==================== lnrv_ifu_prefetch
lnrv_ifu_prefetch, wire density map:
The die is cut into 39 by 39 equal tiles; white is low, dark blue is high, scaled to the fullest tile. Values are wire area over tile area, all layers added.
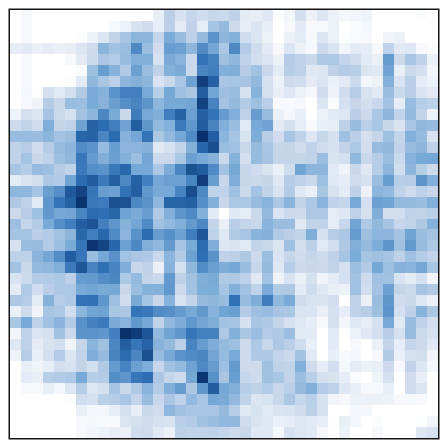
lnrv_ifu_prefetch, clock nets:
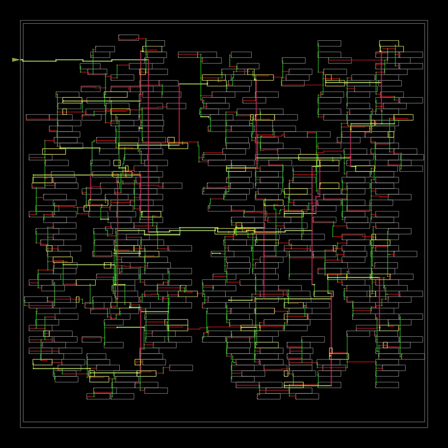
File: config.mk
export PLATFORM = sky130hd
export DESIGN_NAME = lnrv_ifu_prefetch
export DESIGN_NICKNAME = d
export VERILOG_FILES = /design/src/rtl/lnrv_ifu_prefetch.sv
export SDC_FILE = /design/constraint.sdc
export NUM_CORES = 1
export LEC_CHECK = 0
export CAP_MARGIN = 30
export CORE_UTILIZATION = 55
export CTS_BUF_LIST = sky130_fd_sc_hd__clkbuf_4 sky130_fd_sc_hd__clkbuf_8 sky130_fd_sc_hd__clkbuf_16
export CTS_CLUSTER_SIZE = 24
export DETAILED_ROUTE_END_ITERATION = 6
export PLACE_DENSITY = 0.92
export SLEW_MARGIN = 20
export SYNTH_ARGS = -nofsm -noshare
export SYNTH_HDL_FRONTEND = slang
export SYNTH_SLANG_ARGS = --single-unit
File: constraint.sdc
create_clock -name clk -period 11.1 [get_ports clk]
set_input_delay 1.11 -clock clk [delete_from_list [all_inputs] [get_ports clk]]
set_output_delay 1.11 -clock clk [all_outputs]
set_load 0.1 [all_outputs]
File: src/rtl/lnrv_ifu_prefetch.sv
// lnrv_ifu_prefetch: instruction prefetch unit.
// Issues in-order 32-bit bus reads from a running fetch PC, parks returned words
// in a small prefetch buffer and presents them to the execution unit. A pipeline
// flush redirects fetching, discards buffered words and drops responses to
// reads already in flight. A misaligned redirect target produces a single
// error entry and stops fetching until the next redirect.
module lnrv_ifu_prefetch #(
    parameter int P_OTS_MAX   = 2,
    parameter int P_BUF_DEPTH = 4
) (
    input  logic        clk,
    input  logic        reset,
    input  logic [31:0] reset_vector,
    input  logic        pipe_flush_req,
    output logic        pipe_flush_ack,
    input  logic [31:0] pipe_flush_pc_op1,
    input  logic [31:0] pipe_flush_pc_op2,
    input  logic        pipe_halt_req,
    output logic        pipe_halt_ack,
    output logic        ifu_cmd_vld,
    input  logic        ifu_cmd_rdy,
    output logic [31:0] ifu_cmd_addr,
    output logic        ifu_cmd_write,
    output logic [31:0] ifu_cmd_wdata,
    output logic [3:0]  ifu_cmd_wstrb,
    output logic [2:0]  ifu_cmd_size,
    input  logic        ifu_rsp_vld,
    output logic        ifu_rsp_rdy,
    input  logic [31:0] ifu_rsp_rdata,
    input  logic        ifu_rsp_err,
    output logic        ifu_ir_vld,
    input  logic        ifu_ir_rdy,
    output logic [31:0] ifu_pc,
    output logic [31:0] ifu_ir,
    output logic        ifu_buserr,
    output logic        ifu_misalgn
);

    localparam int         BUF_AW      = $clog2(P_BUF_DEPTH);
    localparam logic [3:0] OTS_MAX_C   = 4'(P_OTS_MAX);
    localparam logic [4:0] BUF_DEPTH_C = 5'(P_BUF_DEPTH);
    localparam logic [1:0] PCF_LAST_C  = 2'(P_OTS_MAX - 1);

    // Control state
    logic [31:0]       fetch_pc_q, fetch_pc_d;
    logic              reset_pend_q, reset_pend_d;
    logic [3:0]        ots_cnt_q, ots_cnt_d;
    logic [3:0]        buf_cnt_q, buf_cnt_d;
    logic [3:0]        drop_cnt_q, drop_cnt_d;
    logic              misalgn_lock_q, misalgn_lock_d;
    logic              halt_ack_q, halt_ack_d;
    logic [1:0]        pcf_wr_q, pcf_wr_d;
    logic [1:0]        pcf_rd_q, pcf_rd_d;
    logic [BUF_AW-1:0] buf_wr_q, buf_wr_d;
    logic [BUF_AW-1:0] buf_rd_q, buf_rd_d;

    // Storage: PC of each in-flight read, and the prefetch buffer entries
    logic [31:0]       pcf_mem_q [0:3];
    logic [31:0]       buf_ir_q  [0:P_BUF_DEPTH-1];
    logic [31:0]       buf_pc_q  [0:P_BUF_DEPTH-1];
    logic              buf_err_q [0:P_BUF_DEPTH-1];
    logic              buf_mis_q [0:P_BUF_DEPTH-1];

    // Datapath helpers
    logic [31:0]       cur_pc;
    logic [31:0]       flush_tgt;
    logic              flush_mis;
    logic              cmd_hs;
    logic              rsp_drop;
    logic              rsp_push;
    logic              ir_pop;
    logic              buf_we;
    logic [BUF_AW-1:0] buf_wa;
    logic [31:0]       buf_w_ir;
    logic [31:0]       buf_w_pc;
    logic              buf_w_err;
    logic              buf_w_mis;

    // The PC FIFO depth need not be a power of two, so wrap explicitly.
    function automatic logic [1:0] pcf_inc(input logic [1:0] p);
        return (p == PCF_LAST_C) ? 2'd0 : p + 2'd1;
    endfunction

    // Until the first read goes out, the fetch address follows the reset vector.
    assign cur_pc    = reset_pend_q ? reset_vector : fetch_pc_q;
    assign flush_tgt = pipe_flush_pc_op1 + pipe_flush_pc_op2;
    assign flush_mis = |flush_tgt[1:0];

    assign ifu_cmd_vld = ~pipe_flush_req & ~pipe_halt_req & ~misalgn_lock_q
                       & (ots_cnt_q < OTS_MAX_C)
                       & (({1'b0, ots_cnt_q} + {1'b0, buf_cnt_q}) < BUF_DEPTH_C);
    assign ifu_cmd_addr  = cur_pc;
    assign ifu_cmd_write = 1'b0;
    assign ifu_cmd_wdata = 32'd0;
    assign ifu_cmd_wstrb = 4'd0;
    assign ifu_cmd_size  = 3'd2;
    assign ifu_rsp_rdy   = 1'b1;

    assign pipe_flush_ack = 1'b1;
    assign pipe_halt_ack  = halt_ack_q;

    assign cmd_hs   = ifu_cmd_vld & ifu_cmd_rdy;
    assign rsp_drop = ifu_rsp_vld & (drop_cnt_q != 4'd0);
    assign rsp_push = ifu_rsp_vld & (drop_cnt_q == 4'd0);

    assign ifu_ir_vld  = (buf_cnt_q != 4'd0) & ~pipe_flush_req;
    assign ir_pop      = ifu_ir_vld & ifu_ir_rdy;
    assign ifu_pc      = buf_pc_q[buf_rd_q];
    assign ifu_ir      = buf_ir_q[buf_rd_q];
    assign ifu_buserr  = buf_err_q[buf_rd_q];
    assign ifu_misalgn = buf_mis_q[buf_rd_q];

    // Next-state: fetch PC, in-flight/buffer bookkeeping, redirect handling.
    always_comb begin
        fetch_pc_d     = fetch_pc_q;
        reset_pend_d   = reset_pend_q;
        ots_cnt_d      = ots_cnt_q + {3'b0, cmd_hs} - {3'b0, ifu_rsp_vld};
        buf_cnt_d      = buf_cnt_q;
        drop_cnt_d     = drop_cnt_q;
        misalgn_lock_d = misalgn_lock_q;
        pcf_wr_d       = pcf_wr_q;
        pcf_rd_d       = pcf_rd_q;
        buf_wr_d       = buf_wr_q;
        buf_rd_d       = buf_rd_q;
        buf_we         = 1'b0;
        buf_wa         = buf_wr_q;
        buf_w_ir       = ifu_rsp_rdata;
        buf_w_pc       = pcf_mem_q[pcf_rd_q];
        buf_w_err      = ifu_rsp_err;
        buf_w_mis      = 1'b0;

        if (cmd_hs) begin
            fetch_pc_d   = cur_pc + 32'd4;
            reset_pend_d = 1'b0;
            pcf_wr_d     = pcf_inc(pcf_wr_q);
        end
        if (ifu_rsp_vld) begin
            pcf_rd_d = pcf_inc(pcf_rd_q);
        end
        if (rsp_drop) begin
            drop_cnt_d = drop_cnt_q - 4'd1;
        end

        if (pipe_flush_req) begin
            // Every read still in flight after this cycle belongs to the old stream.
            fetch_pc_d     = flush_tgt;
            reset_pend_d   = 1'b0;
            drop_cnt_d     = ots_cnt_q - {3'b0, ifu_rsp_vld};
            misalgn_lock_d = flush_mis;
            buf_rd_d       = '0;
            if (flush_mis) begin
                buf_we    = 1'b1;
                buf_wa    = '0;
                buf_w_ir  = 32'd0;
                buf_w_pc  = flush_tgt;
                buf_w_err = 1'b0;
                buf_w_mis = 1'b1;
                buf_wr_d  = BUF_AW'(1);
                buf_cnt_d = 4'd1;
            end else begin
                buf_wr_d  = '0;
                buf_cnt_d = 4'd0;
            end
        end else begin
            if (rsp_push) begin
                buf_we   = 1'b1;
                buf_wr_d = buf_wr_q + BUF_AW'(1);
            end
            if (ir_pop) begin
                buf_rd_d = buf_rd_q + BUF_AW'(1);
            end
            buf_cnt_d = buf_cnt_q + {3'b0, rsp_push} - {3'b0, ir_pop};
        end

        halt_ack_d = pipe_halt_req & (ots_cnt_d == 4'd0);
    end

    // Control registers with asynchronous reset.
    always_ff @(posedge clk or posedge reset) begin
        if (reset) begin
            fetch_pc_q     <= 32'd0;
            reset_pend_q   <= 1'b1;
            ots_cnt_q      <= 4'd0;
            buf_cnt_q      <= 4'd0;
            drop_cnt_q     <= 4'd0;
            misalgn_lock_q <= 1'b0;
            halt_ack_q     <= 1'b0;
            pcf_wr_q       <= 2'd0;
            pcf_rd_q       <= 2'd0;
            buf_wr_q       <= '0;
            buf_rd_q       <= '0;
        end else begin
            fetch_pc_q     <= fetch_pc_d;
            reset_pend_q   <= reset_pend_d;
            ots_cnt_q      <= ots_cnt_d;
            buf_cnt_q      <= buf_cnt_d;
            drop_cnt_q     <= drop_cnt_d;
            misalgn_lock_q <= misalgn_lock_d;
            halt_ack_q     <= halt_ack_d;
            pcf_wr_q       <= pcf_wr_d;
            pcf_rd_q       <= pcf_rd_d;
            buf_wr_q       <= buf_wr_d;
            buf_rd_q       <= buf_rd_d;
        end
    end

    // Storage writes; contents are only meaningful where the counters say so.
    always_ff @(posedge clk) begin
        if (cmd_hs) begin
            pcf_mem_q[pcf_wr_q] <= cur_pc;
        end
        if (buf_we) begin
            buf_ir_q[buf_wa]  <= buf_w_ir;
            buf_pc_q[buf_wa]  <= buf_w_pc;
            buf_err_q[buf_wa] <= buf_w_err;
            buf_mis_q[buf_wa] <= buf_w_mis;
        end
    end

endmodule

==> changes_impl.md <==
## Flow update

- Status: finished, final reports clean
- 1st-iter DRT viols: 1278
- Category of the worst setup path capture point: output pin
- Floorplan core area: 36520 sq um
- Portion of the layout cell area used by clock cells: 0.06257
- H-tree depth reported by CTS: 2
- Area share of the largest cell type after synthesis: 0.5770
- Vias in the first global route: 12590
- Reg-to-Reg End: fetch_pc_q[30]$_DFFE_PP0P_
- Cell total in the yosys stat output: 1302
- Die Span X: 194.6 um
- Commonest non-fill, non-tap cell in the layout: sky130_fd_sc_hd__edfxtp_1
- Leading cell type by number of instances after synthesis: sky130_fd_sc_hd__edfxtp_1
- CTS Root Cell: sky130_fd_sc_hd__clkbuf_16
- Std cell rows: 70
- Instance count after placement with tap cells included: 1976
Notes on 'wire density map' of lnrv_ifu_prefetch above:
emptiest ninth of the die: bottom right
mean over tiles: 0.21
nearly empty tiles: 8.4%
tiles over half the peak: 19%
fullest tile: 0.65
densest ninth of the die: left middle

Notes on 'clock nets' of lnrv_ifu_prefetch above:
total number of clock tree sinks: 447
insertion delay to the later sink of the worst-skew pair: 0.56 ns
power consumed by the clock network: 1.61 mW
Clock buffer cells: 55
number of CTS-inserted buffers: 44

## power by group
group / switching (mW) / internal (mW)
Combinational: 1.46 / 0.692
Sequential: 0.0794 / 2.00
Clock: 0.624 / 0.981
Total: 2.16 / 3.67
## worst max-delay path, cell delays in order (launching register included)
cell,delay (ns)
sky130_fd_sc_hd__dfrtp_4,0.67
sky130_fd_sc_hd__buf_4,0.42
sky130_fd_sc_hd__buf_16,0.30
sky130_fd_sc_hd__mux4_2,0.58
sky130_fd_sc_hd__clkdlybuf4s50_1,1.00

==================== ram_port_arbiter
[src/rtl/ram_ctrl_pkg.sv]
// Shared RAM controller constants and types.
// Used by the RAM port arbiter and its round-robin sub-block.
package ram_ctrl_pkg;

  localparam int RAM_ADDR_WIDTH = 12;
  localparam int RAM_DATA_WIDTH = 64;
  localparam int RAM_NUM_REQ    = 4;

  typedef logic [RAM_ADDR_WIDTH-1:0]      addr_t;
  typedef logic [RAM_DATA_WIDTH-1:0]      data_t;
  typedef logic [$clog2(RAM_NUM_REQ)-1:0] req_id_t;

  function automatic int wrap_inc(int i, int n);
    return (i + 1 >= n) ? 0 : i + 1;
  endfunction

endpackage

[src/rtl/rr_arbiter.sv]
// Round-robin arbiter with a rotating priority pointer.
// gnt_idx is the candidate winner; block masks the grant only.
module rr_arbiter
  import ram_ctrl_pkg::*;
#(
  parameter int N  = 4,
  parameter int IW = (N > 1) ? $clog2(N) : 1
) (
  input  logic          clk,
  input  logic          reset,
  input  logic [N-1:0]  req,
  input  logic          block,
  output logic [N-1:0]  gnt,
  output logic [IW-1:0] gnt_idx
);

  logic [IW-1:0] ptr;
  logic [IW-1:0] cand;
  logic          found;

  // search from the pointer upward, wrapping to 0
  always_comb begin
    found   = 1'b0;
    gnt_idx = '0;
    cand    = '0;
    for (int k = 0; k < N; k++) begin
      cand = IW'((int'(ptr) + k) % N);
      if (!found && req[cand]) begin
        found   = 1'b1;
        gnt_idx = cand;
      end
    end
  end

  assign gnt = (found && !block && !reset)
             ? (N'(1) << gnt_idx) : '0;

  // advance past the winner; hold when nothing is granted
  always_ff @(posedge clk) begin
    if (reset)
      ptr <= '0;
    else if (|gnt)
      ptr <= IW'(wrap_inc(int'(gnt_idx), N));
  end

endmodule

[src/rtl/ram_port_arbiter.sv]
// Shares one RAM write port and one read port among requesters.
// Optional RAM_ARB_COLLISION_FWD_EN forwards write data on collision.
module ram_port_arbiter
  import ram_ctrl_pkg::*;
#(
  parameter int NUM_REQ    = RAM_NUM_REQ,
  parameter int ADDR_WIDTH = RAM_ADDR_WIDTH,
  parameter int DATA_WIDTH = RAM_DATA_WIDTH,
  parameter int ID_WIDTH   = 2
) (
  input  logic                           clk,
  input  logic                           reset,
  input  logic [NUM_REQ-1:0]             wr_req,
  input  logic [NUM_REQ*ADDR_WIDTH-1:0]  wr_addr,
  input  logic [NUM_REQ*DATA_WIDTH-1:0]  wr_data,
  output logic [NUM_REQ-1:0]             wr_gnt,
  input  logic [NUM_REQ-1:0]             rd_req,
  input  logic [NUM_REQ*ADDR_WIDTH-1:0]  rd_addr,
  output logic [NUM_REQ-1:0]             rd_gnt,
  output logic                           rd_valid,
  output logic [ID_WIDTH-1:0]            rd_id,
  output logic [DATA_WIDTH-1:0]          rd_data,
  output logic                           write,
  output logic [ADDR_WIDTH-1:0]          wr_address,
  output logic [DATA_WIDTH-1:0]          data_in,
  output logic                           read,
  output logic [ADDR_WIDTH-1:0]          rd_address,
  input  logic [DATA_WIDTH-1:0]          data_out
);

  logic [ID_WIDTH-1:0]   wr_idx;
  logic [ID_WIDTH-1:0]   rd_idx;
  logic [ID_WIDTH-1:0]   id1;
  logic [ADDR_WIDTH-1:0] wa_sel;
  logic [ADDR_WIDTH-1:0] ra_sel;
  logic [DATA_WIDTH-1:0] wd_sel;
  logic                  collision;
  logic                  rd_block;

  assign wa_sel = wr_addr[int'(wr_idx)*ADDR_WIDTH +: ADDR_WIDTH];
  assign wd_sel = wr_data[int'(wr_idx)*DATA_WIDTH +: DATA_WIDTH];
  assign ra_sel = rd_addr[int'(rd_idx)*ADDR_WIDTH +: ADDR_WIDTH];

  assign collision = (|wr_gnt) && (|rd_req) && (wa_sel == ra_sel);

`ifdef RAM_ARB_COLLISION_FWD_EN
  assign rd_block = 1'b0;
`else
  assign rd_block = collision;
`endif

  rr_arbiter #(.N(NUM_REQ), .IW(ID_WIDTH)) u_wr_arb (
    .clk     (clk),
    .reset   (reset),
    .req     (wr_req),
    .block   (1'b0),
    .gnt     (wr_gnt),
    .gnt_idx (wr_idx)
  );

  rr_arbiter #(.N(NUM_REQ), .IW(ID_WIDTH)) u_rd_arb (
    .clk     (clk),
    .reset   (reset),
    .req     (rd_req),
    .block   (rd_block),
    .gnt     (rd_gnt),
    .gnt_idx (rd_idx)
  );

  // register the write winner onto the RAM write port
  always_ff @(posedge clk) begin
    if (reset) begin
      write      <= 1'b0;
      wr_address <= '0;
      data_in    <= '0;
    end else begin
      write <= |wr_gnt;
      if (|wr_gnt) begin
        wr_address <= wa_sel;
        data_in    <= wd_sel;
      end
    end
  end

  // issue the read and carry its owner id through the RAM latency
  always_ff @(posedge clk) begin
    if (reset) begin
      read       <= 1'b0;
      rd_address <= '0;
      id1        <= '0;
      rd_valid   <= 1'b0;
      rd_id      <= '0;
    end else begin
      read     <= |rd_gnt;
      rd_valid <= read;
      rd_id    <= id1;
      if (|rd_gnt) begin
        rd_address <= ra_sel;
        id1        <= rd_idx;
      end
    end
  end

`ifdef RAM_ARB_COLLISION_FWD_EN
  logic                  fwd1;
  logic                  fwd2;
  logic [DATA_WIDTH-1:0] fwd_data;

  // remember colliding reads and return the written data instead
  always_ff @(posedge clk) begin
    if (reset) begin
      fwd1     <= 1'b0;
      fwd2     <= 1'b0;
      fwd_data <= '0;
    end else begin
      fwd1     <= collision && (|rd_gnt);
      fwd2     <= fwd1;
      fwd_data <= data_in;
    end
  end

  assign rd_data = fwd2 ? fwd_data : data_out;
`else
  assign rd_data = data_out;
`endif

endmodule
[config.mk]
export PLATFORM = sky130hd
export DESIGN_NAME = ram_port_arbiter
export DESIGN_NICKNAME = d
export VERILOG_FILES = /design/src/rtl/ram_ctrl_pkg.sv /design/src/rtl/rr_arbiter.sv /design/src/rtl/ram_port_arbiter.sv
export SDC_FILE = /design/constraint.sdc
export NUM_CORES = 1
export LEC_CHECK = 0
export ABC_AREA = 1
export CAP_MARGIN = 10
export CORE_AREA = 4 4 226 228
export CTS_BUF_LIST = sky130_fd_sc_hd__clkbuf_4 sky130_fd_sc_hd__clkbuf_8
export CTS_CLUSTER_SIZE = 20
export DETAILED_ROUTE_END_ITERATION = 8
export DIE_AREA = 0 0 230 232
export PLACE_DENSITY = 0.44
export SLEW_MARGIN = 20
export SYNTH_ARGS = -nofsm -noshare
export SYNTH_HDL_FRONTEND = slang
export SYNTH_HIERARCHICAL = 1
export SYNTH_SLANG_ARGS = --single-unit
[constraint.sdc]
create_clock -name clk -period 4.85 [get_ports clk]
set_clock_uncertainty 0.15 [all_clocks]
set_input_delay 1.2125 -clock clk [delete_from_list [all_inputs] [get_ports clk]]
set_output_delay 1.2125 -clock clk [all_outputs]
set_load 0.005 [all_outputs]
ram_port_arbiter, wire density map:
The die is cut into 23 by 23 equal tiles; white is low, dark blue is high, scaled to the fullest tile. Values are wire area over tile area, all layers added.
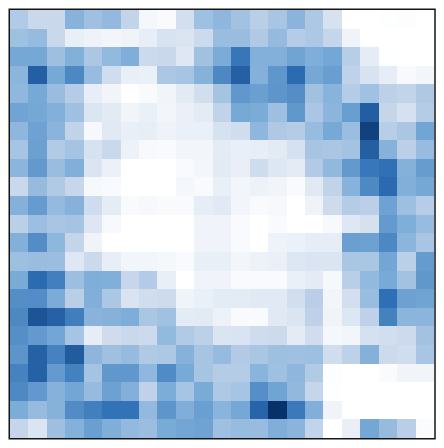
nearly empty tiles: 9.3%
mean over tiles: 0.14
tiles over half the peak: 18%
fullest tile: 0.46
emptiest ninth of the die: middle
densest ninth of the die: bottom left

ram_port_arbiter, pin placement:
Bar = 50 um. Pins as bars across the die edge, other pins in grey.
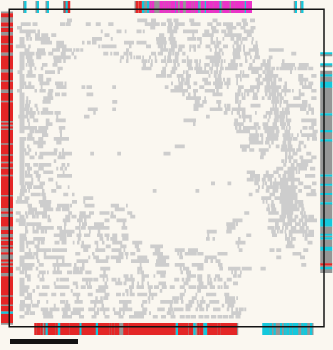
[red] wr_data | pins: 256 | direction: input | edge: 128 bottom, 121 left, 6 top, 1 right
[magenta] rd_addr | pins: 48 | direction: input | edge: top
[cyan] rd_data | pins: 64 | direction: output | edge: 28 bottom, 22 right, 13 top, 1 left
all pins by edge: 202 bottom, 169 left, 113 right, 107 top
Die H: 232 um
total of buffers placed on input and output ports: 462
Die Span X: 230 um

==> changes_impl.md <==
## Flow update

- Reg-to-Reg End: data_in[44]$_SDFFE_PP0P_
- Cell Area, Placed: 12800 sq um
- R2r worst-path depth: 23
- XOR/XNOR Fraction of Synth Area: 0
- Commonest non-fill, non-tap cell in the layout: sky130_fd_sc_hd__clkdlybuf4s50_1
- Final setup violation count: 4
- Pint: 4.525 mW
- R2R setup slack: 0.85 ns
- Status: complete, but fails checks
- PnR worst setup slack: -0.1048 ns
- Count of antenna-violating nets left after detailed routing: 0
- Detailed-route wire length: 44.14 mm
- H-tree depth reported by CTS: 3
- Ys async rst share: 0
- Violated checks: negative setup slack
- Summed standard-cell area reported by yosys: 7651 sq um
- Mean post-synth cell area: 6.082 sq um
-- flip-flops by register name, summed over array words and instances, names as in the netlist --
register and count:
read 1, rd_address 12, data_in 64, wr_address 12, u_wr_arb/ptr 2, u_rd_arb/ptr 2
rd_valid 1, write 1, rd_id 2, id1 2
-- final cells by class --
| cell class | instances | area [sq um] |
|---|---|---|
| flip-flops and latches | 99 | 1983 |
| inverters | 127 | 536.8 |
| clock buffers | 9 | 123.9 |
| multi-input cells | 882 | 4773 |
| fillers | 5403 | 34810 |
| well taps | 664 | 830.8 |
| repair buffers | 568 | 5694 |
| clock inverters | 7 | 95.09 |

==================== regfile_dump
regfile_dump, wire density map:
The die is cut into 25 by 25 equal tiles; white is low, dark blue is high, scaled to the fullest tile. Values are wire area over tile area, all layers added.
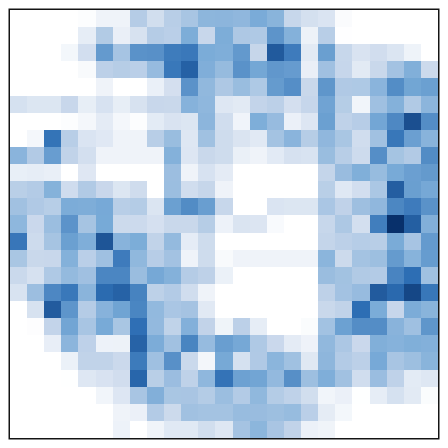
regfile_dump, close-up of the layout:
Bar = 5 um. Region (51, 76) to (71, 96) um. Cells in grey, sequential cells in the stronger grey; small squares are vias.
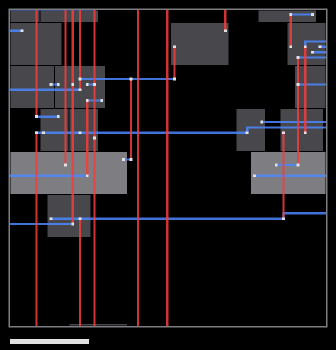
regfile_dump, pin placement:
Bar = 20 um. Pins as bars across the die edge, other pins in grey.
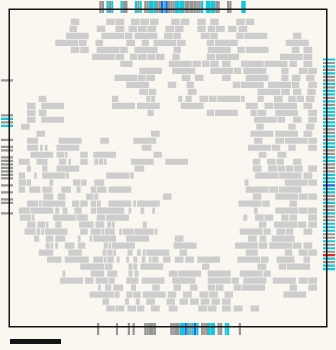
**config.mk**
```make
export PLATFORM = sky130hd
export DESIGN_NAME = regfile_dump
export DESIGN_NICKNAME = d
export VERILOG_FILES = /design/src/rtl/regfile_dump.sv
export SDC_FILE = /design/constraint.sdc
export NUM_CORES = 1
export LEC_CHECK = 0
export CORE_MARGIN = 3
export CORE_UTILIZATION = 25
export CTS_CLUSTER_DIAMETER = 150
export DETAILED_ROUTE_END_ITERATION = 10
export GPL_TIMING_DRIVEN = 0
export SYNTH_ARGS = -nofsm -noshare
export SYNTH_HDL_FRONTEND = slang
export SYNTH_SLANG_ARGS = --single-unit
export TNS_END_PERCENT = 10
```
**constraint.sdc**
```tcl
create_clock -name clk -period 1.9 [get_ports clk]
set_input_delay 0.38 -clock clk [delete_from_list [all_inputs] [get_ports clk]]
set_output_delay 0.38 -clock clk [all_outputs]
set_load 0.02 [all_outputs]
```
**src/rtl/regfile_dump.sv**
```systemverilog
// rtl/regfile_dump.sv - debug engine that stalls the pipeline and streams a register range out
module regfile_dump #(
   parameter int DATA_W = 64,
   parameter int ADDR_W = 5
) (
   input  logic              clk,
   input  logic              reset,
   input  logic              start,
   input  logic [ADDR_W-1:0] first_addr,
   input  logic [ADDR_W-1:0] last_addr,
   output logic              stall_req,
   input  logic              stall_ack,
   output logic [ADDR_W-1:0] rd_addr,
   input  logic [DATA_W-1:0] rd_data,
   output logic              dump_valid,
   input  logic              dump_ready,
   output logic [ADDR_W-1:0] dump_addr,
   output logic [DATA_W-1:0] dump_data,
   output logic              dump_last,
   output logic              busy,
   output logic              done,
   output logic              err
);

   typedef enum logic [2:0] {
      S_IDLE     = 3'd0,
      S_WAIT_ACK = 3'd1,
      S_READ     = 3'd2,
      S_HOLD     = 3'd3,
      S_FIN      = 3'd4
   } state_t;

   state_t            state_q, state_d;
   logic [ADDR_W-1:0] cur_q, cur_d;
   logic [ADDR_W-1:0] lim_q, lim_d;
   logic [ADDR_W-1:0] dump_addr_q, dump_addr_d;
   logic [DATA_W-1:0] dump_data_q, dump_data_d;
   logic              dump_last_q, dump_last_d;
   logic              err_q, err_d;

   logic start_ok;
   logic start_bad;
   logic handshake;

   // Start is only honoured in IDLE; an inverted range is refused with an err pulse.
   always_comb begin
      start_ok  = (state_q == S_IDLE) && start && (first_addr <= last_addr);
      start_bad = (state_q == S_IDLE) && start && (first_addr >  last_addr);
      handshake = (state_q == S_HOLD) && dump_ready;
   end

   // State and datapath registers, cleared asynchronously so a mid-dump reset is immediate.
   always_ff @(posedge clk or negedge reset) begin
      if (!reset) begin
         state_q     <= S_IDLE;
         cur_q       <= '0;
         lim_q       <= '0;
         dump_addr_q <= '0;
         dump_data_q <= '0;
         dump_last_q <= 1'b0;
         err_q       <= 1'b0;
      end else begin
         state_q     <= state_d;
         cur_q       <= cur_d;
         lim_q       <= lim_d;
         dump_addr_q <= dump_addr_d;
         dump_data_q <= dump_data_d;
         dump_last_q <= dump_last_d;
         err_q       <= err_d;
      end
   end

   // Next-state logic: the walk alternates READ/HOLD until the word flagged last is taken.
   always_comb begin
      state_d = state_q;
      case (state_q)
         S_IDLE:     if (start_ok)  state_d = S_WAIT_ACK;
         S_WAIT_ACK: if (stall_ack) state_d = S_READ;
         S_READ:     state_d = S_HOLD;
         S_HOLD:     if (handshake) state_d = dump_last_q ? S_FIN : S_READ;
         S_FIN:      state_d = S_IDLE;
         default:    state_d = S_IDLE;
      endcase
   end

   // Datapath: latch the range, capture the read word, and advance only after a non-last handshake
   // so that a range ending at 31 never wraps the cursor back to 0.
   always_comb begin
      cur_d       = cur_q;
      lim_d       = lim_q;
      dump_addr_d = dump_addr_q;
      dump_data_d = dump_data_q;
      dump_last_d = dump_last_q;
      err_d       = start_bad;
      if (start_ok) begin
         cur_d = first_addr;
         lim_d = last_addr;
      end
      if (state_q == S_READ) begin
         dump_addr_d = cur_q;
         dump_data_d = (cur_q == '0) ? '0 : rd_data;
         dump_last_d = (cur_q == lim_q);
      end
      if (handshake && !dump_last_q) begin
         cur_d = cur_q + 1'b1;
      end
   end

   // Output decode: stall and RS1 ownership span WAIT_ACK through HOLD and drop in FIN.
   always_comb begin
      busy       = (state_q == S_WAIT_ACK) || (state_q == S_READ) || (state_q == S_HOLD);
      stall_req  = busy;
      rd_addr    = busy ? cur_q : '0;
      dump_valid = (state_q == S_HOLD);
      done       = (state_q == S_FIN);
      err        = err_q;
      dump_addr  = dump_addr_q;
      dump_data  = dump_data_q;
      dump_last  = dump_last_q;
   end

endmodule

```
==> changes_impl.md <==
## Flow update

- Status: complete, but fails checks
- Violated checks: negative setup slack
- Worst-path cell chain: buf_6 -> or4b_4 -> and2b_2 -> a21oi_4 -> buf_6 -> o221a_1
- Initial Utilization: 0.2572
- Via-per-instance ratio: 4.508
- CP most frequent cell: sky130_fd_sc_hd__buf_6
- Most used standard cells in the synthesized netlist: sky130_fd_sc_hd__dfrtp_1 (84), sky130_fd_sc_hd__a22o_1 (64), sky130_fd_sc_hd__nor2_1 (13)
- Tally of yosys warning messages: 0
- Critical path depth in cells: 6
- Netlist Area Pre-Place: 3420 sq um
- PnR worst setup slack: -0.1127 ns
- Critical Setup Path Class: reg2reg
- Fraction of layout instances using a drive strength above 1: 0.1889
- Total of buffers placed on input and output ports: 158
- Stage delay of the slowest cell on the critical path: 0.57 ns
- GR Util met3: 0.03111
- Seq power: 3.16 mW
- Final Hold Slack: 0.04653 ns
- Start point of the critical path: state_q[1]$_DFFE_PN0P_
- Hold-fix buffers at CTS: 0
- Final setup violation count: 10
- Number of enable-type register cells in the synthesized netlist: 0
- Max Used Layer: met4
About 'wire density map' of regfile_dump:
emptiest ninth of the die: top left
tiles over half the peak: 16%
mean over tiles: 0.11
fullest tile: 0.39
nearly empty tiles: 21%
total via count after detailed routing: 2822
GRT Total Usage: 0.1284
average wire length per cell after detail routing: 15.85 um

About 'close-up of the layout' of regfile_dump:
[red] met2
[blue] met1
most frequent: clkdlybuf4s50_1 (3)
cells with their middle in the window: 12
netlist names of flops here include: dump_data (2)
sequential cells in the window: 2

About 'pin placement' of regfile_dump:
[blue] dump_addr | pins: 5 | direction: output | edge: 2 bottom, 2 top, 1 right
[red] reset | pins: 1 | direction: input | edge: right
[cyan] dump_data | pins: 64 | direction: output | edge: 32 right, 20 top, 10 bottom, 2 left
all pins by edge: 61 right, 46 top, 32 bottom, 20 left

## sequential cells by signal, summed over array words and instances (netlist names)
signal	cells
dump_last	1
lim_q	5
dump_addr	5
cur_q	5
state_q	3
dump_data	64
err	1
## area by class of cell
type | count | area [sq um]
Tap cell | 176 | 220.2
Timing Repair Buffer | 167 | 1663
Clock inverter | 3 | 42.54
Clock buffer | 13 | 280.3
Multi-Input combinational cell | 155 | 1314
Buffer | 19 | 116.4
Sequential cell | 84 | 2106
Inverter | 9 | 33.78
Fill cell | 1247 | 7520

==================== toast_sequencer
toast_sequencer, selected gate families:
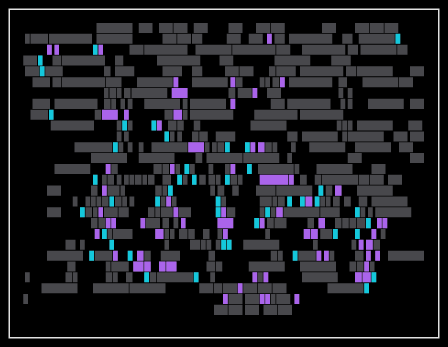
toast_sequencer, pin placement:
Bar = 20 um. Pins as bars across the die edge, other pins in grey.
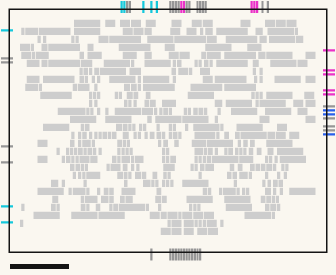
toast_sequencer, wire density map:
The die is cut into 21 by 16 equal tiles; white is low, dark blue is high, scaled to the fullest tile. Values are wire area over tile area, all layers added.
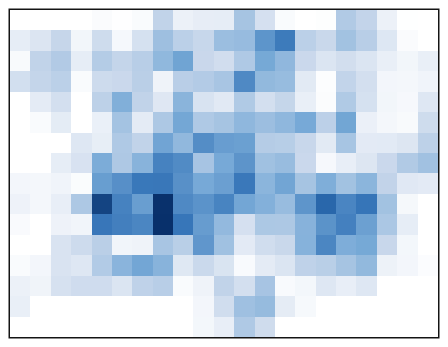
**src/rtl/toast_sequencer.sv**
```systemverilog
// Toaster cycle controller: preheat, shade-timed toast and keep-warm phases driven
// through the timer/PWM block's load handshake, with pause, cancel, ack timeout and done beep.
module toast_sequencer #(
  parameter int PREHEAT_S  = 20,
  parameter int PREHEAT_DC = 200,
  parameter int WARM_S     = 60,
  parameter int WARM_DC    = 40,
  parameter int BEEP_CYC   = 1000,
  parameter int ACK_TMO    = 16
) (
  input  logic        clk,
  input  logic        rst,
  input  logic        go,
  input  logic        cancel,
  input  logic        lid_closed,
  input  logic [9:0]  cook_time,
  input  logic [1:0]  shade,
  input  logic [11:0] tmr_remaining,
  input  logic        tmr_ack,
  output logic        tmr_write,
  output logic [9:0]  tmr_time,
  output logic        tmr_start,
  output logic [7:0]  tmr_dc,
  output logic        busy,
  output logic        beep,
  output logic [2:0]  phase,
  output logic        err
);

  localparam int AW = $clog2(ACK_TMO + 1);
  localparam int BW = $clog2(BEEP_CYC + 1);

  typedef enum logic [3:0] {
    S_IDLE   = 4'd0,
    S_LD_PRE = 4'd1,
    S_PRE    = 4'd2,
    S_LD_TST = 4'd3,
    S_TST    = 4'd4,
    S_LD_WRM = 4'd5,
    S_WRM    = 4'd6,
    S_PAUSE  = 4'd7,
    S_ERR    = 4'd8
  } state_t;

  function automatic logic [7:0] shade_dc(input logic [1:0] s);
    case (s)
      2'd0:    return 8'd80;
      2'd1:    return 8'd120;
      2'd2:    return 8'd160;
      default: return 8'd200;
    endcase
  endfunction

  state_t        r_state, w_state_nxt;
  state_t        r_ret, w_ret_nxt;
  state_t        w_eff;
  logic [3:0]    w_nxt_bits;
  logic [AW-1:0] r_ack_cnt, w_ack_cnt_nxt;
  logic [BW-1:0] r_beep_cnt, w_beep_nxt;
  logic [9:0]    r_cook;
  logic [7:0]    r_tdc;
  logic          w_cap, w_err_pulse, w_beep_start, w_go_ok, w_rem_zero, w_tmo;

  logic          r_tmr_write, w_tmr_write;
  logic [9:0]    r_tmr_time, w_tmr_time;
  logic          r_tmr_start, w_tmr_start;
  logic [7:0]    r_tmr_dc, w_tmr_dc;
  logic          r_busy, w_busy;
  logic          r_beep, w_beep;
  logic [2:0]    r_phase, w_phase;
  logic          r_err, w_err;

  assign w_go_ok    = lid_closed && (cook_time != 10'd0) && (cook_time < 10'd600);
  assign w_rem_zero = (tmr_remaining == 12'd0);
  assign w_tmo      = (r_ack_cnt == AW'(ACK_TMO - 1));

  always_comb begin
    w_state_nxt   = r_state;
    w_ret_nxt     = r_ret;
    w_ack_cnt_nxt = r_ack_cnt;
    w_cap         = 1'b0;
    w_err_pulse   = 1'b0;
    w_beep_start  = 1'b0;
    if (cancel) begin
      w_state_nxt = S_IDLE;
    end else begin
      case (r_state)
        S_IDLE: begin
          if (go) begin
            if (w_go_ok) begin
              w_state_nxt   = S_LD_PRE;
              w_cap         = 1'b1;
              w_ack_cnt_nxt = '0;
            end else begin
              w_err_pulse = 1'b1;
            end
          end
        end
        S_LD_PRE, S_LD_TST, S_LD_WRM: begin
          if (w_tmo) begin
            w_state_nxt = S_ERR;
          end else if (tmr_ack) begin
            case (r_state)
              S_LD_PRE: w_state_nxt = S_PRE;
              S_LD_TST: w_state_nxt = S_TST;
              default:  w_state_nxt = S_WRM;
            endcase
          end else begin
            w_ack_cnt_nxt = r_ack_cnt + AW'(1);
          end
        end
        S_PRE, S_TST: begin
          if (!lid_closed) begin
            w_ret_nxt   = r_state;
            w_state_nxt = S_PAUSE;
          end else if (w_rem_zero) begin
            w_ack_cnt_nxt = '0;
            if (r_state == S_PRE) begin
              w_state_nxt = S_LD_TST;
            end else begin
              w_state_nxt  = S_LD_WRM;
              w_beep_start = 1'b1;
            end
          end
        end
        // Lever-up in keep-warm simply ends the cycle early.
        S_WRM: begin
          if (!lid_closed || w_rem_zero) w_state_nxt = S_IDLE;
        end
        S_PAUSE: begin
          if (lid_closed) w_state_nxt = r_ret;
        end
        S_ERR: w_state_nxt = S_ERR;
        default: w_state_nxt = S_IDLE;
      endcase
    end
  end

  always_comb begin
    w_beep_nxt = r_beep_cnt;
    if (cancel)                                  w_beep_nxt = '0;
    else if (w_beep_start && r_beep_cnt == '0)   w_beep_nxt = BW'(BEEP_CYC);
    else if (r_beep_cnt != '0)                   w_beep_nxt = r_beep_cnt - BW'(1);
  end

  // Outputs are decoded from the upcoming state so they register alongside it.
  always_comb begin
    w_nxt_bits  = w_state_nxt;
    w_eff       = (w_state_nxt == S_PAUSE) ? w_ret_nxt : w_state_nxt;
    w_tmr_write = (w_state_nxt == S_LD_PRE) || (w_state_nxt == S_LD_TST) || (w_state_nxt == S_LD_WRM);
    w_tmr_start = (w_state_nxt == S_PRE) || (w_state_nxt == S_TST) || (w_state_nxt == S_WRM);
    w_busy      = (w_state_nxt != S_IDLE) && (w_state_nxt != S_ERR);
    w_phase     = (w_state_nxt == S_ERR) ? 3'd7 : w_nxt_bits[2:0];
    w_err       = (w_state_nxt == S_ERR) || w_err_pulse;
    w_beep      = (w_beep_nxt != '0);
    w_tmr_time  = 10'd0;
    w_tmr_dc    = 8'd0;
    case (w_eff)
      S_LD_PRE: w_tmr_time = 10'(PREHEAT_S);
      S_PRE: begin
        w_tmr_time = 10'(PREHEAT_S);
        w_tmr_dc   = 8'(PREHEAT_DC);
      end
      S_LD_TST: w_tmr_time = r_cook;
      S_TST: begin
        w_tmr_time = r_cook;
        w_tmr_dc   = r_tdc;
      end
      S_LD_WRM: w_tmr_time = 10'(WARM_S);
      S_WRM: begin
        w_tmr_time = 10'(WARM_S);
        w_tmr_dc   = 8'(WARM_DC);
      end
      default: ;
    endcase
  end

  always_ff @(posedge clk or posedge rst) begin
    if (rst) begin
      r_state     <= S_IDLE;
      r_ret       <= S_PRE;
      r_ack_cnt   <= '0;
      r_beep_cnt  <= '0;
      r_tmr_write <= 1'b0;
      r_tmr_time  <= 10'd0;
      r_tmr_start <= 1'b0;
      r_tmr_dc    <= 8'd0;
      r_busy      <= 1'b0;
      r_beep      <= 1'b0;
      r_phase     <= 3'd0;
      r_err       <= 1'b0;
    end else begin
      r_state     <= w_state_nxt;
      r_ret       <= w_ret_nxt;
      r_ack_cnt   <= w_ack_cnt_nxt;
      r_beep_cnt  <= w_beep_nxt;
      r_tmr_write <= w_tmr_write;
      r_tmr_time  <= w_tmr_time;
      r_tmr_start <= w_tmr_start;
      r_tmr_dc    <= w_tmr_dc;
      r_busy      <= w_busy;
      r_beep      <= w_beep;
      r_phase     <= w_phase;
      r_err       <= w_err;
    end
  end

  always_ff @(posedge clk) begin
    if (w_cap) begin
      r_cook <= cook_time;
      r_tdc  <= shade_dc(shade);
    end
  end

  assign tmr_write = r_tmr_write;
  assign tmr_time  = r_tmr_time;
  assign tmr_start = r_tmr_start;
  assign tmr_dc    = r_tmr_dc;
  assign busy      = r_busy;
  assign beep      = r_beep;
  assign phase     = r_phase;
  assign err       = r_err;

endmodule

```
**config.mk**
```make
export PLATFORM = sky130hd
export DESIGN_NAME = toast_sequencer
export DESIGN_NICKNAME = d
export VERILOG_FILES = /design/src/rtl/toast_sequencer.sv
export SDC_FILE = /design/constraint.sdc
export NUM_CORES = 1
export LEC_CHECK = 0
export ABC_AREA = 1
export CAP_MARGIN = 10
export CORE_ASPECT_RATIO = 0.75
export CORE_MARGIN = 3
export CORE_UTILIZATION = 40
export CTS_CLUSTER_SIZE = 16
export DETAILED_ROUTE_END_ITERATION = 8
export SLEW_MARGIN = 40
export SYNTH_ARGS = -nofsm -noshare
export SYNTH_HDL_FRONTEND = slang
export SYNTH_SLANG_ARGS = --single-unit
```
**constraint.sdc**
```tcl
create_clock -name clk -period 5.5 [get_ports clk]
set_input_delay 0.55 -clock clk [delete_from_list [all_inputs] [get_ports clk]]
set_output_delay 0.55 -clock clk [all_outputs]
set_load 0.02 [all_outputs]
```
==> changes_impl.md <==
## Flow update

- Status: finished, final reports clean
- Reg-to-Reg End: tmr_time[5]$_DFF_PP0_
- Area of all sequential standard cells: 1603 sq um
- Top pwr grp: sequential cells
- Post-placement worst setup slack: 2.310 ns
- Highest fanout seen on the critical path: 12
- Clock buffer cells: 9
- Pint: 0.9677 mW
- Fraction of layout instances using a drive strength above 1: 0.1142
- Yosys adder share: 0.03247
- Global-route track usage on met1: 0.2324
- Cell Area, Placed: 3712 sq um
- Non-CTS inverters: 44
- Critical Setup Path Class: in2reg
- R2r worst-path depth: 20
- MUX share of area: 0
- Number of CTS-inserted buffers: 9
- Share of the core filled with cells: 0.5283
- Count of antenna-violating nets left after detailed routing: 0
- Cell Pwr Density: 391.0 nW/um^2
- Insertion delay to the later sink of the worst-skew pair: 0.34 ns
- Largest contributor to cell area by class: registers
- Main flop type after synthesis: sky130_fd_sc_hd__dfrtp_1
## Picture notes: 'selected gate families' of toast_sequencer
[purple] NOR gates | cells: 67 | most used: nor2_1
[cyan] inverters | cells: 44 | most used: inv_1
Comb area share: 0.3281
post-layout instance count excluding filler cells: 530
commonest non-fill, non-tap cell in the layout: sky130_fd_sc_hd__nand2_1

## Picture notes: 'pin placement' of toast_sequencer
[magenta] tmr_time | pins: 10 | direction: output | edge: 5 top, 5 right
[cyan] tmr_dc | pins: 8 | direction: output | edge: 5 top, 3 left
[blue] phase | pins: 3 | direction: output | edge: right

## Picture notes: 'wire density map' of toast_sequencer
densest ninth of the die: middle
emptiest ninth of the die: bottom left
fullest tile: 0.49
GRT Total Usage: 0.1583
detailed-route wire length: 6.519 mm
total via count after detailed routing: 2521
average wire length per cell after detail routing: 12.30 um

worst max path at each step:
stage | startpoint | endpoint | slack, ns | depth (start not counted)
after floorplan | r_ack_cnt[0]$_DFFE_PP0P_ | tmr_time[2]$_DFF_PP0_ | 3.37 | 20
after global placement | lid_closed | tmr_time[5]$_DFF_PP0_ | 2.31 | 17
after detailed placement | lid_closed | tmr_time[5]$_DFF_PP0_ | 2.31 | 17
after CTS | lid_closed | tmr_time[5]$_DFF_PP0_ | 2.66 | 17
after global routing | lid_closed | tmr_time[5]$_DFF_PP0_ | 2.32 | 17
final | lid_closed | tmr_time[5]$_DFF_PP0_ | 2.63 | 17

==================== bram_rd_streamer
`config.mk`:
```
export PLATFORM = sky130hd
export DESIGN_NAME = bram_rd_streamer
export DESIGN_NICKNAME = d
export VERILOG_FILES = /design/src/rtl/lenet_pkg.sv /design/src/rtl/bram_rd_streamer_skid_fifo2.sv /design/src/rtl/bram_rd_streamer.sv
export SDC_FILE = /design/constraint.sdc
export NUM_CORES = 1
export LEC_CHECK = 0
export ABC_AREA = 0
export CORE_MARGIN = 2
export CORE_UTILIZATION = 49
export CTS_CLUSTER_DIAMETER = 60
export CTS_CLUSTER_SIZE = 10
export DETAILED_ROUTE_END_ITERATION = 12
export HOLD_SLACK_MARGIN = 0.06
export PLACE_DENSITY = 0.77
export RECOVER_POWER = 100
export SLEW_MARGIN = 20
export SYNTH_ARGS = -nofsm -noshare
export SYNTH_HDL_FRONTEND = slang
export SYNTH_SLANG_ARGS = --single-unit
```
`constraint.sdc`:
```
create_clock -name clk -period 3.5 [get_ports clk]
set_input_delay 0.35 -clock clk [delete_from_list [all_inputs] [get_ports clk]]
set_output_delay 0.35 -clock clk [all_outputs]
set_load 0.01 [all_outputs]
```
`src/rtl/lenet_pkg.sv`:
```
// Shared definitions for the LeNet feature-map buffer datapath:
// default BRAM geometry, read-streamer FSM encoding and skid FIFO sizing.
package lenet_pkg;

  localparam int DEF_ADDR_WIDTH = 12;
  localparam int DEF_MEM_WIDTH  = 16;
  localparam int DEF_LEN_WIDTH  = 13;

  // The skid buffer must cover the one-cycle BRAM read latency plus one
  // word held against back-pressure.
  localparam int FIFO_DEPTH = 2;
  localparam int FIFO_CNT_W = $clog2(FIFO_DEPTH + 1);

  typedef enum logic [1:0] {
    ST_IDLE = 2'd0,
    ST_RUN  = 2'd1,
    ST_DONE = 2'd2
  } rd_state_e;

endpackage

```
`src/rtl/bram_rd_streamer_skid_fifo2.sv`:
```
// skid_fifo2: 2-entry synchronous FIFO absorbing BRAM read data while the
// downstream stream is stalled. The caller guarantees no push when full
// (unless popping) and no pop when empty.
module skid_fifo2
  import lenet_pkg::*;
#(
  parameter int WIDTH = DEF_MEM_WIDTH
) (
  input  logic                  clk,
  input  logic                  reset_n,
  input  logic                  push,
  input  logic [WIDTH-1:0]      din,
  input  logic                  pop,
  output logic [WIDTH-1:0]      dout,
  output logic [FIFO_CNT_W-1:0] count
);

  logic [WIDTH-1:0] mem [FIFO_DEPTH];
  logic             wr_ptr;
  logic             rd_ptr;

  // Storage write; entries are cleared so the stream data reads 0 after reset.
  always_ff @(posedge clk or negedge reset_n) begin
    // NOTE: only two words of storage, and the head is a visible output with a
    // defined reset value, so resetting the array is cheap and intentional.
    // NOTE: sequential state always uses non-blocking assignment so every
    // register samples pre-edge values regardless of block ordering.
    if (!reset_n) begin
      for (int i = 0; i < FIFO_DEPTH; i++) mem[i] <= '0;
    end else if (push) begin
      mem[wr_ptr] <= din;
    end
  end

  // Pointer and occupancy tracking; simultaneous push/pop keeps the count.
  always_ff @(posedge clk or negedge reset_n) begin
    if (!reset_n) begin
      wr_ptr <= 1'b0;
      rd_ptr <= 1'b0;
      count  <= '0;
    end else begin
      if (push) wr_ptr <= ~wr_ptr;
      if (pop)  rd_ptr <= ~rd_ptr;
      case ({push, pop})
        2'b10:   count <= count + FIFO_CNT_W'(1);
        2'b01:   count <= count - FIFO_CNT_W'(1);
        default: count <= count;
      endcase
    end
  end

  assign dout = mem[rd_ptr];

endmodule

```
`src/rtl/bram_rd_streamer.sv`:
```
// bram_rd_streamer: walks a BRAM address range after a start pulse, hides the
// one-cycle read latency and presents the words as a valid/ready stream.
// Reads are issued only while the 2-entry skid FIFO has a free credit, so
// back-pressure never loses or duplicates a word.
// Optional feature: define BRAM_RD_STRIDE_EN to add the i_stride port
// (address increment latched on start); otherwise the increment is 1.
module bram_rd_streamer
  import lenet_pkg::*;
#(
  parameter int ADDR_WIDTH = DEF_ADDR_WIDTH,
  parameter int MEM_WIDTH  = DEF_MEM_WIDTH,
  parameter int LEN_WIDTH  = DEF_LEN_WIDTH
) (
  input  logic                  clk,
  input  logic                  reset_n,
  input  logic                  i_start,
  input  logic [ADDR_WIDTH-1:0] i_base_addr,
  input  logic [LEN_WIDTH-1:0]  i_len,
`ifdef BRAM_RD_STRIDE_EN
  input  logic [ADDR_WIDTH-1:0] i_stride,
`endif
  output logic                  o_idle,
  output logic                  o_done,
  output logic [ADDR_WIDTH-1:0] o_addr,
  output logic                  o_ce,
  output logic                  o_we,
  input  logic [MEM_WIDTH-1:0]  i_q,
  output logic                  o_valid,
  output logic [MEM_WIDTH-1:0]  o_data,
  input  logic                  i_ready
);

  rd_state_e state;
  rd_state_e state_nxt;

  logic [LEN_WIDTH-1:0]  len_q;
  logic [LEN_WIDTH-1:0]  issued;
  logic [LEN_WIDTH-1:0]  accepted;
  logic [ADDR_WIDTH-1:0] addr_q;
  logic [ADDR_WIDTH-1:0] stride_q;
  logic                  inflight;
  logic [FIFO_CNT_W-1:0] fifo_cnt;
  logic [FIFO_CNT_W:0]   credit_used;
  logic                  start_ok;
  logic                  pop;
  logic                  last_beat;

  assign start_ok  = (state == ST_IDLE) && i_start;
  assign pop       = o_valid && i_ready;
  assign last_beat = (state == ST_RUN) && pop &&
                     (accepted == len_q - LEN_WIDTH'(1));

  // Words that will occupy the FIFO after this edge if no new read is issued.
  assign credit_used = {1'b0, fifo_cnt}
                     + (FIFO_CNT_W+1)'(inflight)
                     - (FIFO_CNT_W+1)'(pop);

`ifdef BRAM_RD_STRIDE_EN
  // Stride is captured together with base and length.
  always_ff @(posedge clk or negedge reset_n) begin
    if (!reset_n)      stride_q <= '0;
    else if (start_ok) stride_q <= i_stride;
  end
`else
  assign stride_q = ADDR_WIDTH'(1);
`endif

  // FSM state register.
  always_ff @(posedge clk or negedge reset_n) begin
    if (!reset_n) state <= ST_IDLE;
    else          state <= state_nxt;
  end

  // FSM next-state: a zero-length job skips straight to DONE; the job ends on
  // the final accepted beat, never on the issue count.
  always_comb begin
    // NOTE: default first so no path through the case leaves state_nxt
    // unassigned, which would otherwise infer a latch.
    state_nxt = state;
    unique case (state)
      ST_IDLE: if (i_start)   state_nxt = (i_len == '0) ? ST_DONE : ST_RUN;
      ST_RUN:  if (last_beat) state_nxt = ST_DONE;
      ST_DONE:                state_nxt = ST_IDLE;
      default:                state_nxt = ST_IDLE;
    endcase
  end

  // FSM outputs: status flags and credit-gated read issue.
  always_comb begin
    o_idle = (state == ST_IDLE);
    o_done = (state == ST_DONE);
    o_ce   = (state == ST_RUN) && (issued < len_q) &&
             (credit_used < (FIFO_CNT_W+1)'(FIFO_DEPTH));
  end

  assign o_we   = 1'b0;
  assign o_addr = addr_q;

  // Job registers and counters; the running address wraps modulo the depth.
  always_ff @(posedge clk or negedge reset_n) begin
    if (!reset_n) begin
      len_q    <= '0;
      issued   <= '0;
      accepted <= '0;
      addr_q   <= '0;
      inflight <= 1'b0;
    end else begin
      inflight <= o_ce;
      if (start_ok) begin
        len_q    <= i_len;
        issued   <= '0;
        accepted <= '0;
        addr_q   <= i_base_addr;
      end else begin
        if (o_ce) begin
          issued <= issued + LEN_WIDTH'(1);
          addr_q <= addr_q + stride_q;
        end
        if ((state == ST_RUN) && pop) accepted <= accepted + LEN_WIDTH'(1);
      end
    end
  end

  skid_fifo2 #(
    .WIDTH (MEM_WIDTH)
  ) u_fifo (
    .clk     (clk),
    .reset_n (reset_n),
    .push    (inflight),
    .din     (i_q),
    .pop     (pop),
    .dout    (o_data),
    .count   (fifo_cnt)
  );

  assign o_valid = (fifo_cnt != '0);

endmodule

```
==> changes_impl.md <==
## Flow update

- Number of max-slew violations in the final report: 47
- Top Layout Cells: sky130_fd_sc_hd__dfrtp_1 (90), sky130_fd_sc_hd__clkdlybuf4s50_1 (74), sky130_fd_sc_hd__mux2_2 (48)
- Final setup violation count: 0
- Placer Congestion: 0.8818
- Clock slew at the register clock pins of the worst setup and hold paths: 0.09 ns
- Pint: 3.185 mW
- Clock tree from TritonCTS: built
- Cell Pwr Density: 857.6 nW/um^2
- Stage delay of the slowest cell on the critical path: 0.48 ns
- Final Hold Slack: 0.5038 ns
- R2R setup slack: 0.17 ns
- Area of the die: 10720 sq um
- Status: complete, but fails checks
- Synth area leader: sky130_fd_sc_hd__dfrtp_1
- Total negative slack: 0 ns
- Share of the core filled with cells: 0.6274
- Violated checks: max-capacitance violations, max-slew violations
- Number of maximum-capacitance constraint violations: 1
- H-tree depth reported by CTS: 3
- Reg-to-Reg End: o_addr[3]$_DFFE_PN0P_
- Mean post-synth cell area: 10.09 sq um
- Yosys adder share: 0.05052
- Top pwr grp: combinational cells
- Post-route fraction of the period consumed by the critical path: 0.9518
- Hpwl dp: 7.809 mm
[repair_timing]
item,4_1_cts,5_1_grt
endpoints found under the hold margin,0,40
hold buffers,0,1
resized,3,6
setup buffers,1,2
endpoints found under the setup margin,1,10
pin swaps,0,5
[layout make-up]
class | count | area (sq um) | area share
repair buffers | 95 | 914.6 | 0.1505
well taps | 133 | 166.4 | 0.02739
inverters | 22 | 82.58 | 0.01359
clock inverters | 6 | 50.05 | 0.008237
flip-flops and latches | 90 | 2252 | 0.3707
clock buffers | 10 | 137.6 | 0.02265
multi-input cells | 350 | 2472 | 0.4069
bram_rd_streamer, wire density map:
The die is cut into 21 by 21 equal tiles; white is low, dark blue is high, scaled to the fullest tile. Values are wire area over tile area, all layers added.
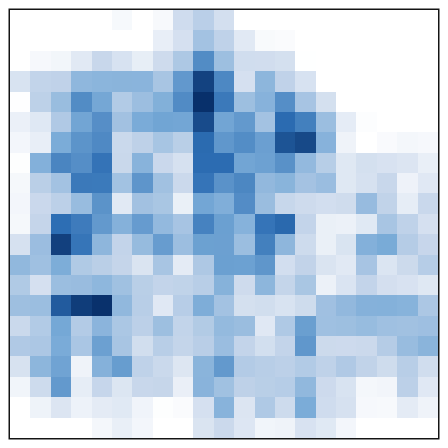
mean over tiles: 0.16
tiles over half the peak: 16%
emptiest ninth of the die: top right
fullest tile: 0.57

bram_rd_streamer, pin placement:
Bar = 20 um. Pins as bars across the die edge, other pins in grey.
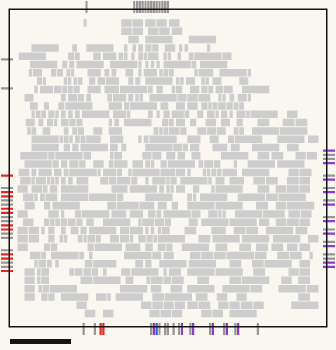
[red] i_base_addr | pins: 12 | direction: input | edge: 10 left, 2 bottom
[blue] o_idle | pins: 1 | direction: output | edge: bottom
[purple] i_q | pins: 16 | direction: input | edge: 10 right, 6 bottom
Die Span X: 103.5 um
Die H: 103.5 um
total of buffers placed on input and output ports: 76


==================== vua_ir_exec
**src/rtl/vua_ir_pkg.sv**
```systemverilog
// Shared types for the vua register-IR executor: opcodes, instruction field
// positions and FSM states.
package vua_ir_pkg;

    localparam int OP_LSB = 27;
    localparam int OP_W   = 5;
    localparam int RD_LSB = 23;
    localparam int RA_LSB = 19;
    localparam int RB_LSB = 15;
    localparam int IMM_W  = 12;

    typedef enum logic [OP_W-1:0] {
        OP_NOP  = 5'd0,
        OP_LDI  = 5'd1,
        OP_ADD  = 5'd2,
        OP_SUB  = 5'd3,
        OP_AND  = 5'd4,
        OP_OR   = 5'd5,
        OP_XOR  = 5'd6,
        OP_EQ   = 5'd7,
        OP_LT   = 5'd8,
        OP_NEG  = 5'd9,
        OP_NOT  = 5'd10,
        OP_CJT  = 5'd11,
        OP_CJF  = 5'd12,
        OP_JMP  = 5'd13,
        OP_ST   = 5'd14,
        OP_HALT = 5'd15
    } op_e;

    typedef enum logic [2:0] {
        ST_IDLE       = 3'd0,
        ST_FETCH      = 3'd1,
        ST_EXEC       = 3'd2,
        ST_STORE_WAIT = 3'd3,
        ST_HALTED     = 3'd4,
        ST_FAULT      = 3'd5
    } state_e;

    function automatic op_e instr_op(input logic [31:0] instr);
        return op_e'(instr[OP_LSB +: OP_W]);
    endfunction

endpackage

```
**src/rtl/vua_ir_alu.sv**
```systemverilog
// Combinational datapath for the vua IR: computes the write-back value and
// decodes whether an opcode is legal, a branch, or writes its destination.
module vua_ir_alu
    import vua_ir_pkg::*;
#(
    parameter int DATA_W = 32
) (
    input  logic [OP_W-1:0]   op_i,
    input  logic [DATA_W-1:0] a_i,
    input  logic [DATA_W-1:0] b_i,
    output logic [DATA_W-1:0] result_o,
    output logic              is_branch_o,
    output logic              is_legal_o,
    output logic              writes_rd_o
);

    always_comb begin
        result_o    = '0;
        is_branch_o = 1'b0;
        is_legal_o  = 1'b1;
        writes_rd_o = 1'b1;
        case (op_e'(op_i))
            // LDI arrives with the sign-extended immediate already on b_i
            OP_LDI:  result_o = b_i;
            OP_ADD:  result_o = a_i + b_i;
            OP_SUB:  result_o = a_i - b_i;
            OP_AND:  result_o = a_i & b_i;
            OP_OR:   result_o = a_i | b_i;
            OP_XOR:  result_o = a_i ^ b_i;
            OP_EQ:   result_o = DATA_W'(a_i == b_i);
            OP_LT:   result_o = DATA_W'($signed(a_i) < $signed(b_i));
            OP_NEG:  result_o = -a_i;
            OP_NOT:  result_o = DATA_W'(a_i == '0);
            OP_NOP, OP_ST, OP_HALT: writes_rd_o = 1'b0;
            OP_CJT, OP_CJF, OP_JMP: begin
                writes_rd_o = 1'b0;
                is_branch_o = 1'b1;
            end
            default: begin
                writes_rd_o = 1'b0;
                is_legal_o  = 1'b0;
            end
        endcase
    end

endmodule

```
**src/rtl/vua_ir_exec.sv**
```systemverilog
// Executes vua register IR: fetches over a request/valid port, runs one
// instruction per EXEC cycle against a private register file, issues stores.
module vua_ir_exec
    import vua_ir_pkg::*;
#(
    parameter int DATA_W = 32,
    parameter int REG_AW = 4,
    parameter int PC_W   = 12
) (
    input  logic              clk,
    input  logic              rst_n,
    input  logic              start,
    output logic              busy,
    output logic              done,
    output logic              fault,
    output logic              if_req,
    output logic [PC_W-1:0]   if_addr,
    input  logic              if_valid,
    input  logic [31:0]       if_instr,
    output logic              st_valid,
    input  logic              st_ready,
    output logic [DATA_W-1:0] st_addr,
    output logic [DATA_W-1:0] st_data,
    input  logic [REG_AW-1:0] dbg_idx,
    output logic [DATA_W-1:0] dbg_data,
    output logic [2:0]        dbg_state
);

    localparam int NREGS = 2**REG_AW;

    // Handshakes: a fetch completes in the cycle if_req & if_valid; a store
    // completes in the cycle st_valid & st_ready. Requests hold until then.
    state_e            state_q, state_d;
    logic [PC_W-1:0]   pc_q, pc_d;
    logic [31:0]       instr_q, instr_d;
    logic [DATA_W-1:0] st_addr_q, st_addr_d;
    logic [DATA_W-1:0] st_data_q, st_data_d;
    logic              done_q, done_d;
    logic [DATA_W-1:0] regs_q [NREGS];

    op_e               op;
    logic [REG_AW-1:0] rd_idx, ra_idx, rb_idx;
    logic [IMM_W-1:0]  imm;
    logic [DATA_W-1:0] rd_val, ra_val, rb_val, alu_b, alu_res;
    logic              is_branch, is_legal, writes_rd, wr_en, taken;
    logic [PC_W-1:0]   pc_inc, br_tgt;
    logic              unused_instr_bits;

    assign op     = instr_op(instr_q);
    assign rd_idx = instr_q[RD_LSB +: REG_AW];
    assign ra_idx = instr_q[RA_LSB +: REG_AW];
    assign rb_idx = instr_q[RB_LSB +: REG_AW];
    assign imm    = instr_q[IMM_W-1:0];
    assign unused_instr_bits = ^instr_q[14:12];

    assign rd_val = regs_q[rd_idx];
    assign ra_val = regs_q[ra_idx];
    assign rb_val = regs_q[rb_idx];
    assign alu_b  = (op == OP_LDI) ? {{(DATA_W-IMM_W){imm[IMM_W-1]}}, imm} : rb_val;

    assign pc_inc = pc_q + PC_W'(1);
    assign br_tgt = PC_W'(imm);
    assign taken  = (op == OP_JMP) ||
                    (op == OP_CJT && ra_val != '0) ||
                    (op == OP_CJF && ra_val == '0);

    vua_ir_alu #(.DATA_W(DATA_W)) u_alu (
        .op_i        (instr_q[OP_LSB +: OP_W]),
        .a_i         (ra_val),
        .b_i         (alu_b),
        .result_o    (alu_res),
        .is_branch_o (is_branch),
        .is_legal_o  (is_legal),
        .writes_rd_o (writes_rd)
    );

    always_comb begin
        state_d   = state_q;
        pc_d      = pc_q;
        instr_d   = instr_q;
        st_addr_d = st_addr_q;
        st_data_d = st_data_q;
        done_d    = 1'b0;
        wr_en     = 1'b0;
        case (state_q)
            ST_IDLE, ST_HALTED, ST_FAULT: begin
                if (start) begin
                    state_d = ST_FETCH;
                    pc_d    = '0;
                end
            end
            ST_FETCH: begin
                if (if_valid) begin
                    instr_d = if_instr;
                    state_d = ST_EXEC;
                end
            end
            ST_EXEC: begin
                state_d = ST_FETCH;
                pc_d    = pc_inc;
                if (!is_legal) begin
                    state_d = ST_FAULT;
                    pc_d    = pc_q;
                end else if (op == OP_HALT) begin
                    state_d = ST_HALTED;
                    pc_d    = pc_q;
                    done_d  = 1'b1;
                end else if (op == OP_ST) begin
                    state_d   = ST_STORE_WAIT;
                    st_addr_d = rd_val;
                    st_data_d = ra_val;
                end else if (is_branch) begin
                    if (taken) pc_d = br_tgt;
                end else begin
                    wr_en = writes_rd;
                end
            end
            ST_STORE_WAIT: begin
                if (st_ready) state_d = ST_FETCH;
            end
            default: state_d = ST_IDLE;
        endcase
    end

    always_ff @(posedge clk or negedge rst_n) begin
        if (!rst_n) begin
            state_q   <= ST_IDLE;
            pc_q      <= '0;
            instr_q   <= '0;
            st_addr_q <= '0;
            st_data_q <= '0;
            done_q    <= 1'b0;
        end else begin
            state_q   <= state_d;
            pc_q      <= pc_d;
            instr_q   <= instr_d;
            st_addr_q <= st_addr_d;
            st_data_q <= st_data_d;
            done_q    <= done_d;
        end
    end

    always_ff @(posedge clk or negedge rst_n) begin
        if (!rst_n) begin
            for (int i = 0; i < NREGS; i++) regs_q[i] <= '0;
        end else if (wr_en) begin
            regs_q[rd_idx] <= alu_res;
        end
    end

    // All handshake outputs decode from state so reset drops them at once
    assign busy      = (state_q == ST_FETCH) || (state_q == ST_EXEC) || (state_q == ST_STORE_WAIT);
    assign done      = done_q;
    assign fault     = (state_q == ST_FAULT);
    assign if_req    = (state_q == ST_FETCH);
    assign if_addr   = pc_q;
    assign st_valid  = (state_q == ST_STORE_WAIT);
    assign st_addr   = st_addr_q;
    assign st_data   = st_data_q;
    assign dbg_data  = regs_q[dbg_idx];
    assign dbg_state = state_q;

endmodule

```
**config.mk**
```make
export PLATFORM = sky130hd
export DESIGN_NAME = vua_ir_exec
export DESIGN_NICKNAME = d
export VERILOG_FILES = /design/src/rtl/vua_ir_pkg.sv /design/src/rtl/vua_ir_alu.sv /design/src/rtl/vua_ir_exec.sv
export SDC_FILE = /design/constraint.sdc
export NUM_CORES = 2
export LEC_CHECK = 0
export CAP_MARGIN = 20
export CORE_UTILIZATION = 36
export DETAILED_ROUTE_END_ITERATION = 10
export GPL_ROUTABILITY_DRIVEN = 0
export PLACE_DENSITY = 0.48
export SYNTH_ARGS = -nofsm -noshare
export SYNTH_HDL_FRONTEND = slang
export SYNTH_SLANG_ARGS = --single-unit
```
**constraint.sdc**
```tcl
create_clock -name clk -period 6.1 [get_ports clk]
set_input_delay 1.83 -clock clk [delete_from_list [all_inputs] [get_ports clk]]
set_output_delay 1.83 -clock clk [all_outputs]
set_load 0.05 [all_outputs]
```
vua_ir_exec, close-up of the layout:
Bar = 5 um. Region (168, 239) to (188, 259) um. Cells in grey, sequential cells in the stronger grey; small squares are vias.
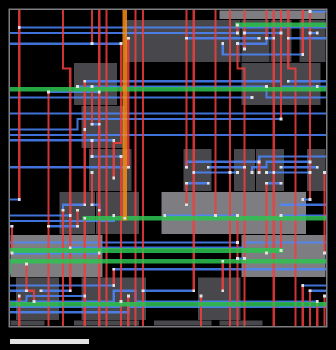
[green] met3
[orange] met4
[blue] met1
[red] met2
most frequent: buf_4 (5), dfrtp_1 (3)
cells with their middle in the window: 19
netlist names of flops here include: regs_q (3)
sequential cells in the window: 3

==> changes_impl.md <==
## Flow update

- 1st-iter DRT viols: 3483
- Number of logged tool warnings: 105
- CTS Root Cell: sky130_fd_sc_hd__clkbuf_16
- PostCTS Resize Cnt: 0
- Met2 wire length: 78.29 mm
- DRC: 24
- Antenna Cells: 1
- Summed standard-cell area reported by yosys: 45200 sq um
- MUX share of area: 0.3543
- Routed length on met1: 73.07 mm
- Main flop type after synthesis: sky130_fd_sc_hd__dfrtp_1
- Worst Setup EP: regs_q[274]$_DFFE_PN0P_
- Signal buf overhead: 0.07181
- Count of antenna-violating nets left after detailed routing: 0
- Instance count after placement with tap cells included: 5622
- Total met3 wirelength after detailed routing: 14.03 mm
- Nature of the critical path startpoint: flip-flop
- Comb area share: 0.5332
- Clock slew at the register clock pins of the worst setup and hold paths: 0.06 ns
- Number of nets in the synthesized netlist: 4122
- GR Util met3: 0.06020
- Status: complete, but fails checks
- Netlist Area Pre-Place: 45200 sq um
- Violated checks: design-rule violations
- Clock tree from TritonCTS: built
- Cell leakage power: 21.77 nW
- Portion of the layout cell area used by clock cells: 0.05087
- Well Taps: 1637
- Count of filler cells inserted in the layout: 11680
vua_ir_exec, pin placement:
Bar = 100 um. Pins as bars across the die edge, other pins in grey.
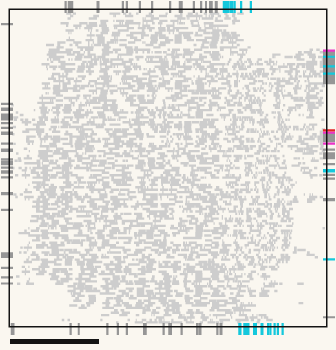
[red] st_ready | pins: 1 | direction: input | edge: right
[magenta] dbg_state | pins: 3 | direction: output | edge: right
[cyan] st_data | pins: 32 | direction: output | edge: 15 bottom, 11 top, 6 right
all pins by edge: 53 right, 36 bottom, 34 left, 34 top
Die Span X: 356.3 um
total of buffers placed on input and output ports: 153
Die H: 356.3 um

## cells by family (layout without fill, tap and decap cells)
| family | after synthesis | in the layout |
|---|---|---|
| and+or+nand+nor | 1037 | 1037 |
| AOI/OAI and AO/OA | 872 | 872 |
| muxes | 833 | 833 |
| DFF | 621 | 621 |
| buffers and inverters | 477 | 630 |
| adders and majority gates | 106 | 106 |
| xor gates and xnor gates | 29 | 29 |
| other | 0 | 1 |
## report_power, final
group	internal (mW)	switching, mW	total, mW
clock network	2.94	1.95	4.89
registers	5.30	1.90	7.20
logic	8.70	12.1	20.8

==================== mem_arbiter
mem_arbiter, selected gate families:
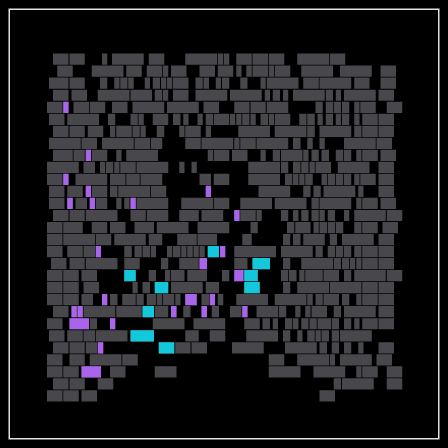
mem_arbiter, pin placement:
Bar = 20 um. Pins as bars across the die edge, other pins in grey.
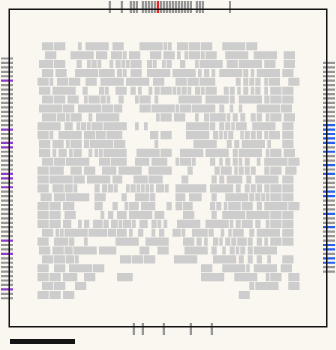
File: config.mk
export PLATFORM = sky130hd
export DESIGN_NAME = mem_arbiter
export DESIGN_NICKNAME = d
export VERILOG_FILES = /design/src/rtl/mem_arbiter.sv
export SDC_FILE = /design/constraint.sdc
export NUM_CORES = 1
export LEC_CHECK = 0
export CAP_MARGIN = 20
export CORE_MARGIN = 8
export CORE_UTILIZATION = 44
export DETAILED_ROUTE_END_ITERATION = 7
export GPL_ROUTABILITY_DRIVEN = 0
export GPL_TIMING_DRIVEN = 0
export HOLD_SLACK_MARGIN = 0.05
export PLACE_DENSITY = 0.93
export SKIP_CTS_REPAIR_TIMING = 1
export SYNTH_ARGS = -nofsm -noshare
export SYNTH_HDL_FRONTEND = slang
export SYNTH_SLANG_ARGS = --single-unit
File: constraint.sdc
create_clock -name clock -period 5 [get_ports clock]
set_input_delay 0.5 -clock clock [delete_from_list [all_inputs] [get_ports clock]]
set_output_delay 0.5 -clock clock [all_outputs]
set_load 0.005 [all_outputs]
File: src/rtl/mem_arbiter.sv
// mem_arbiter: sole driver of a single-port block RAM, shared by an instruction-fetch port
// and a load/store data port. Alternating arbitration, address range check, one-cycle ack.
module mem_arbiter #(
    parameter int ADDR_BITS = 10,
    parameter int DATA_BITS = 16
) (
    input  logic                 clock,
    input  logic                 reset,
    input  logic                 if_req,
    input  logic [15:0]          if_addr,
    output logic                 if_ack,
    output logic [DATA_BITS-1:0] if_rdata,
    output logic                 if_err,
    input  logic                 d_req,
    input  logic                 d_we,
    input  logic [15:0]          d_addr,
    input  logic [DATA_BITS-1:0] d_wdata,
    output logic                 d_ack,
    output logic [DATA_BITS-1:0] d_rdata,
    output logic                 d_err,
    output logic                 busy,
    output logic                 ram_en,
    output logic                 ram_we,
    output logic [ADDR_BITS-1:0] ram_addr,
    output logic [DATA_BITS-1:0] ram_di,
    input  logic [DATA_BITS-1:0] ram_dout
);

    typedef enum logic [1:0] {IDLE, ISSUE, CAPTURE, RESP} state_t;

    state_t      state;
    logic        last_data;  // 1 = the previous grant went to the data port
    logic        sel_data;   // port that owns the access in flight
    logic        grant_data;
    logic [15:0] grant_addr;
    logic        grant_ok;
    logic        grant_we;

    // Under contention the port that lost last time wins; a lone requester always wins.
    always_comb begin
        grant_data = d_req && (!if_req || !last_data);
        grant_addr = grant_data ? d_addr : if_addr;
        grant_ok   = (grant_addr >> ADDR_BITS) == 16'd0;
        grant_we   = grant_data && d_we;
    end

    // NOTE: every register here is assigned with <= so all of them update from the same
    // pre-edge values; a blocking = would let later statements see half-updated state.
    always_ff @(posedge clock) begin
        if (reset) begin
            state     <= IDLE;
            last_data <= 1'b1;
            sel_data  <= 1'b0;
            busy      <= 1'b0;
            ram_en    <= 1'b0;
            ram_we    <= 1'b0;
            ram_addr  <= '0;
            ram_di    <= '0;
            if_ack    <= 1'b0;
            if_err    <= 1'b0;
            if_rdata  <= '0;
            d_ack     <= 1'b0;
            d_err     <= 1'b0;
            d_rdata   <= '0;
        end else begin
            case (state)
                IDLE: begin
                    if (if_req || d_req) begin
                        sel_data  <= grant_data;
                        last_data <= grant_data;
                        busy      <= 1'b1;
                        if (grant_ok) begin
                            state    <= ISSUE;
                            ram_en   <= 1'b1;
                            ram_we   <= grant_we;
                            ram_addr <= grant_addr[ADDR_BITS-1:0];
                            ram_di   <= d_wdata;
                        end else begin
                            // Out-of-range: answer straight away, RAM stays untouched.
                            state <= RESP;
                            if (grant_data) begin
                                d_ack   <= 1'b1;
                                d_err   <= 1'b1;
                                d_rdata <= '0;
                            end else begin
                                if_ack   <= 1'b1;
                                if_err   <= 1'b1;
                                if_rdata <= '0;
                            end
                        end
                    end
                end
                ISSUE: begin
                    state  <= CAPTURE;
                    ram_en <= 1'b0;
                    ram_we <= 1'b0;
                end
                CAPTURE: begin
                    state <= RESP;
                    if (sel_data) begin
                        d_ack   <= 1'b1;
                        d_err   <= 1'b0;
                        d_rdata <= ram_dout;
                    end else begin
                        if_ack   <= 1'b1;
                        if_err   <= 1'b0;
                        if_rdata <= ram_dout;
                    end
                end
                RESP: begin
                    state  <= IDLE;
                    busy   <= 1'b0;
                    if_ack <= 1'b0;
                    if_err <= 1'b0;
                    d_ack  <= 1'b0;
                    d_err  <= 1'b0;
                end
                default: state <= IDLE;
            endcase
        end
    end

endmodule
==> changes_impl.md <==
## Flow update

- Non-clk bufs: 155
- Total number of clock tree sinks: 69
- Combinational power: 0.600 mW
- Post-synthesis instance total: 334
- Register share after synthesis: 0.4808
- Worst endpoint data arrival time: 2.36 ns
- Switching power of the nets: 0.5845 mW
- Status: finished, final reports clean
- MUX share of area: 0.04181
- Final nets: 551
- Total negative slack: 0 ns
- Registers: 69
- Minimum clock period after layout: 2.146 ns
- Layout Cell Area excl Fill: 4464 sq um
- Cell Pwr Density: 369.5 nW/um^2
- Std cell rows: 29
- Worst Hold Endpoint: ram_di[4]$_SDFFE_PP0P_
- Vias in the first global route: 3149
- Instance count after placement with tap cells included: 543
- Post-layout instance count excluding filler cells: 559
- Count of filler cells inserted in the layout: 516
- Cell Area, Placed: 4290 sq um
- Top pwr grp: sequential cells
Notes on 'selected gate families' of mem_arbiter above:
[purple] NOR gates | cells: 25 | most used: nor2_1
[cyan] AND-OR and OR-AND gates | cells: 9

Notes on 'pin placement' of mem_arbiter above:
[blue] if_rdata | pins: 16 | direction: output | edge: right
[purple] ram_addr | pins: 10 | direction: output | edge: left
[red] reset | pins: 1 | direction: input | edge: top
total of buffers placed on input and output ports: 132
Die H: 96.80 um
Die Span X: 96.80 um

==> layer usage <==
| layer | up-vias | GRT usage | part of all wire |
|---|---|---|---|
| li1 | 1446 | - | - |
| met1 | 1339 | 0.2034 | 0.40 |
| met2 | 148 | 0.3130 | 0.47 |
| met3 | 22 | 0.09104 | 0.11 |
| met4 | 0 | 0.08876 | 0.022 |
| met5 | - | 0 | 0 |

==================== cla_adder_pipe
<file path="src/rtl/cla_adder_pipe.sv">
// cla_adder_pipe: two-stage pipelined carry-lookahead adder/subtractor
// with group generate/propagate and valid/ready flow control.
module cla_adder_pipe #(
    parameter int WIDTH = 8,
    parameter int GROUP = 4
) (
    input  logic                     clk,
    input  logic                     rst_n,
    input  logic                     in_valid,
    output logic                     in_ready,
    input  logic [WIDTH-1:0]         a,
    input  logic [WIDTH-1:0]         b,
    input  logic                     carry_in,
    input  logic                     sub,
    output logic                     out_valid,
    input  logic                     out_ready,
    output logic [WIDTH-1:0]         sum,
    output logic                     carry_out,
    output logic                     overflow,
    output logic [WIDTH/GROUP-1:0]   group_p
);

    localparam int NG = WIDTH / GROUP;

    if (GROUP < 1) begin : g_bad_group
        $error("cla_adder_pipe: GROUP must be >= 1");
    end else if (WIDTH % GROUP != 0) begin : g_bad_width
        $error("cla_adder_pipe: WIDTH must be a multiple of GROUP");
    end

    logic [WIDTH-1:0] b_eff;
    logic [WIDTH-1:0] g_c;
    logic [WIDTH-1:0] p_c;
    logic             c0_c;
    logic [NG-1:0]    gg_c;
    logic [NG-1:0]    gp_c;

    logic             v1;
    logic [WIDTH-1:0] g1;
    logic [WIDTH-1:0] p1;
    logic [NG-1:0]    gg1;
    logic [NG-1:0]    gp1;
    logic             c0_1;
    logic             a_msb1;
    logic             b_msb1;

    logic [NG:0]      gc;
    logic [WIDTH-1:0] c_bit;
    logic [WIDTH-1:0] sum_c;
    logic             ov_c;

    logic             v2;
    logic [WIDTH-1:0] sum_q;
    logic             co_q;
    logic             ov_q;
    logic [NG-1:0]    gp_q;

    logic             adv2;

    assign adv2     = !v2 || out_ready;
    assign in_ready = !v1 || adv2;

    // Condition operands and form bit-level generate/propagate.
    always_comb begin
        b_eff = b ^ {WIDTH{sub}};
        c0_c  = sub | carry_in;
        g_c   = a & b_eff;
        p_c   = a ^ b_eff;
    end

    // Per-group generate/propagate from the bit-level terms.
    always_comb begin
        logic gacc;
        logic pacc;
        gg_c = '0;
        gp_c = '0;
        for (int k = 0; k < NG; k++) begin
            gacc = 1'b0;
            pacc = 1'b1;
            for (int j = 0; j < GROUP; j++) begin
                gacc = g_c[k*GROUP+j] | (p_c[k*GROUP+j] & gacc);
                pacc = pacc & p_c[k*GROUP+j];
            end
            gg_c[k] = gacc;
            gp_c[k] = pacc;
        end
    end

    // Stage 1: capture generate/propagate terms when the pipe can move.
    always_ff @(posedge clk or negedge rst_n) begin
        if (!rst_n) begin
            v1     <= 1'b0;
            g1     <= '0;
            p1     <= '0;
            gg1    <= '0;
            gp1    <= '0;
            c0_1   <= 1'b0;
            a_msb1 <= 1'b0;
            b_msb1 <= 1'b0;
        end else if (in_ready) begin
            v1 <= in_valid;
            if (in_valid) begin
                g1     <= g_c;
                p1     <= p_c;
                gg1    <= gg_c;
                gp1    <= gp_c;
                c0_1   <= c0_c;
                a_msb1 <= a[WIDTH-1];
                b_msb1 <= b_eff[WIDTH-1];
            end
        end
    end

    // Group carries as flat sum-of-products across all lower groups.
    always_comb begin
        logic acc;
        logic pr;
        gc    = '0;
        gc[0] = c0_1;
        for (int k = 1; k <= NG; k++) begin
            acc = 1'b0;
            pr  = 1'b1;
            for (int m = k - 1; m >= 0; m--) begin
                acc = acc | (gg1[m] & pr);
                pr  = pr & gp1[m];
            end
            gc[k] = acc | (c0_1 & pr);
        end
    end

    // Intra-group carries, sum and signed overflow.
    always_comb begin
        logic acc;
        logic pr;
        c_bit = '0;
        for (int i = 0; i < WIDTH; i++) begin
            acc = 1'b0;
            pr  = 1'b1;
            for (int m = i - 1; m >= (i / GROUP) * GROUP; m--) begin
                acc = acc | (g1[m] & pr);
                pr  = pr & p1[m];
            end
            c_bit[i] = acc | (gc[i/GROUP] & pr);
        end
        sum_c = p1 ^ c_bit;
        ov_c  = (a_msb1 == b_msb1) && (sum_c[WIDTH-1] != a_msb1);
    end

    // Stage 2: register the resolved result; hold it while stalled.
    always_ff @(posedge clk or negedge rst_n) begin
        if (!rst_n) begin
            v2    <= 1'b0;
            sum_q <= '0;
            co_q  <= 1'b0;
            ov_q  <= 1'b0;
            gp_q  <= '0;
        end else if (adv2) begin
            v2 <= v1;
            if (v1) begin
                sum_q <= sum_c;
                co_q  <= gc[NG];
                ov_q  <= ov_c;
                gp_q  <= gp1;
            end
        end
    end

    assign out_valid = v2;
    assign sum       = sum_q;
    assign carry_out = co_q;
    assign overflow  = ov_q;
    assign group_p   = gp_q;

endmodule

</file>
<file path="config.mk">
export PLATFORM = sky130hd
export DESIGN_NAME = cla_adder_pipe
export DESIGN_NICKNAME = d
export VERILOG_FILES = /design/src/rtl/cla_adder_pipe.sv
export SDC_FILE = /design/constraint.sdc
export NUM_CORES = 1
export LEC_CHECK = 0
export ABC_CLOCK_PERIOD_IN_PS = 4360
export CAP_MARGIN = 20
export CORE_MARGIN = 3
export CORE_UTILIZATION = 55
export CTS_CLUSTER_SIZE = 12
export DETAILED_ROUTE_END_ITERATION = 10
export DONT_BUFFER_PORTS = 1
export HOLD_SLACK_MARGIN = 0.03
export PLACE_DENSITY = 0.68
export SLEW_MARGIN = 20
export SYNTH_ARGS = -nofsm -noshare
export SYNTH_HDL_FRONTEND = slang
export SYNTH_SLANG_ARGS = --single-unit
</file>
<file path="constraint.sdc">
create_clock -name clk -period 4.36 [get_ports clk]
set_clock_uncertainty 0.1 [all_clocks]
set_input_delay 0.872 -clock clk [delete_from_list [all_inputs] [get_ports clk]]
set_output_delay 0.872 -clock clk [all_outputs]
set_load 0.03 [all_outputs]
</file>
cla_adder_pipe, pin placement:
Bar = 20 um. Pins as bars across the die edge, other pins in grey.
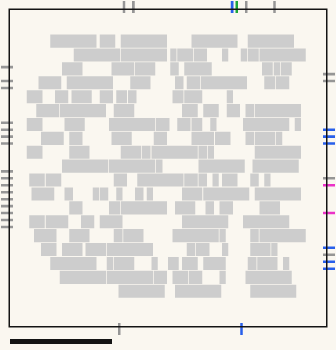
[green] overflow | pins: 1 | direction: output | edge: top
[magenta] group_p | pins: 2 | direction: output | edge: right
[blue] sum | pins: 8 | direction: output | edge: 6 right, 1 bottom, 1 top
all pins by edge: 16 left, 12 right, 6 top, 2 bottom
Die H: 61.85 um
Die Span X: 61.85 um
total of buffers placed on input and output ports: 0

cla_adder_pipe, wire density map:
The die is cut into 12 by 12 equal tiles; white is low, dark blue is high, scaled to the fullest tile. Values are wire area over tile area, all layers added.
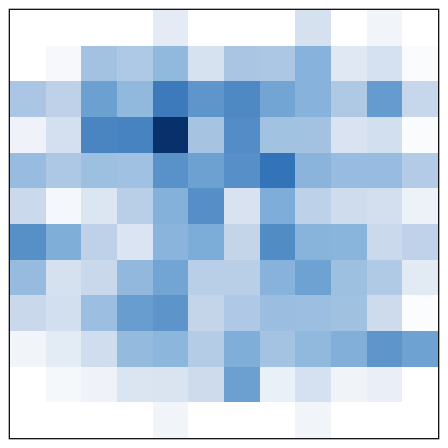
emptiest ninth of the die: bottom left
fullest tile: 0.42
mean over tiles: 0.12
densest ninth of the die: middle

==> changes_impl.md <==
## Flow update

- Ys async rst share: 1.000
- Std cell rows: 19
- Signal buf overhead: 0
- Worst voltage drop across the vdd grid: 0.2460 mV
- Floorplan core area: 2853 sq um
- Power consumed by the clock network: 0.162 mW
- Status: finished, final reports clean
- Largest contributor to cell area by class: registers
- Final setup violation count: 0
- Worst endpoint data arrival time: 2.47 ns
- Start point of the critical path: out_valid$_DFFE_PN0P_
- Netlist Area Pre-Place: 1715 sq um
- Antenna violations before repair: 0
- Clock tree from TritonCTS: built
- Met2 wire length: 1.246 mm
- Final Hold Slack: 0.1224 ns
- Peak clock frequency supported by timing: 422.1 MHz
-- kinds of logic after synthesis --
group / count (synthesis) / share of synthesized area
AND-OR/OR-AND: 31 / 0.1167
multiplexers: 21 / 0.1400
XOR/XNOR: 12 / 0.06127
AND/OR/NAND/NOR: 29 / 0.08023
flip-flops: 35 / 0.5106
adder cells (fa/ha/maj): 10 / 0.07294
buffers and inverters: 7 / 0.01823
-- worst max-delay path: stages, from the launching register on --
cell and delay (ns):
sky130_fd_sc_hd__dfrtp_1 0.54, sky130_fd_sc_hd__nand3b_1 0.39, sky130_fd_sc_hd__nand2_1 0.79, sky130_fd_sc_hd__mux2_2 0.41

==================== exmem_skid_stage
exmem_skid_stage, clock nets:
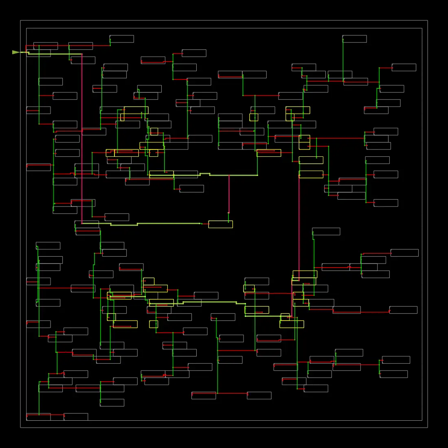
exmem_skid_stage, close-up of the layout:
Bar = 5 um. Region (68, 99) to (88, 119) um. Cells in grey, sequential cells in the stronger grey; small squares are vias.
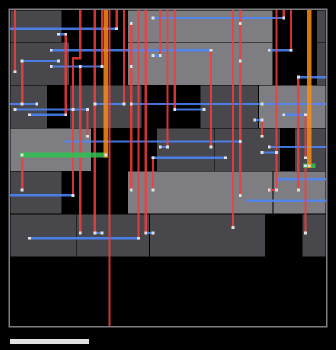
<file path="config.mk">
export PLATFORM = sky130hd
export DESIGN_NAME = exmem_skid_stage
export DESIGN_NICKNAME = d
export VERILOG_FILES = /design/src/rtl/exmem_skid_stage.sv
export SDC_FILE = /design/constraint.sdc
export NUM_CORES = 1
export LEC_CHECK = 0
export CAP_MARGIN = 40
export CORE_MARGIN = 2
export CORE_UTILIZATION = 25
export CTS_CLUSTER_SIZE = 14
export DETAILED_ROUTE_END_ITERATION = 10
export GPL_TIMING_DRIVEN = 0
export PLACE_DENSITY_LB_ADDON = 0.2
export SKIP_CTS_REPAIR_TIMING = 1
export SLEW_MARGIN = 10
export SYNTH_ARGS = -nofsm -noshare
export SYNTH_HDL_FRONTEND = slang
export SYNTH_SLANG_ARGS = --single-unit
</file>
<file path="constraint.sdc">
create_clock -name CLK -period 1.7 [get_ports CLK]
set_input_delay 0.255 -clock CLK [delete_from_list [all_inputs] [get_ports CLK]]
set_output_delay 0.255 -clock CLK [all_outputs]
set_load 0.1 [all_outputs]
</file>
<file path="src/rtl/exmem_skid_stage.sv">
// EX->MEM pipeline stage with optional two-entry skid buffer and stall counter.
// Latency: 1 cycle from accept to out_valid/out_data; flush empties the stage in 1 cycle.
// Backpressure: with EXMEM_SKID_STAGE_SKID_EN, in_ready is registered (= next state not full);
//               without it, in_ready = !out_valid | out_ready (combinational pass-through).
//
// Ports:
//   CLK, nRST            clock, asynchronous active-low reset
//   flush                drop every held entry (mispredict / trap)
//   in_valid/in_ready    upstream handshake, in_data payload
//   out_valid/out_ready  downstream handshake, out_data payload (always the main register)
//   occupancy            entries held (0..2)
//   stat_clr/stall_cnt   saturating count of cycles out_valid & !out_ready, clearable
// Build option: define EXMEM_SKID_STAGE_SKID_EN for the two-entry skid version.
module exmem_skid_stage #(
    parameter int WIDTH = 128,
    parameter int CNT_W = 16
) (
    input  logic             CLK,
    input  logic             nRST,
    input  logic             flush,
    input  logic             in_valid,
    output logic             in_ready,
    input  logic [WIDTH-1:0] in_data,
    output logic             out_valid,
    input  logic             out_ready,
    output logic [WIDTH-1:0] out_data,
    output logic [1:0]       occupancy,
    input  logic             stat_clr,
    output logic [CNT_W-1:0] stall_cnt
);

    // State encoding doubles as the occupancy count.
    localparam logic [1:0] ST_EMPTY = 2'd0;
    localparam logic [1:0] ST_ONE   = 2'd1;

    logic [1:0]       state_q, state_d;
    logic [WIDTH-1:0] main_q, main_d;
    logic [CNT_W-1:0] stall_cnt_q, stall_cnt_d;
    logic             in_fire, out_fire;

    assign out_valid = (state_q != ST_EMPTY);
    assign out_data  = main_q;
    assign occupancy = state_q;
    assign in_fire   = in_valid & in_ready;
    assign out_fire  = out_valid & out_ready;

`ifdef EXMEM_SKID_STAGE_SKID_EN
    localparam logic [1:0] ST_TWO = 2'd2;

    logic [WIDTH-1:0] skid_q, skid_d;
    logic             in_ready_q;

    // Registered ready breaks the out_ready -> in_ready timing path; the skid
    // register absorbs the one entry that can arrive while ready is stale.
    assign in_ready = in_ready_q;

    always_comb begin
        state_d = state_q;
        main_d  = main_q;
        skid_d  = skid_q;
        if (flush) begin
            state_d = ST_EMPTY;
        end else begin
            case (state_q)
                ST_EMPTY: begin
                    if (in_fire) begin
                        state_d = ST_ONE;
                        main_d  = in_data;
                    end
                end
                ST_ONE: begin
                    if (in_fire && !out_fire) begin
                        state_d = ST_TWO;
                        skid_d  = in_data;
                    end else if (!in_fire && out_fire) begin
                        state_d = ST_EMPTY;
                    end else if (in_fire && out_fire) begin
                        main_d  = in_data;
                    end
                end
                ST_TWO: begin
                    if (out_fire) begin
                        state_d = ST_ONE;
                        main_d  = skid_q;
                    end
                end
                default: state_d = ST_EMPTY;
            endcase
        end
    end

    always_ff @(posedge CLK or negedge nRST) begin
        if (!nRST) begin
            skid_q     <= '0;
            in_ready_q <= 1'b1;
        end else begin
            skid_q     <= skid_d;
            in_ready_q <= (state_d != ST_TWO);
        end
    end
`else
    // Single register: a new entry may enter only as the held one leaves.
    assign in_ready = !out_valid | out_ready;

    always_comb begin
        state_d = state_q;
        main_d  = main_q;
        if (flush) begin
            state_d = ST_EMPTY;
        end else begin
            case (state_q)
                ST_EMPTY: begin
                    if (in_fire) begin
                        state_d = ST_ONE;
                        main_d  = in_data;
                    end
                end
                ST_ONE: begin
                    if (in_fire) begin
                        main_d  = in_data;
                    end else if (out_fire) begin
                        state_d = ST_EMPTY;
                    end
                end
                default: state_d = ST_EMPTY;
            endcase
        end
    end
`endif

    // Stall statistics: clear beats increment; flush is deliberately ignored.
    always_comb begin
        stall_cnt_d = stall_cnt_q;
        if (stat_clr) begin
            stall_cnt_d = '0;
        end else if (out_valid && !out_ready && (stall_cnt_q != {CNT_W{1'b1}})) begin
            stall_cnt_d = stall_cnt_q + {{(CNT_W-1){1'b0}}, 1'b1};
        end
    end

    assign stall_cnt = stall_cnt_q;

    always_ff @(posedge CLK or negedge nRST) begin
        if (!nRST) begin
            state_q     <= ST_EMPTY;
            main_q      <= '0;
            stall_cnt_q <= '0;
        end else begin
            state_q     <= state_d;
            main_q      <= main_d;
            stall_cnt_q <= stall_cnt_d;
        end
    end

endmodule

</file>
==> changes_impl.md <==
## Flow update

- Status: complete, but fails checks
- Violated checks: negative setup slack
- Final setup violation count: 125
- Number of enable-type register cells in the synthesized netlist: 0
- Critical path's top delay family: buffers and inverters
- Initial Utilization: 0.2535
- Register share after synthesis: 0.6340
- Clock buffer cells: 18
- Std cell rows: 55
- Non-CTS inverters: 6
- Maximum number of pins on one net before global-route repair: 92
- Num ports: 282
- Antenna Cells: 0
- R2R setup slack: -0.17 ns
- Startpoint of the worst register-to-register path: occupancy[0]$_DFFE_PN0P_
- Nature of the critical path startpoint: flip-flop
- Reg-to-Reg End: out_data[115]$_DFFE_PN0P_
- PnR worst setup slack: -0.1710 ns
- Most used standard cells in the synthesized netlist: sky130_fd_sc_hd__dfrtp_1 (145), sky130_fd_sc_hd__mux2_2 (129), sky130_fd_sc_hd__buf_2 (15)
## Picture notes: 'clock nets' of exmem_skid_stage
total number of clock tree sinks: 145
power consumed by the clock network: 3.63 mW
registers: 145
number of CTS-inserted buffers: 17
insertion delay to the later sink of the worst-skew pair: 0.43 ns

## Picture notes: 'close-up of the layout' of exmem_skid_stage
[blue] met1
[orange] met4
[red] met2
[green] met3
cells with their middle in the window: 14
netlist names of flops here include: out_data (4)
sequential cells in the window: 4
most frequent: dfrtp_1 (4)

-- layer usage --
metal,vias to the layer above,track usage,routed length [um]
met3,32,0.05738,1442
met5,-,0,0
met1,2543,0.1792,7565
met4,0,0.06029,462
li1,2280,-,-
met2,208,0.2732,11340
-- power by group --
part | total [mW] | switching, mW | internal (mW)
clock network | 3.63 | 1.68 | 1.96
registers | 4.26 | 0.282 | 3.98
logic | 9.09 | 5.21 | 3.89
-- flip-flops by register name, summed over array words and instances (netlist names) --
name / cells
out_data: 128
stall_cnt: 16
occupancy: 1

==================== rv_fetch_queue
### src/rtl/rv_fetch_pkg.sv
// rv_fetch_pkg
//   Shared definitions for the fetch queue: the queue entry layout, the
//   default queue depth and a helper that classifies an instruction word
//   as compressed (RVC) or full-width.
package rv_fetch_pkg;

    localparam int FETCH_Q_DEPTH = 4;
    localparam int FETCH_XLEN    = 32;

    // One queued instruction together with the pc it was fetched from.
    typedef struct packed {
        logic [FETCH_XLEN-1:0] pc;
        logic [FETCH_XLEN-1:0] instruction;
    } fetch_entry_t;

    // An RVC instruction is any encoding whose two low bits are not 2'b11.
    function automatic logic is_compressed(input logic [FETCH_XLEN-1:0] instr);
        return (instr[1:0] != 2'b11);
    endfunction

endpackage

### src/rtl/rv_fetch_queue_mem.sv
// rv_fetch_queue_mem
//   Entry storage for the fetch queue: DEPTH x fetch_entry_t, one
//   synchronous write port and one asynchronous read port. The array is not
//   reset; the control logic never exposes an unwritten slot.
// Ports:
//   i_clk      clock
//   i_wr_en    write strobe
//   i_wr_addr  write slot index
//   i_wr_data  entry to store
//   i_rd_addr  read slot index
//   o_rd_data  entry at i_rd_addr (combinational)
module rv_fetch_queue_mem
    import rv_fetch_pkg::*;
#(
    parameter int DEPTH = FETCH_Q_DEPTH
) (
    input  logic                     i_clk,
    input  logic                     i_wr_en,
    input  logic [$clog2(DEPTH)-1:0] i_wr_addr,
    input  fetch_entry_t             i_wr_data,
    input  logic [$clog2(DEPTH)-1:0] i_rd_addr,
    output fetch_entry_t             o_rd_data
);

    fetch_entry_t mem_r [DEPTH];

    // Write port: store the incoming entry at the write slot.
    always_ff @(posedge i_clk) begin
        if (i_wr_en) begin
            mem_r[i_wr_addr] <= i_wr_data;
        end
    end

    assign o_rd_data = mem_r[i_rd_addr];

endmodule

### src/rtl/rv_fetch_queue.sv
// rv_fetch_queue
//   Instruction fetch queue between the aligner and decode. Entries are
//   pushed from the aligner and popped by decode in order. A redirect
//   (i_flush) empties the queue; pushes while full are dropped and flagged
//   on the sticky o_overflow. There is no bypass: a pushed entry reaches the
//   head one cycle after the push.
//   XLEN must equal rv_fetch_pkg::FETCH_XLEN since entries use fetch_entry_t.
// Ports:
//   i_clk, i_reset        clock, synchronous active-high reset
//   i_flush               redirect, discard every queued entry
//   i_valid/i_pc/i_instruction/o_in_ready   push side (aligner)
//   o_valid/o_pc/o_instruction/o_compressed/i_ready   pop side (decode)
//   o_count               occupancy
//   o_overflow            sticky: push attempted while full
module rv_fetch_queue
    import rv_fetch_pkg::*;
#(
    parameter int DEPTH = FETCH_Q_DEPTH,
    parameter int XLEN  = FETCH_XLEN
) (
    input  logic                     i_clk,
    input  logic                     i_reset,
    input  logic                     i_flush,
    input  logic                     i_valid,
    input  logic [XLEN-1:0]          i_pc,
    input  logic [XLEN-1:0]          i_instruction,
    output logic                     o_in_ready,
    output logic                     o_valid,
    output logic [XLEN-1:0]          o_pc,
    output logic [XLEN-1:0]          o_instruction,
    output logic                     o_compressed,
    input  logic                     i_ready,
    output logic [$clog2(DEPTH):0]   o_count,
    output logic                     o_overflow
);

    localparam int PW = $clog2(DEPTH);
    localparam int CW = $clog2(DEPTH) + 1;
    localparam logic [CW-1:0] FULL_COUNT = CW'(DEPTH);

    logic [PW-1:0] wr_ptr_r;
    logic [PW-1:0] rd_ptr_r;
    logic [CW-1:0] count_r;
    logic          overflow_r;

    logic          in_ready_s;
    logic          valid_s;
    logic          push_s;
    logic          pop_s;
    logic          drop_s;
    fetch_entry_t  wr_entry_s;
    fetch_entry_t  rd_entry_s;

    // Handshake flags depend only on registered occupancy, so there is no
    // combinational path from i_ready to o_in_ready.
    assign in_ready_s = (count_r != FULL_COUNT);
    assign valid_s    = (count_r != {CW{1'b0}});
    assign push_s     = i_valid & in_ready_s & ~i_flush;
    assign pop_s      = valid_s & i_ready & ~i_flush;
    assign drop_s     = i_valid & ~in_ready_s & ~i_flush;

    assign wr_entry_s.pc          = i_pc;
    assign wr_entry_s.instruction = i_instruction;

    rv_fetch_queue_mem #(
        .DEPTH (DEPTH)
    ) u_mem (
        .i_clk     (i_clk),
        .i_wr_en   (push_s),
        .i_wr_addr (wr_ptr_r),
        .i_wr_data (wr_entry_s),
        .i_rd_addr (rd_ptr_r),
        .o_rd_data (rd_entry_s)
    );

    // Queue control: reset beats flush, flush beats push/pop. Pointers wrap
    // naturally because DEPTH is a power of two.
    always_ff @(posedge i_clk) begin
        if (i_reset || i_flush) begin
            wr_ptr_r   <= {PW{1'b0}};
            rd_ptr_r   <= {PW{1'b0}};
            count_r    <= {CW{1'b0}};
            overflow_r <= 1'b0;
        end else begin
            if (push_s) begin
                wr_ptr_r <= wr_ptr_r + PW'(1);
            end
            if (pop_s) begin
                rd_ptr_r <= rd_ptr_r + PW'(1);
            end
            case ({push_s, pop_s})
                2'b10:   count_r <= count_r + CW'(1);
                2'b01:   count_r <= count_r - CW'(1);
                default: count_r <= count_r;
            endcase
            if (drop_s) begin
                overflow_r <= 1'b1;
            end
        end
    end

    // Head fields read as zero whenever the queue is empty so stale storage
    // never leaks toward decode.
    assign o_in_ready    = in_ready_s;
    assign o_valid       = valid_s;
    assign o_pc          = valid_s ? rd_entry_s.pc : {XLEN{1'b0}};
    assign o_instruction = valid_s ? rd_entry_s.instruction : {XLEN{1'b0}};
    assign o_compressed  = valid_s ? is_compressed(rd_entry_s.instruction) : 1'b0;
    assign o_count       = count_r;
    assign o_overflow    = overflow_r;

endmodule

### config.mk
export PLATFORM = sky130hd
export DESIGN_NAME = rv_fetch_queue
export DESIGN_NICKNAME = d
export VERILOG_FILES = /design/src/rtl/rv_fetch_pkg.sv /design/src/rtl/rv_fetch_queue_mem.sv /design/src/rtl/rv_fetch_queue.sv
export SDC_FILE = /design/constraint.sdc
export NUM_CORES = 1
export LEC_CHECK = 0
export CELL_PAD_IN_SITES_DETAIL_PLACEMENT = 1
export CELL_PAD_IN_SITES_GLOBAL_PLACEMENT = 2
export CORE_AREA = 2 2 160 162
export CTS_CLUSTER_DIAMETER = 120
export DETAILED_ROUTE_END_ITERATION = 10
export DIE_AREA = 0 0 162 164
export PLACE_DENSITY_LB_ADDON = 0.12
export SLEW_MARGIN = 25
export SYNTH_ARGS = -nofsm -noshare
export SYNTH_HDL_FRONTEND = slang
export SYNTH_SLANG_ARGS = --single-unit
### constraint.sdc
create_clock -name i_clk -period 3.1 [get_ports i_clk]
set_clock_uncertainty 0.15 [all_clocks]
set_input_delay 0.465 -clock i_clk [delete_from_list [all_inputs] [get_ports i_clk]]
set_output_delay 0.465 -clock i_clk [all_outputs]
set_load 0.005 [all_outputs]
rv_fetch_queue, selected gate families:
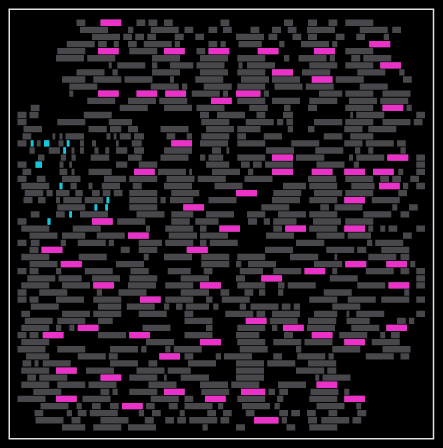
[cyan] NOR gates | cells: 11 | most used: nor2_1 | where: left middle
[magenta] multiplexers | cells: 64 | most used: mux4_2 | where: all over the die
Comb area share: 0.1642
commonest non-fill, non-tap cell in the layout: sky130_fd_sc_hd__edfxtp_1
post-layout instance count excluding filler cells: 991

rv_fetch_queue, clock nets:
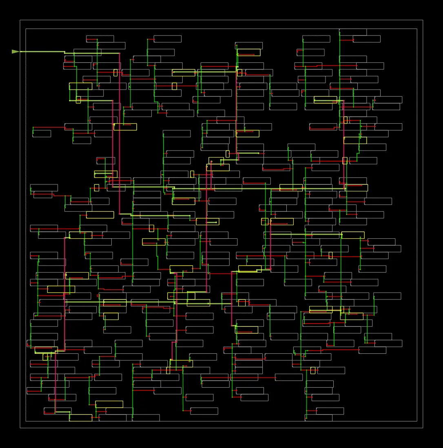
number of CTS-inserted buffers: 28
Clock buffer cells: 30

## layout make-up
type | instances | area, sq um | area share
Multi-Input combinational cell | 170 | 2163 | 0.1642
Inverter | 7 | 26.28 | 0.001995
Clock buffer | 30 | 708.2 | 0.05376
Sequential cell | 266 | 7895 | 0.5994
Tap cell | 330 | 412.9 | 0.03135
Timing Repair Buffer | 166 | 1738 | 0.1319
Clock inverter | 21 | 226.5 | 0.01719
Antenna cell | 1 | 2.502 | 0.0001900
## flip-flops by register name, summed over array words and instances, names as in the netlist, named ones only
register     flops
wr_ptr_r         2
o_overflow       1
o_count          3
u_mem.mem_r    256
rd_ptr_r         2
==> changes_impl.md <==
## Flow update

- Power consumed by the clock network: 3.34 mW
- Std cell rows: 58
- Combinational power: 0.338 mW
- Post-placement worst setup slack: 0.4069 ns
- Count of antenna-violating nets left after detailed routing: 0
- Synth area leader: sky130_fd_sc_hd__edfxtp_1
- Number of logged tool warnings: 31
- Clock slew at the register clock pins of the worst setup and hold paths: 0.06 ns
- Endpoint required time on the critical path: 2.48 ns
- Stage delay of the slowest cell on the critical path: 0.54 ns
- Worst hold path cell count: 2
- Max Used Layer: met5
- Antenna violations before repair: 1
- Startpoint of the worst register-to-register path: o_count[2]$_SDFFE_PP0P_
- Post-route fraction of the period consumed by the critical path: 0.9798
- Relative slew slack: 0.6962
- Count of cell types in the netlist: 27
- Hold violation count in the final report: 0
- Floorplan core area: 24820 sq um
- GRT Total Usage: 0.1660
- Via-per-instance ratio: 5.064
- Launch instance of the worst min-delay path: o_overflow$_SDFFE_PP0P_
- GR met2 Demand/Resource: 0.2880
- Main flop type after synthesis: sky130_fd_sc_hd__edfxtp_1
- Status: finished, final reports clean
- GR Util met3: 0.03182
- Die H: 164 um

==================== muldiv_iter
File: src/rtl/muldiv_pkg.sv
// Shared encodings and helpers for the iterative multiply/divide unit.
package muldiv_pkg;

  localparam logic [1:0] OP_MULT  = 2'b00;
  localparam logic [1:0] OP_MULTU = 2'b01;
  localparam logic [1:0] OP_DIV   = 2'b10;
  localparam logic [1:0] OP_DIVU  = 2'b11;

  typedef enum logic [1:0] {
    IDLE = 2'd0,
    CALC = 2'd1,
    FIX  = 2'd2,
    DONE = 2'd3
  } state_e;

  function automatic logic is_signed(input logic [1:0] op);
    return (op == OP_MULT) || (op == OP_DIV);
  endfunction

  function automatic logic is_div(input logic [1:0] op);
    return (op == OP_DIV) || (op == OP_DIVU);
  endfunction

endpackage

File: src/rtl/muldiv_step.sv
// Single iteration of the shared datapath: shift-add multiply or restoring shift-subtract divide.
module muldiv_step #(
  parameter int WIDTH = 32
) (
  input  logic [2*WIDTH-1:0] acc,
  input  logic [WIDTH-1:0]   operand,
  input  logic               is_div,
  output logic [2*WIDTH-1:0] acc_next,
  output logic               q_bit
);

  logic [WIDTH:0] sum;
  logic [WIDTH:0] shl;
  logic [WIDTH:0] diff;

  always_comb begin
    sum   = {1'b0, acc[2*WIDTH-1:WIDTH]} + {1'b0, operand};
    shl   = acc[2*WIDTH-1:WIDTH-1];
    diff  = shl - {1'b0, operand};
    q_bit = is_div & ~diff[WIDTH];
    // divide leaves the quotient slot at 0; the caller inserts q_bit
    if (is_div) begin
      acc_next = {(q_bit ? diff[WIDTH-1:0] : shl[WIDTH-1:0]), acc[WIDTH-2:0], 1'b0};
    end else if (acc[0]) begin
      acc_next = {sum, acc[WIDTH-1:1]};
    end else begin
      acc_next = {1'b0, acc[2*WIDTH-1:1]};
    end
  end

endmodule

File: src/rtl/muldiv_iter.sv
// Iterative MULT/MULTU/DIV/DIVU unit, one bit per cycle, busy/ready/annul handshake.
// Optional MULDIV_EARLY_OUT_EN: zero-operand ops skip CALC and finish two cycles after start.
//
// state | meaning
// IDLE  | waiting for start
// CALC  | one shift/add-subtract iteration per cycle
// FIX   | sign fixup, hi/lo registered at end of cycle
// DONE  | ready pulse, back to IDLE
module muldiv_iter
  import muldiv_pkg::*;
#(
  parameter int WIDTH = 32
) (
  input  logic             clk,
  input  logic             rst,
  input  logic             start,
  input  logic [1:0]       op,
  input  logic             annul,
  input  logic [WIDTH-1:0] a,
  input  logic [WIDTH-1:0] b,
  output logic             busy,
  output logic             ready,
  output logic [WIDTH-1:0] hi,
  output logic [WIDTH-1:0] lo
);

  localparam int CNT_W = $clog2(WIDTH) + 1;

  state_e             state, state_nxt;
  logic [CNT_W-1:0]   cnt;
  logic [2*WIDTH-1:0] acc, step_acc, prod_fix;
  logic [WIDTH-1:0]   opnd, a_abs, b_abs, quo_fix, rem_src, rem_fix;
  logic [1:0]         op_r;
  logic               sa, sb, b_zero, q_bit, accept, skip_in;
`ifdef MULDIV_EARLY_OUT_EN
  logic               skip_r;
`endif

  assign accept = start & ~annul;
  assign a_abs  = (is_signed(op) & a[WIDTH-1]) ? -a : a;
  assign b_abs  = (is_signed(op) & b[WIDTH-1]) ? -b : b;
  assign busy   = (state != IDLE);
  assign ready  = (state == DONE);

`ifdef MULDIV_EARLY_OUT_EN
  assign skip_in = (b == '0) | (~is_div(op) & (a == '0));
`else
  assign skip_in = 1'b0;
`endif

  muldiv_step #(.WIDTH(WIDTH)) u_step (
    .acc      (acc),
    .operand  (opnd),
    .is_div   (is_div(op_r)),
    .acc_next (step_acc),
    .q_bit    (q_bit)
  );

  always_comb begin
    state_nxt = state;
    case (state)
      IDLE:    if (accept) state_nxt = skip_in ? FIX : CALC;
      CALC:    if (cnt == CNT_W'(1)) state_nxt = FIX;
      FIX:     state_nxt = DONE;
      DONE:    state_nxt = IDLE;
      default: state_nxt = IDLE;
    endcase
    if (annul) state_nxt = IDLE;
  end

  always_ff @(posedge clk) begin
    if (rst) state <= IDLE;
    else     state <= state_nxt;
  end

  // Divide by zero iterates to rem=|a|, so negating by sa restores the original dividend.
  always_comb begin
    prod_fix = (sa ^ sb) ? -acc : acc;
    rem_src  = acc[2*WIDTH-1:WIDTH];
`ifdef MULDIV_EARLY_OUT_EN
    if (skip_r) begin
      prod_fix = '0;
      rem_src  = acc[WIDTH-1:0];
    end
`endif
    quo_fix = ((sa ^ sb) & ~b_zero) ? -acc[WIDTH-1:0] : acc[WIDTH-1:0];
    if (b_zero) quo_fix = '1;
    rem_fix = sa ? -rem_src : rem_src;
  end

  always_ff @(posedge clk) begin
    if (rst) begin
      cnt    <= '0;
      acc    <= '0;
      opnd   <= '0;
      op_r   <= '0;
      sa     <= 1'b0;
      sb     <= 1'b0;
      b_zero <= 1'b0;
      hi     <= '0;
      lo     <= '0;
`ifdef MULDIV_EARLY_OUT_EN
      skip_r <= 1'b0;
`endif
    end else begin
      case (state)
        IDLE: begin
          if (accept) begin
            op_r   <= op;
            sa     <= is_signed(op) & a[WIDTH-1];
            sb     <= is_signed(op) & b[WIDTH-1];
            b_zero <= (b == '0);
            cnt    <= CNT_W'(WIDTH);
            acc    <= {{WIDTH{1'b0}}, (is_div(op) ? a_abs : b_abs)};
            opnd   <= is_div(op) ? b_abs : a_abs;
`ifdef MULDIV_EARLY_OUT_EN
            skip_r <= skip_in;
`endif
          end
        end
        CALC: begin
          acc <= is_div(op_r) ? {step_acc[2*WIDTH-1:1], q_bit} : step_acc;
          cnt <= cnt - CNT_W'(1);
        end
        FIX: begin
          if (!annul) begin
            hi <= is_div(op_r) ? rem_fix : prod_fix[2*WIDTH-1:WIDTH];
            lo <= is_div(op_r) ? quo_fix : prod_fix[WIDTH-1:0];
          end
        end
        default: ;
      endcase
    end
  end

endmodule
File: config.mk
export PLATFORM = sky130hd
export DESIGN_NAME = muldiv_iter
export DESIGN_NICKNAME = d
export VERILOG_FILES = /design/src/rtl/muldiv_pkg.sv /design/src/rtl/muldiv_step.sv /design/src/rtl/muldiv_iter.sv
export SDC_FILE = /design/constraint.sdc
export NUM_CORES = 1
export LEC_CHECK = 0
export ABC_CLOCK_PERIOD_IN_PS = 3800
export CAP_MARGIN = 20
export CELL_PAD_IN_SITES_DETAIL_PLACEMENT = 1
export CELL_PAD_IN_SITES_GLOBAL_PLACEMENT = 2
export CORE_MARGIN = 10
export CORE_UTILIZATION = 39
export CTS_BUF_LIST = sky130_fd_sc_hd__clkbuf_8
export CTS_CLUSTER_SIZE = 20
export DETAILED_ROUTE_END_ITERATION = 10
export DONT_BUFFER_PORTS = 1
export PLACE_DENSITY_LB_ADDON = 0.1
export SLEW_MARGIN = 20
export SYNTH_ARGS = -nofsm -noshare
export SYNTH_HDL_FRONTEND = slang
export SYNTH_HIERARCHICAL = 1
export SYNTH_SLANG_ARGS = --single-unit
File: constraint.sdc
create_clock -name clk -period 3.8 [get_ports clk]
set_input_delay 0.76 -clock clk [delete_from_list [all_inputs] [get_ports clk]]
set_output_delay 0.76 -clock clk [all_outputs]
set_load 0.05 [all_outputs]
muldiv_iter, clock nets:
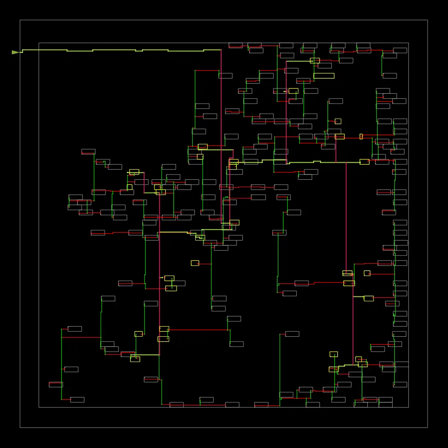
Clock buffer cells: 17
total number of clock tree sinks: 172
registers: 172
insertion delay to the later sink of the worst-skew pair: 0.55 ns

worst paths after layout:
kind,start,end,slack (ns),cells past startpoint
hold reg to reg,opnd[9]$_SDFFE_PP0P_,opnd[9]$_SDFFE_PP0P_,0.49,2
setup reg to reg,opnd[8]$_SDFFE_PP0P_,acc[57]$_SDFFE_PP0P_,0.15,14
setup / recovery,opnd[8]$_SDFFE_PP0P_,acc[57]$_SDFFE_PP0P_,0.15,14
hold / removal,annul,state[1]$_SDFFE_PP0P_,0.27,1
==> changes_impl.md <==
## Flow update

- Status: finished, final reports clean
- Clock slew at the register clock pins of the worst setup and hold paths: 0.12 ns
- Comb area: 11090 sq um
- PnR worst setup slack: 0.1460 ns
- Comb area share: 0.6578
- Sw Share: 0.3882
- Power consumed by the clock network: 1.43 mW
- Switching power of the nets: 1.858 mW
- Stage delay of the slowest cell on the critical path: 0.48 ns
- Most utilized layer in the global route result: met2
- Growth of design area from synthesis to finish: 9.136%
- Count of cell types in the netlist: 99
- Nature of the critical path startpoint: flip-flop
- Total via count after detailed routing: 16490
- Post-synthesis instance total: 2057
- Category of the worst setup path capture point: flip-flop

==================== jump_physics_mp
--- config.mk ---
export PLATFORM = sky130hd
export DESIGN_NAME = jump_physics_mp
export DESIGN_NICKNAME = d
export VERILOG_FILES = /design/src/rtl/jump_pkg.sv /design/src/rtl/proj_slot.sv /design/src/rtl/jump_physics_mp.sv
export SDC_FILE = /design/constraint.sdc
export NUM_CORES = 1
export LEC_CHECK = 0
export CAP_MARGIN = 20
export CORE_MARGIN = 5
export CORE_UTILIZATION = 30
export CTS_CLUSTER_DIAMETER = 30
export DETAILED_ROUTE_END_ITERATION = 10
export GPL_ROUTABILITY_DRIVEN = 1
export GPL_TIMING_DRIVEN = 1
export PLACE_DENSITY = 0.56
export SLEW_MARGIN = 30
export SYNTH_ARGS = -nofsm -noshare
export SYNTH_HDL_FRONTEND = slang
export SYNTH_SLANG_ARGS = --single-unit
--- constraint.sdc ---
create_clock -name frame_clk -period 3.2 [get_ports frame_clk]
set_input_delay 0.48 -clock frame_clk [delete_from_list [all_inputs] [get_ports frame_clk]]
set_output_delay 0.48 -clock frame_clk [all_outputs]
set_load 0.01 [all_outputs]
--- src/rtl/jump_pkg.sv ---
// jump_pkg: shared definitions for the jump physics datapath.
//   - VW        : signed vertical-velocity width
//   - KEY_*     : USB HID keycodes recognised by the player
//   - game_state_t : IDLE / RUN / FREEZE encoding of the game_state input
//   - vel_t     : signed vertical velocity type
package jump_pkg;

   localparam int VW = 8;

   localparam logic [7:0] KEY_RIGHT     = 8'd7;
   localparam logic [7:0] KEY_RIGHT_ALT = 8'd79;
   localparam logic [7:0] KEY_LEFT      = 8'd4;
   localparam logic [7:0] KEY_LEFT_ALT  = 8'd80;
   localparam logic [7:0] KEY_FIRE      = 8'd44;

   // 2'b11 is not a member; the datapath treats it like IDLE.
   typedef enum logic [1:0] {
      IDLE   = 2'b00,
      RUN    = 2'b01,
      FREEZE = 2'b10
   } game_state_t;

   typedef logic signed [VW-1:0] vel_t;

endpackage

--- src/rtl/proj_slot.sv ---
// proj_slot: one upward-moving projectile channel.
//   frame_clk, Reset       : clock / async active-high reset
//   spawn_i                : load spawn_x_i/spawn_y_i and mark the slot valid
//   advance_i              : frame in which live projectiles move
//   valid_o, x_o, y_o      : registered slot state
module proj_slot
   import jump_pkg::*;
#(
   parameter int PROJ_SPEED = 7
)(
   input  logic       frame_clk,
   input  logic       Reset,
   input  logic       spawn_i,
   input  logic [9:0] spawn_x_i,
   input  logic [9:0] spawn_y_i,
   input  logic       advance_i,
   output logic       valid_o,
   output logic [9:0] x_o,
   output logic [9:0] y_o
);

   logic       valid_q, valid_d;
   logic [9:0] x_q, x_d, y_q, y_d;

   always_comb begin
      valid_d = valid_q;
      x_d     = x_q;
      y_d     = y_q;
      // The top only spawns into a slot that is currently empty, so spawn
      // never collides with an in-flight advance.
      if (spawn_i) begin
         valid_d = 1'b1;
         x_d     = spawn_x_i;
         y_d     = spawn_y_i;
      end else if (advance_i && valid_q) begin
         // Leaving the top of the screen: drop the slot, keep the last y.
         if (y_q < 10'(PROJ_SPEED)) valid_d = 1'b0;
         else                       y_d     = y_q - 10'(PROJ_SPEED);
      end
   end

   always_ff @(posedge frame_clk or posedge Reset) begin
      if (Reset) begin
         valid_q <= 1'b0;
         x_q     <= '0;
         y_q     <= '0;
      end else begin
         valid_q <= valid_d;
         x_q     <= x_d;
         y_q     <= y_d;
      end
   end

   assign valid_o = valid_q;
   assign x_o     = x_q;
   assign y_o     = y_q;

endmodule

--- src/rtl/jump_physics_mp.sv ---
// jump_physics_mp: player physics plus a pool of NUM_PROJ projectiles.
//   frame_clk, Reset   : frame clock / async active-high reset
//   keycode            : HID code (left/right move, fire)
//   game_state         : 00 IDLE, 01 RUN, 10 FREEZE, 11 as IDLE
//   land               : platform contact from the collision block
//   ball_x/y/s, ball_vy: registered player position, size, velocity
//   proj_valid/x/y     : packed per-slot projectile state (10 bits per slot)
//   fire_drop          : one-frame pulse, shot accepted with no free slot
module jump_physics_mp
   import jump_pkg::*;
#(
   parameter int X_MAX         = 639,
   parameter int Y_MAX         = 479,
   parameter int SIZE          = 12,
   parameter int X_CENTER      = 320,
   parameter int Y_START       = 240,
   parameter int JUMP_V        = 12,
   parameter int GRAVITY       = 1,
   parameter int GRAV_DIV      = 4,
   parameter int MAX_FALL      = 10,
   parameter int X_SPEED       = 2,
   parameter int NUM_PROJ      = 4,
   parameter int PROJ_SPEED    = 7,
   parameter int FIRE_COOLDOWN = 8
)(
   input  logic                     frame_clk,
   input  logic                     Reset,
   input  logic [7:0]               keycode,
   input  logic [1:0]               game_state,
   input  logic                     land,
   output logic [9:0]               ball_x,
   output logic [9:0]               ball_y,
   output logic [9:0]               ball_s,
   output logic signed [VW-1:0]     ball_vy,
   output logic [NUM_PROJ-1:0]      proj_valid,
   output logic [NUM_PROJ*10-1:0]   proj_x,
   output logic [NUM_PROJ*10-1:0]   proj_y,
   output logic                     fire_drop
);

   localparam int XW  = 11;
   localparam int YW  = 12;
   localparam int GCW = (GRAV_DIV > 1) ? $clog2(GRAV_DIV) : 1;
   localparam int CDW = $clog2(FIRE_COOLDOWN + 1);
   localparam vel_t VY_JUMP = vel_t'(-JUMP_V);

   game_state_t gs;
   logic        run, frz, advance;

   logic [9:0]     x_q, x_d, y_q, y_d;
   vel_t           vy_q, vy_d, vy_grav;
   logic [GCW-1:0] gc_q, gc_d;
   logic [CDW-1:0] cool_q, cool_d;
   logic           fire_prev_q, drop_q, drop_d;

   logic signed [XW-1:0] dx, x_sum;
   logic signed [YW-1:0] y_sum;
   logic                 key_r, key_l, key_fire;
   logic                 floor_hit, plat_hit, grav_wrap, fire_acc, any_free;
   logic [NUM_PROJ-1:0]  spawn, pv;
   logic [9:0]           spawn_y;

   assign gs      = game_state_t'(game_state);
   assign run     = (gs == RUN);
   assign frz     = (gs == FREEZE);
   assign advance = run || frz;

   assign key_r    = (keycode == KEY_RIGHT) || (keycode == KEY_RIGHT_ALT);
   assign key_l    = (keycode == KEY_LEFT)  || (keycode == KEY_LEFT_ALT);
   assign key_fire = (keycode == KEY_FIRE);

   // Horizontal step in 11-bit signed so one step past either edge is visible.
   always_comb begin
      dx = '0;
      if (key_r && !key_l)      dx = $signed(XW'(X_SPEED));
      else if (key_l && !key_r) dx = -$signed(XW'(X_SPEED));
   end
   assign x_sum = $signed({1'b0, x_q}) + dx;

   // Vertical candidate uses the current velocity, sign-extended.
   assign y_sum     = $signed({2'b00, y_q}) + $signed({{(YW-VW){vy_q[VW-1]}}, vy_q});
   assign floor_hit = (y_sum + $signed(YW'(SIZE)) >= $signed(YW'(Y_MAX))) && !vy_q[VW-1];
   assign plat_hit  = land && !vy_q[VW-1] && (vy_q != '0);
   assign grav_wrap = (gc_q == GCW'(GRAV_DIV - 1));
   // Saturating add so a long fall never wraps the signed velocity.
   assign vy_grav   = (vy_q >= vel_t'(MAX_FALL - GRAVITY)) ? vel_t'(MAX_FALL)
                                                            : vy_q + vel_t'(GRAVITY);

   always_comb begin
      x_d  = x_q;
      y_d  = y_q;
      vy_d = vy_q;
      gc_d = gc_q;
      if (run) begin
         if (x_sum > $signed(XW'(X_MAX)))  x_d = 10'(x_sum - $signed(XW'(X_MAX + 1)));
         else if (x_sum < $signed(XW'(0))) x_d = 10'(x_sum + $signed(XW'(X_MAX + 1)));
         else                              x_d = 10'(x_sum);
         gc_d = grav_wrap ? '0 : gc_q + GCW'(1);
         // Floor wins over platform; either bounce suppresses gravity.
         if (floor_hit) begin
            y_d  = 10'(Y_MAX - SIZE);
            vy_d = VY_JUMP;
         end else begin
            y_d = y_sum[9:0];
            if (plat_hit)       vy_d = VY_JUMP;
            else if (grav_wrap) vy_d = vy_grav;
         end
      end
   end

   // Fire is edge-triggered on the key and gated by the cooldown.
   assign fire_acc = run && key_fire && !fire_prev_q && (cool_q == '0);

   // Lowest-index free slot, judged on current valid flags only, so a slot
   // that empties this frame is not reusable until the next one.
   always_comb begin
      spawn    = '0;
      any_free = 1'b0;
      for (int i = 0; i < NUM_PROJ; i++) begin
         if (!pv[i] && !any_free) begin
            spawn[i] = fire_acc;
            any_free = 1'b1;
         end
      end
   end

   always_comb begin
      cool_d = cool_q;
      if (fire_acc)                      cool_d = CDW'(FIRE_COOLDOWN);
      else if (advance && cool_q != '0)  cool_d = cool_q - CDW'(1);
   end

   // A pulse, not held state: it drops back to 0 on any frame without a drop.
   assign drop_d  = fire_acc && !any_free;
   assign spawn_y = y_q - 10'(SIZE);

   always_ff @(posedge frame_clk or posedge Reset) begin
      if (Reset) begin
         x_q         <= 10'(X_CENTER);
         y_q         <= 10'(Y_START);
         vy_q        <= '0;
         gc_q        <= '0;
         cool_q      <= '0;
         fire_prev_q <= 1'b0;
         drop_q      <= 1'b0;
      end else begin
         x_q         <= x_d;
         y_q         <= y_d;
         vy_q        <= vy_d;
         gc_q        <= gc_d;
         cool_q      <= cool_d;
         fire_prev_q <= key_fire;
         drop_q      <= drop_d;
      end
   end

   generate
      for (genvar i = 0; i < NUM_PROJ; i++) begin : g_slot
         proj_slot #(.PROJ_SPEED(PROJ_SPEED)) u_slot (
            .frame_clk (frame_clk),
            .Reset     (Reset),
            .spawn_i   (spawn[i]),
            .spawn_x_i (x_q),
            .spawn_y_i (spawn_y),
            .advance_i (advance),
            .valid_o   (pv[i]),
            .x_o       (proj_x[10*i +: 10]),
            .y_o       (proj_y[10*i +: 10])
         );
      end
   endgenerate

   assign ball_x     = x_q;
   assign ball_y     = y_q;
   assign ball_s     = 10'(SIZE);
   assign ball_vy    = vy_q;
   assign proj_valid = pv;
   assign fire_drop  = drop_q;

endmodule

jump_physics_mp, wire density map:
The die is cut into 32 by 32 equal tiles; white is low, dark blue is high, scaled to the fullest tile. Values are wire area over tile area, all layers added.
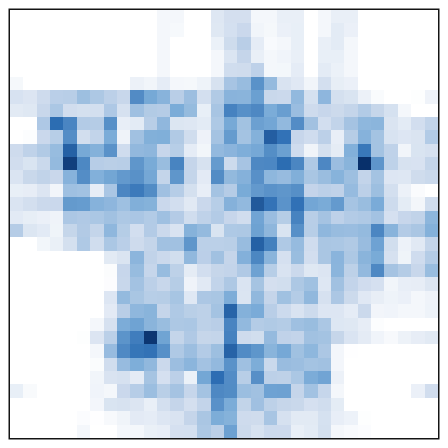
tiles over half the peak: 9.9%
mean over tiles: 0.12
nearly empty tiles: 26%
fullest tile: 0.55
total via count after detailed routing: 5963
detailed-route wire length: 19.90 mm
average wire length per cell after detail routing: 16.41 um
GRT Total Usage: 0.1546

jump_physics_mp, selected gate families:
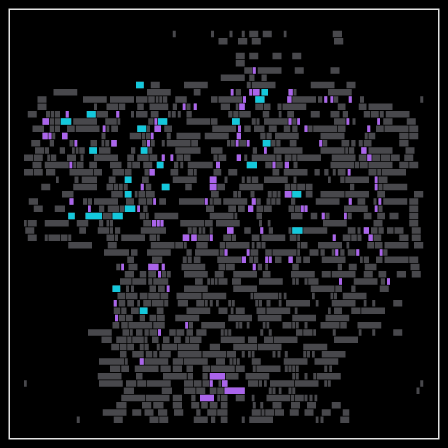
[purple] NOR gates | cells: 107 | most used: nor2_1
[cyan] AND-OR and OR-AND gates | cells: 24 | most used: a21o_1
post-layout instance count excluding filler cells: 1213
commonest non-fill, non-tap cell in the layout: sky130_fd_sc_hd__nand2_1
Comb area share: 0.3912

==> changes_impl.md <==
## Flow update

- Setup repair after global routing missed its margin: true
- Status: finished, final reports clean
- Via-per-instance ratio: 4.916
- Ys async rst share: 1.000
- Total negative slack: 0 ns
- Highest fanout seen on the critical path: 3
- Number of logged tool warnings: 34
- Mean post-synth cell area: 9.129 sq um
- Area share of the largest cell type after synthesis: 0.4043
- Cell leakage power: 4.352 nW
- Minimum clock period after layout: 3.139 ns
- DRC: 0
- Post-CTS Setup Inserts: 1
- Vias in the first global route: 5916
- Cell Pwr Density: 740.0 nW/um^2
- Cell total in the yosys stat output: 739
- Sw Share: 0.3881
- Post-placement worst setup slack: -0.7906 ns
- R2R setup slack: 0.20 ns
- Switching power of the nets: 2.670 mW
- First-pass GRT wire length: 31.78 mm
- Placer Congestion: 0.8103
- Fraction of layout instances using a drive strength above 1: 0.1726
- Part of the total power dissipated in the clock network: 0.264
- Growth of design area from synthesis to finish: 37.78%
- Std cell rows: 54
- Transition time at the pin with the least slew margin: 0.8049 ns
- Proportion of power drawn by flip-flops and latches: 0.304
- CTS Root Cell: sky130_fd_sc_hd__clkbuf_16
[final cells by class]
class | count | share of cell area
clock inverter | 14 | 0.01413
timing repair buffer | 190 | 0.1864
clock buffer | 18 | 0.04617
inverter | 33 | 0.01400
sequential | 115 | 0.3104
multi-input combinational | 563 | 0.3912
tap | 280 | 0.03769
[routing by layer]
layer / part of all wire / wire length (um) / global-route usage / vias up
met1: 0.46 / 9075 / 0.2049 / 2877
met5: 0 / 0 / 0 / -
li1: - / - / - / 2909
met2: 0.48 / 9499 / 0.2513 / 154
met3: 0.050 / 1003 / 0.03840 / 23
met4: 0.016 / 325 / 0.04458 / 0


## Gallery

Clock nets.
picture 1
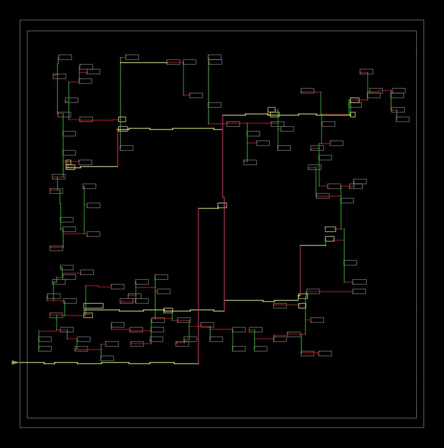
picture 2
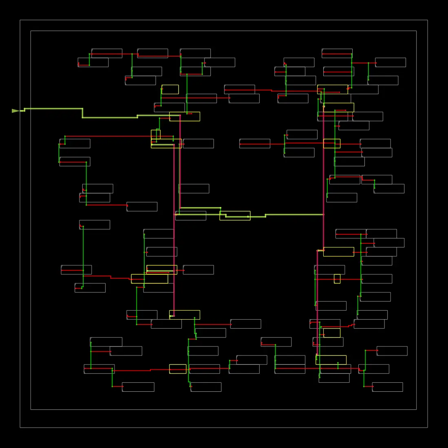
picture 3
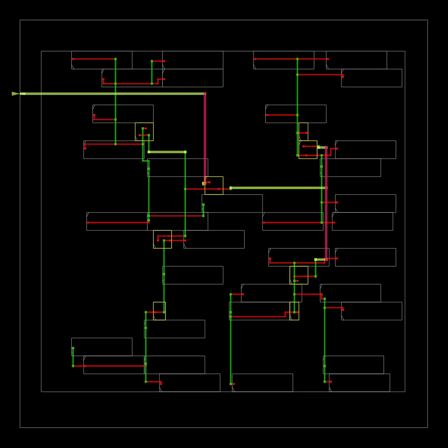
picture 4
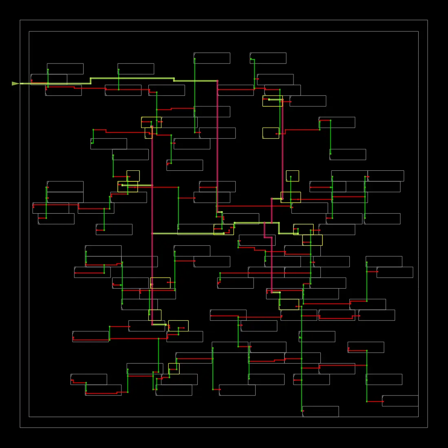
picture 5
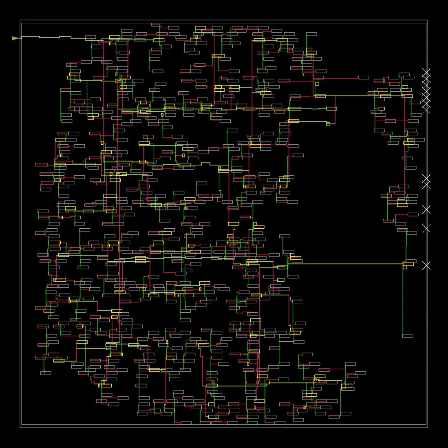
picture 6
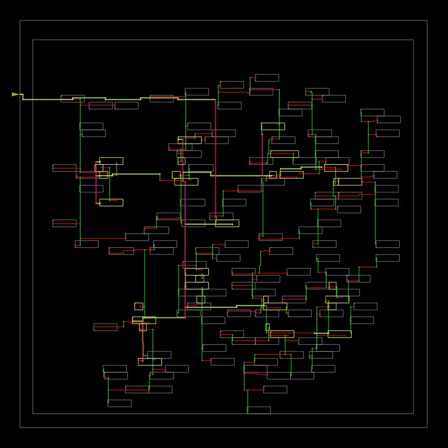
Picture 2 is regfile_dump.
Picture 1 is ram_port_arbiter.
Picture 4 is bram_rd_streamer.
Picture 5 is vua_ir_exec.
Picture 6 is jump_physics_mp.
Picture 3 is cla_adder_pipe.
- most clock buffers: picture 5
- fewest sequential cells: picture 3


==> layout pictures side by side <==
Wire density map.
(a)
The die is cut into 36 by 36 equal tiles; white is low, dark blue is high, scaled to the fullest tile. Values are wire area over tile area, all layers added.
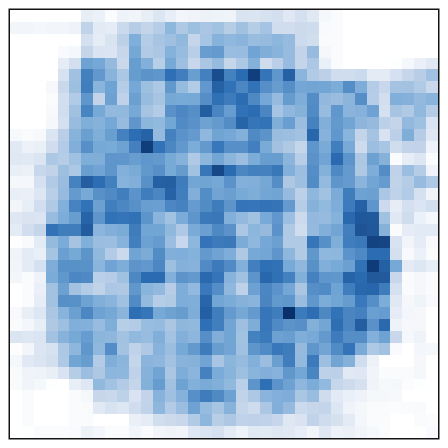
(b)
The die is cut into 19 by 19 equal tiles; white is low, dark blue is high, scaled to the fullest tile. Values are wire area over tile area, all layers added.
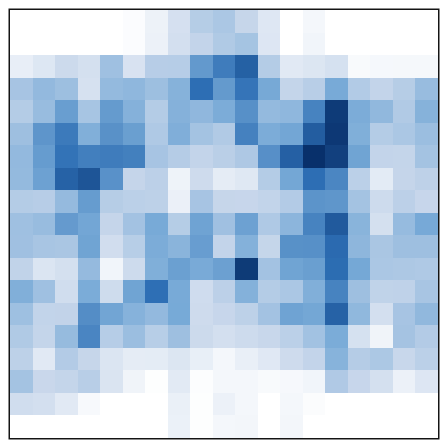
(c)
The die is cut into 31 by 31 equal tiles; white is low, dark blue is high, scaled to the fullest tile. Values are wire area over tile area, all layers added.
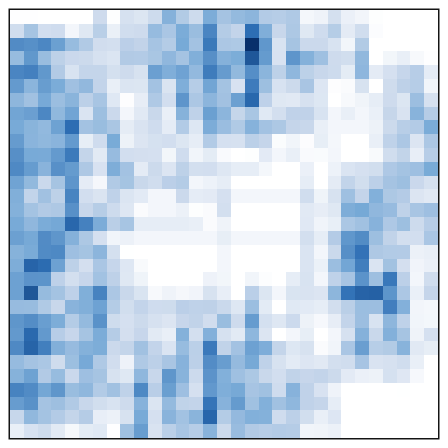
(d)
The die is cut into 32 by 33 equal tiles; white is low, dark blue is high, scaled to the fullest tile. Values are wire area over tile area, all layers added.
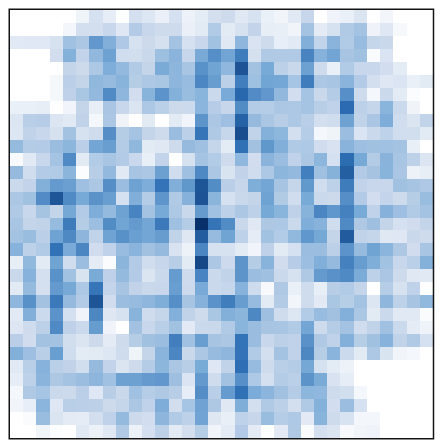
(e)
The die is cut into 22 by 22 equal tiles; white is low, dark blue is high, scaled to the fullest tile. Values are wire area over tile area, all layers added.
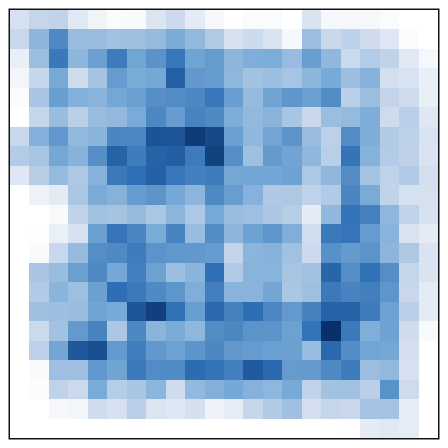
exmem_skid_stage is (c).
rv_fetch_queue is (d).
vua_ir_exec is (a).
mem_arbiter is (b).
muldiv_iter is (e).

Key to (c):
nearly empty tiles: 12%
fullest tile: 0.52
tiles over half the peak: 13%

Power figures rest on the tool's default switching activity, not on a simulated workload.
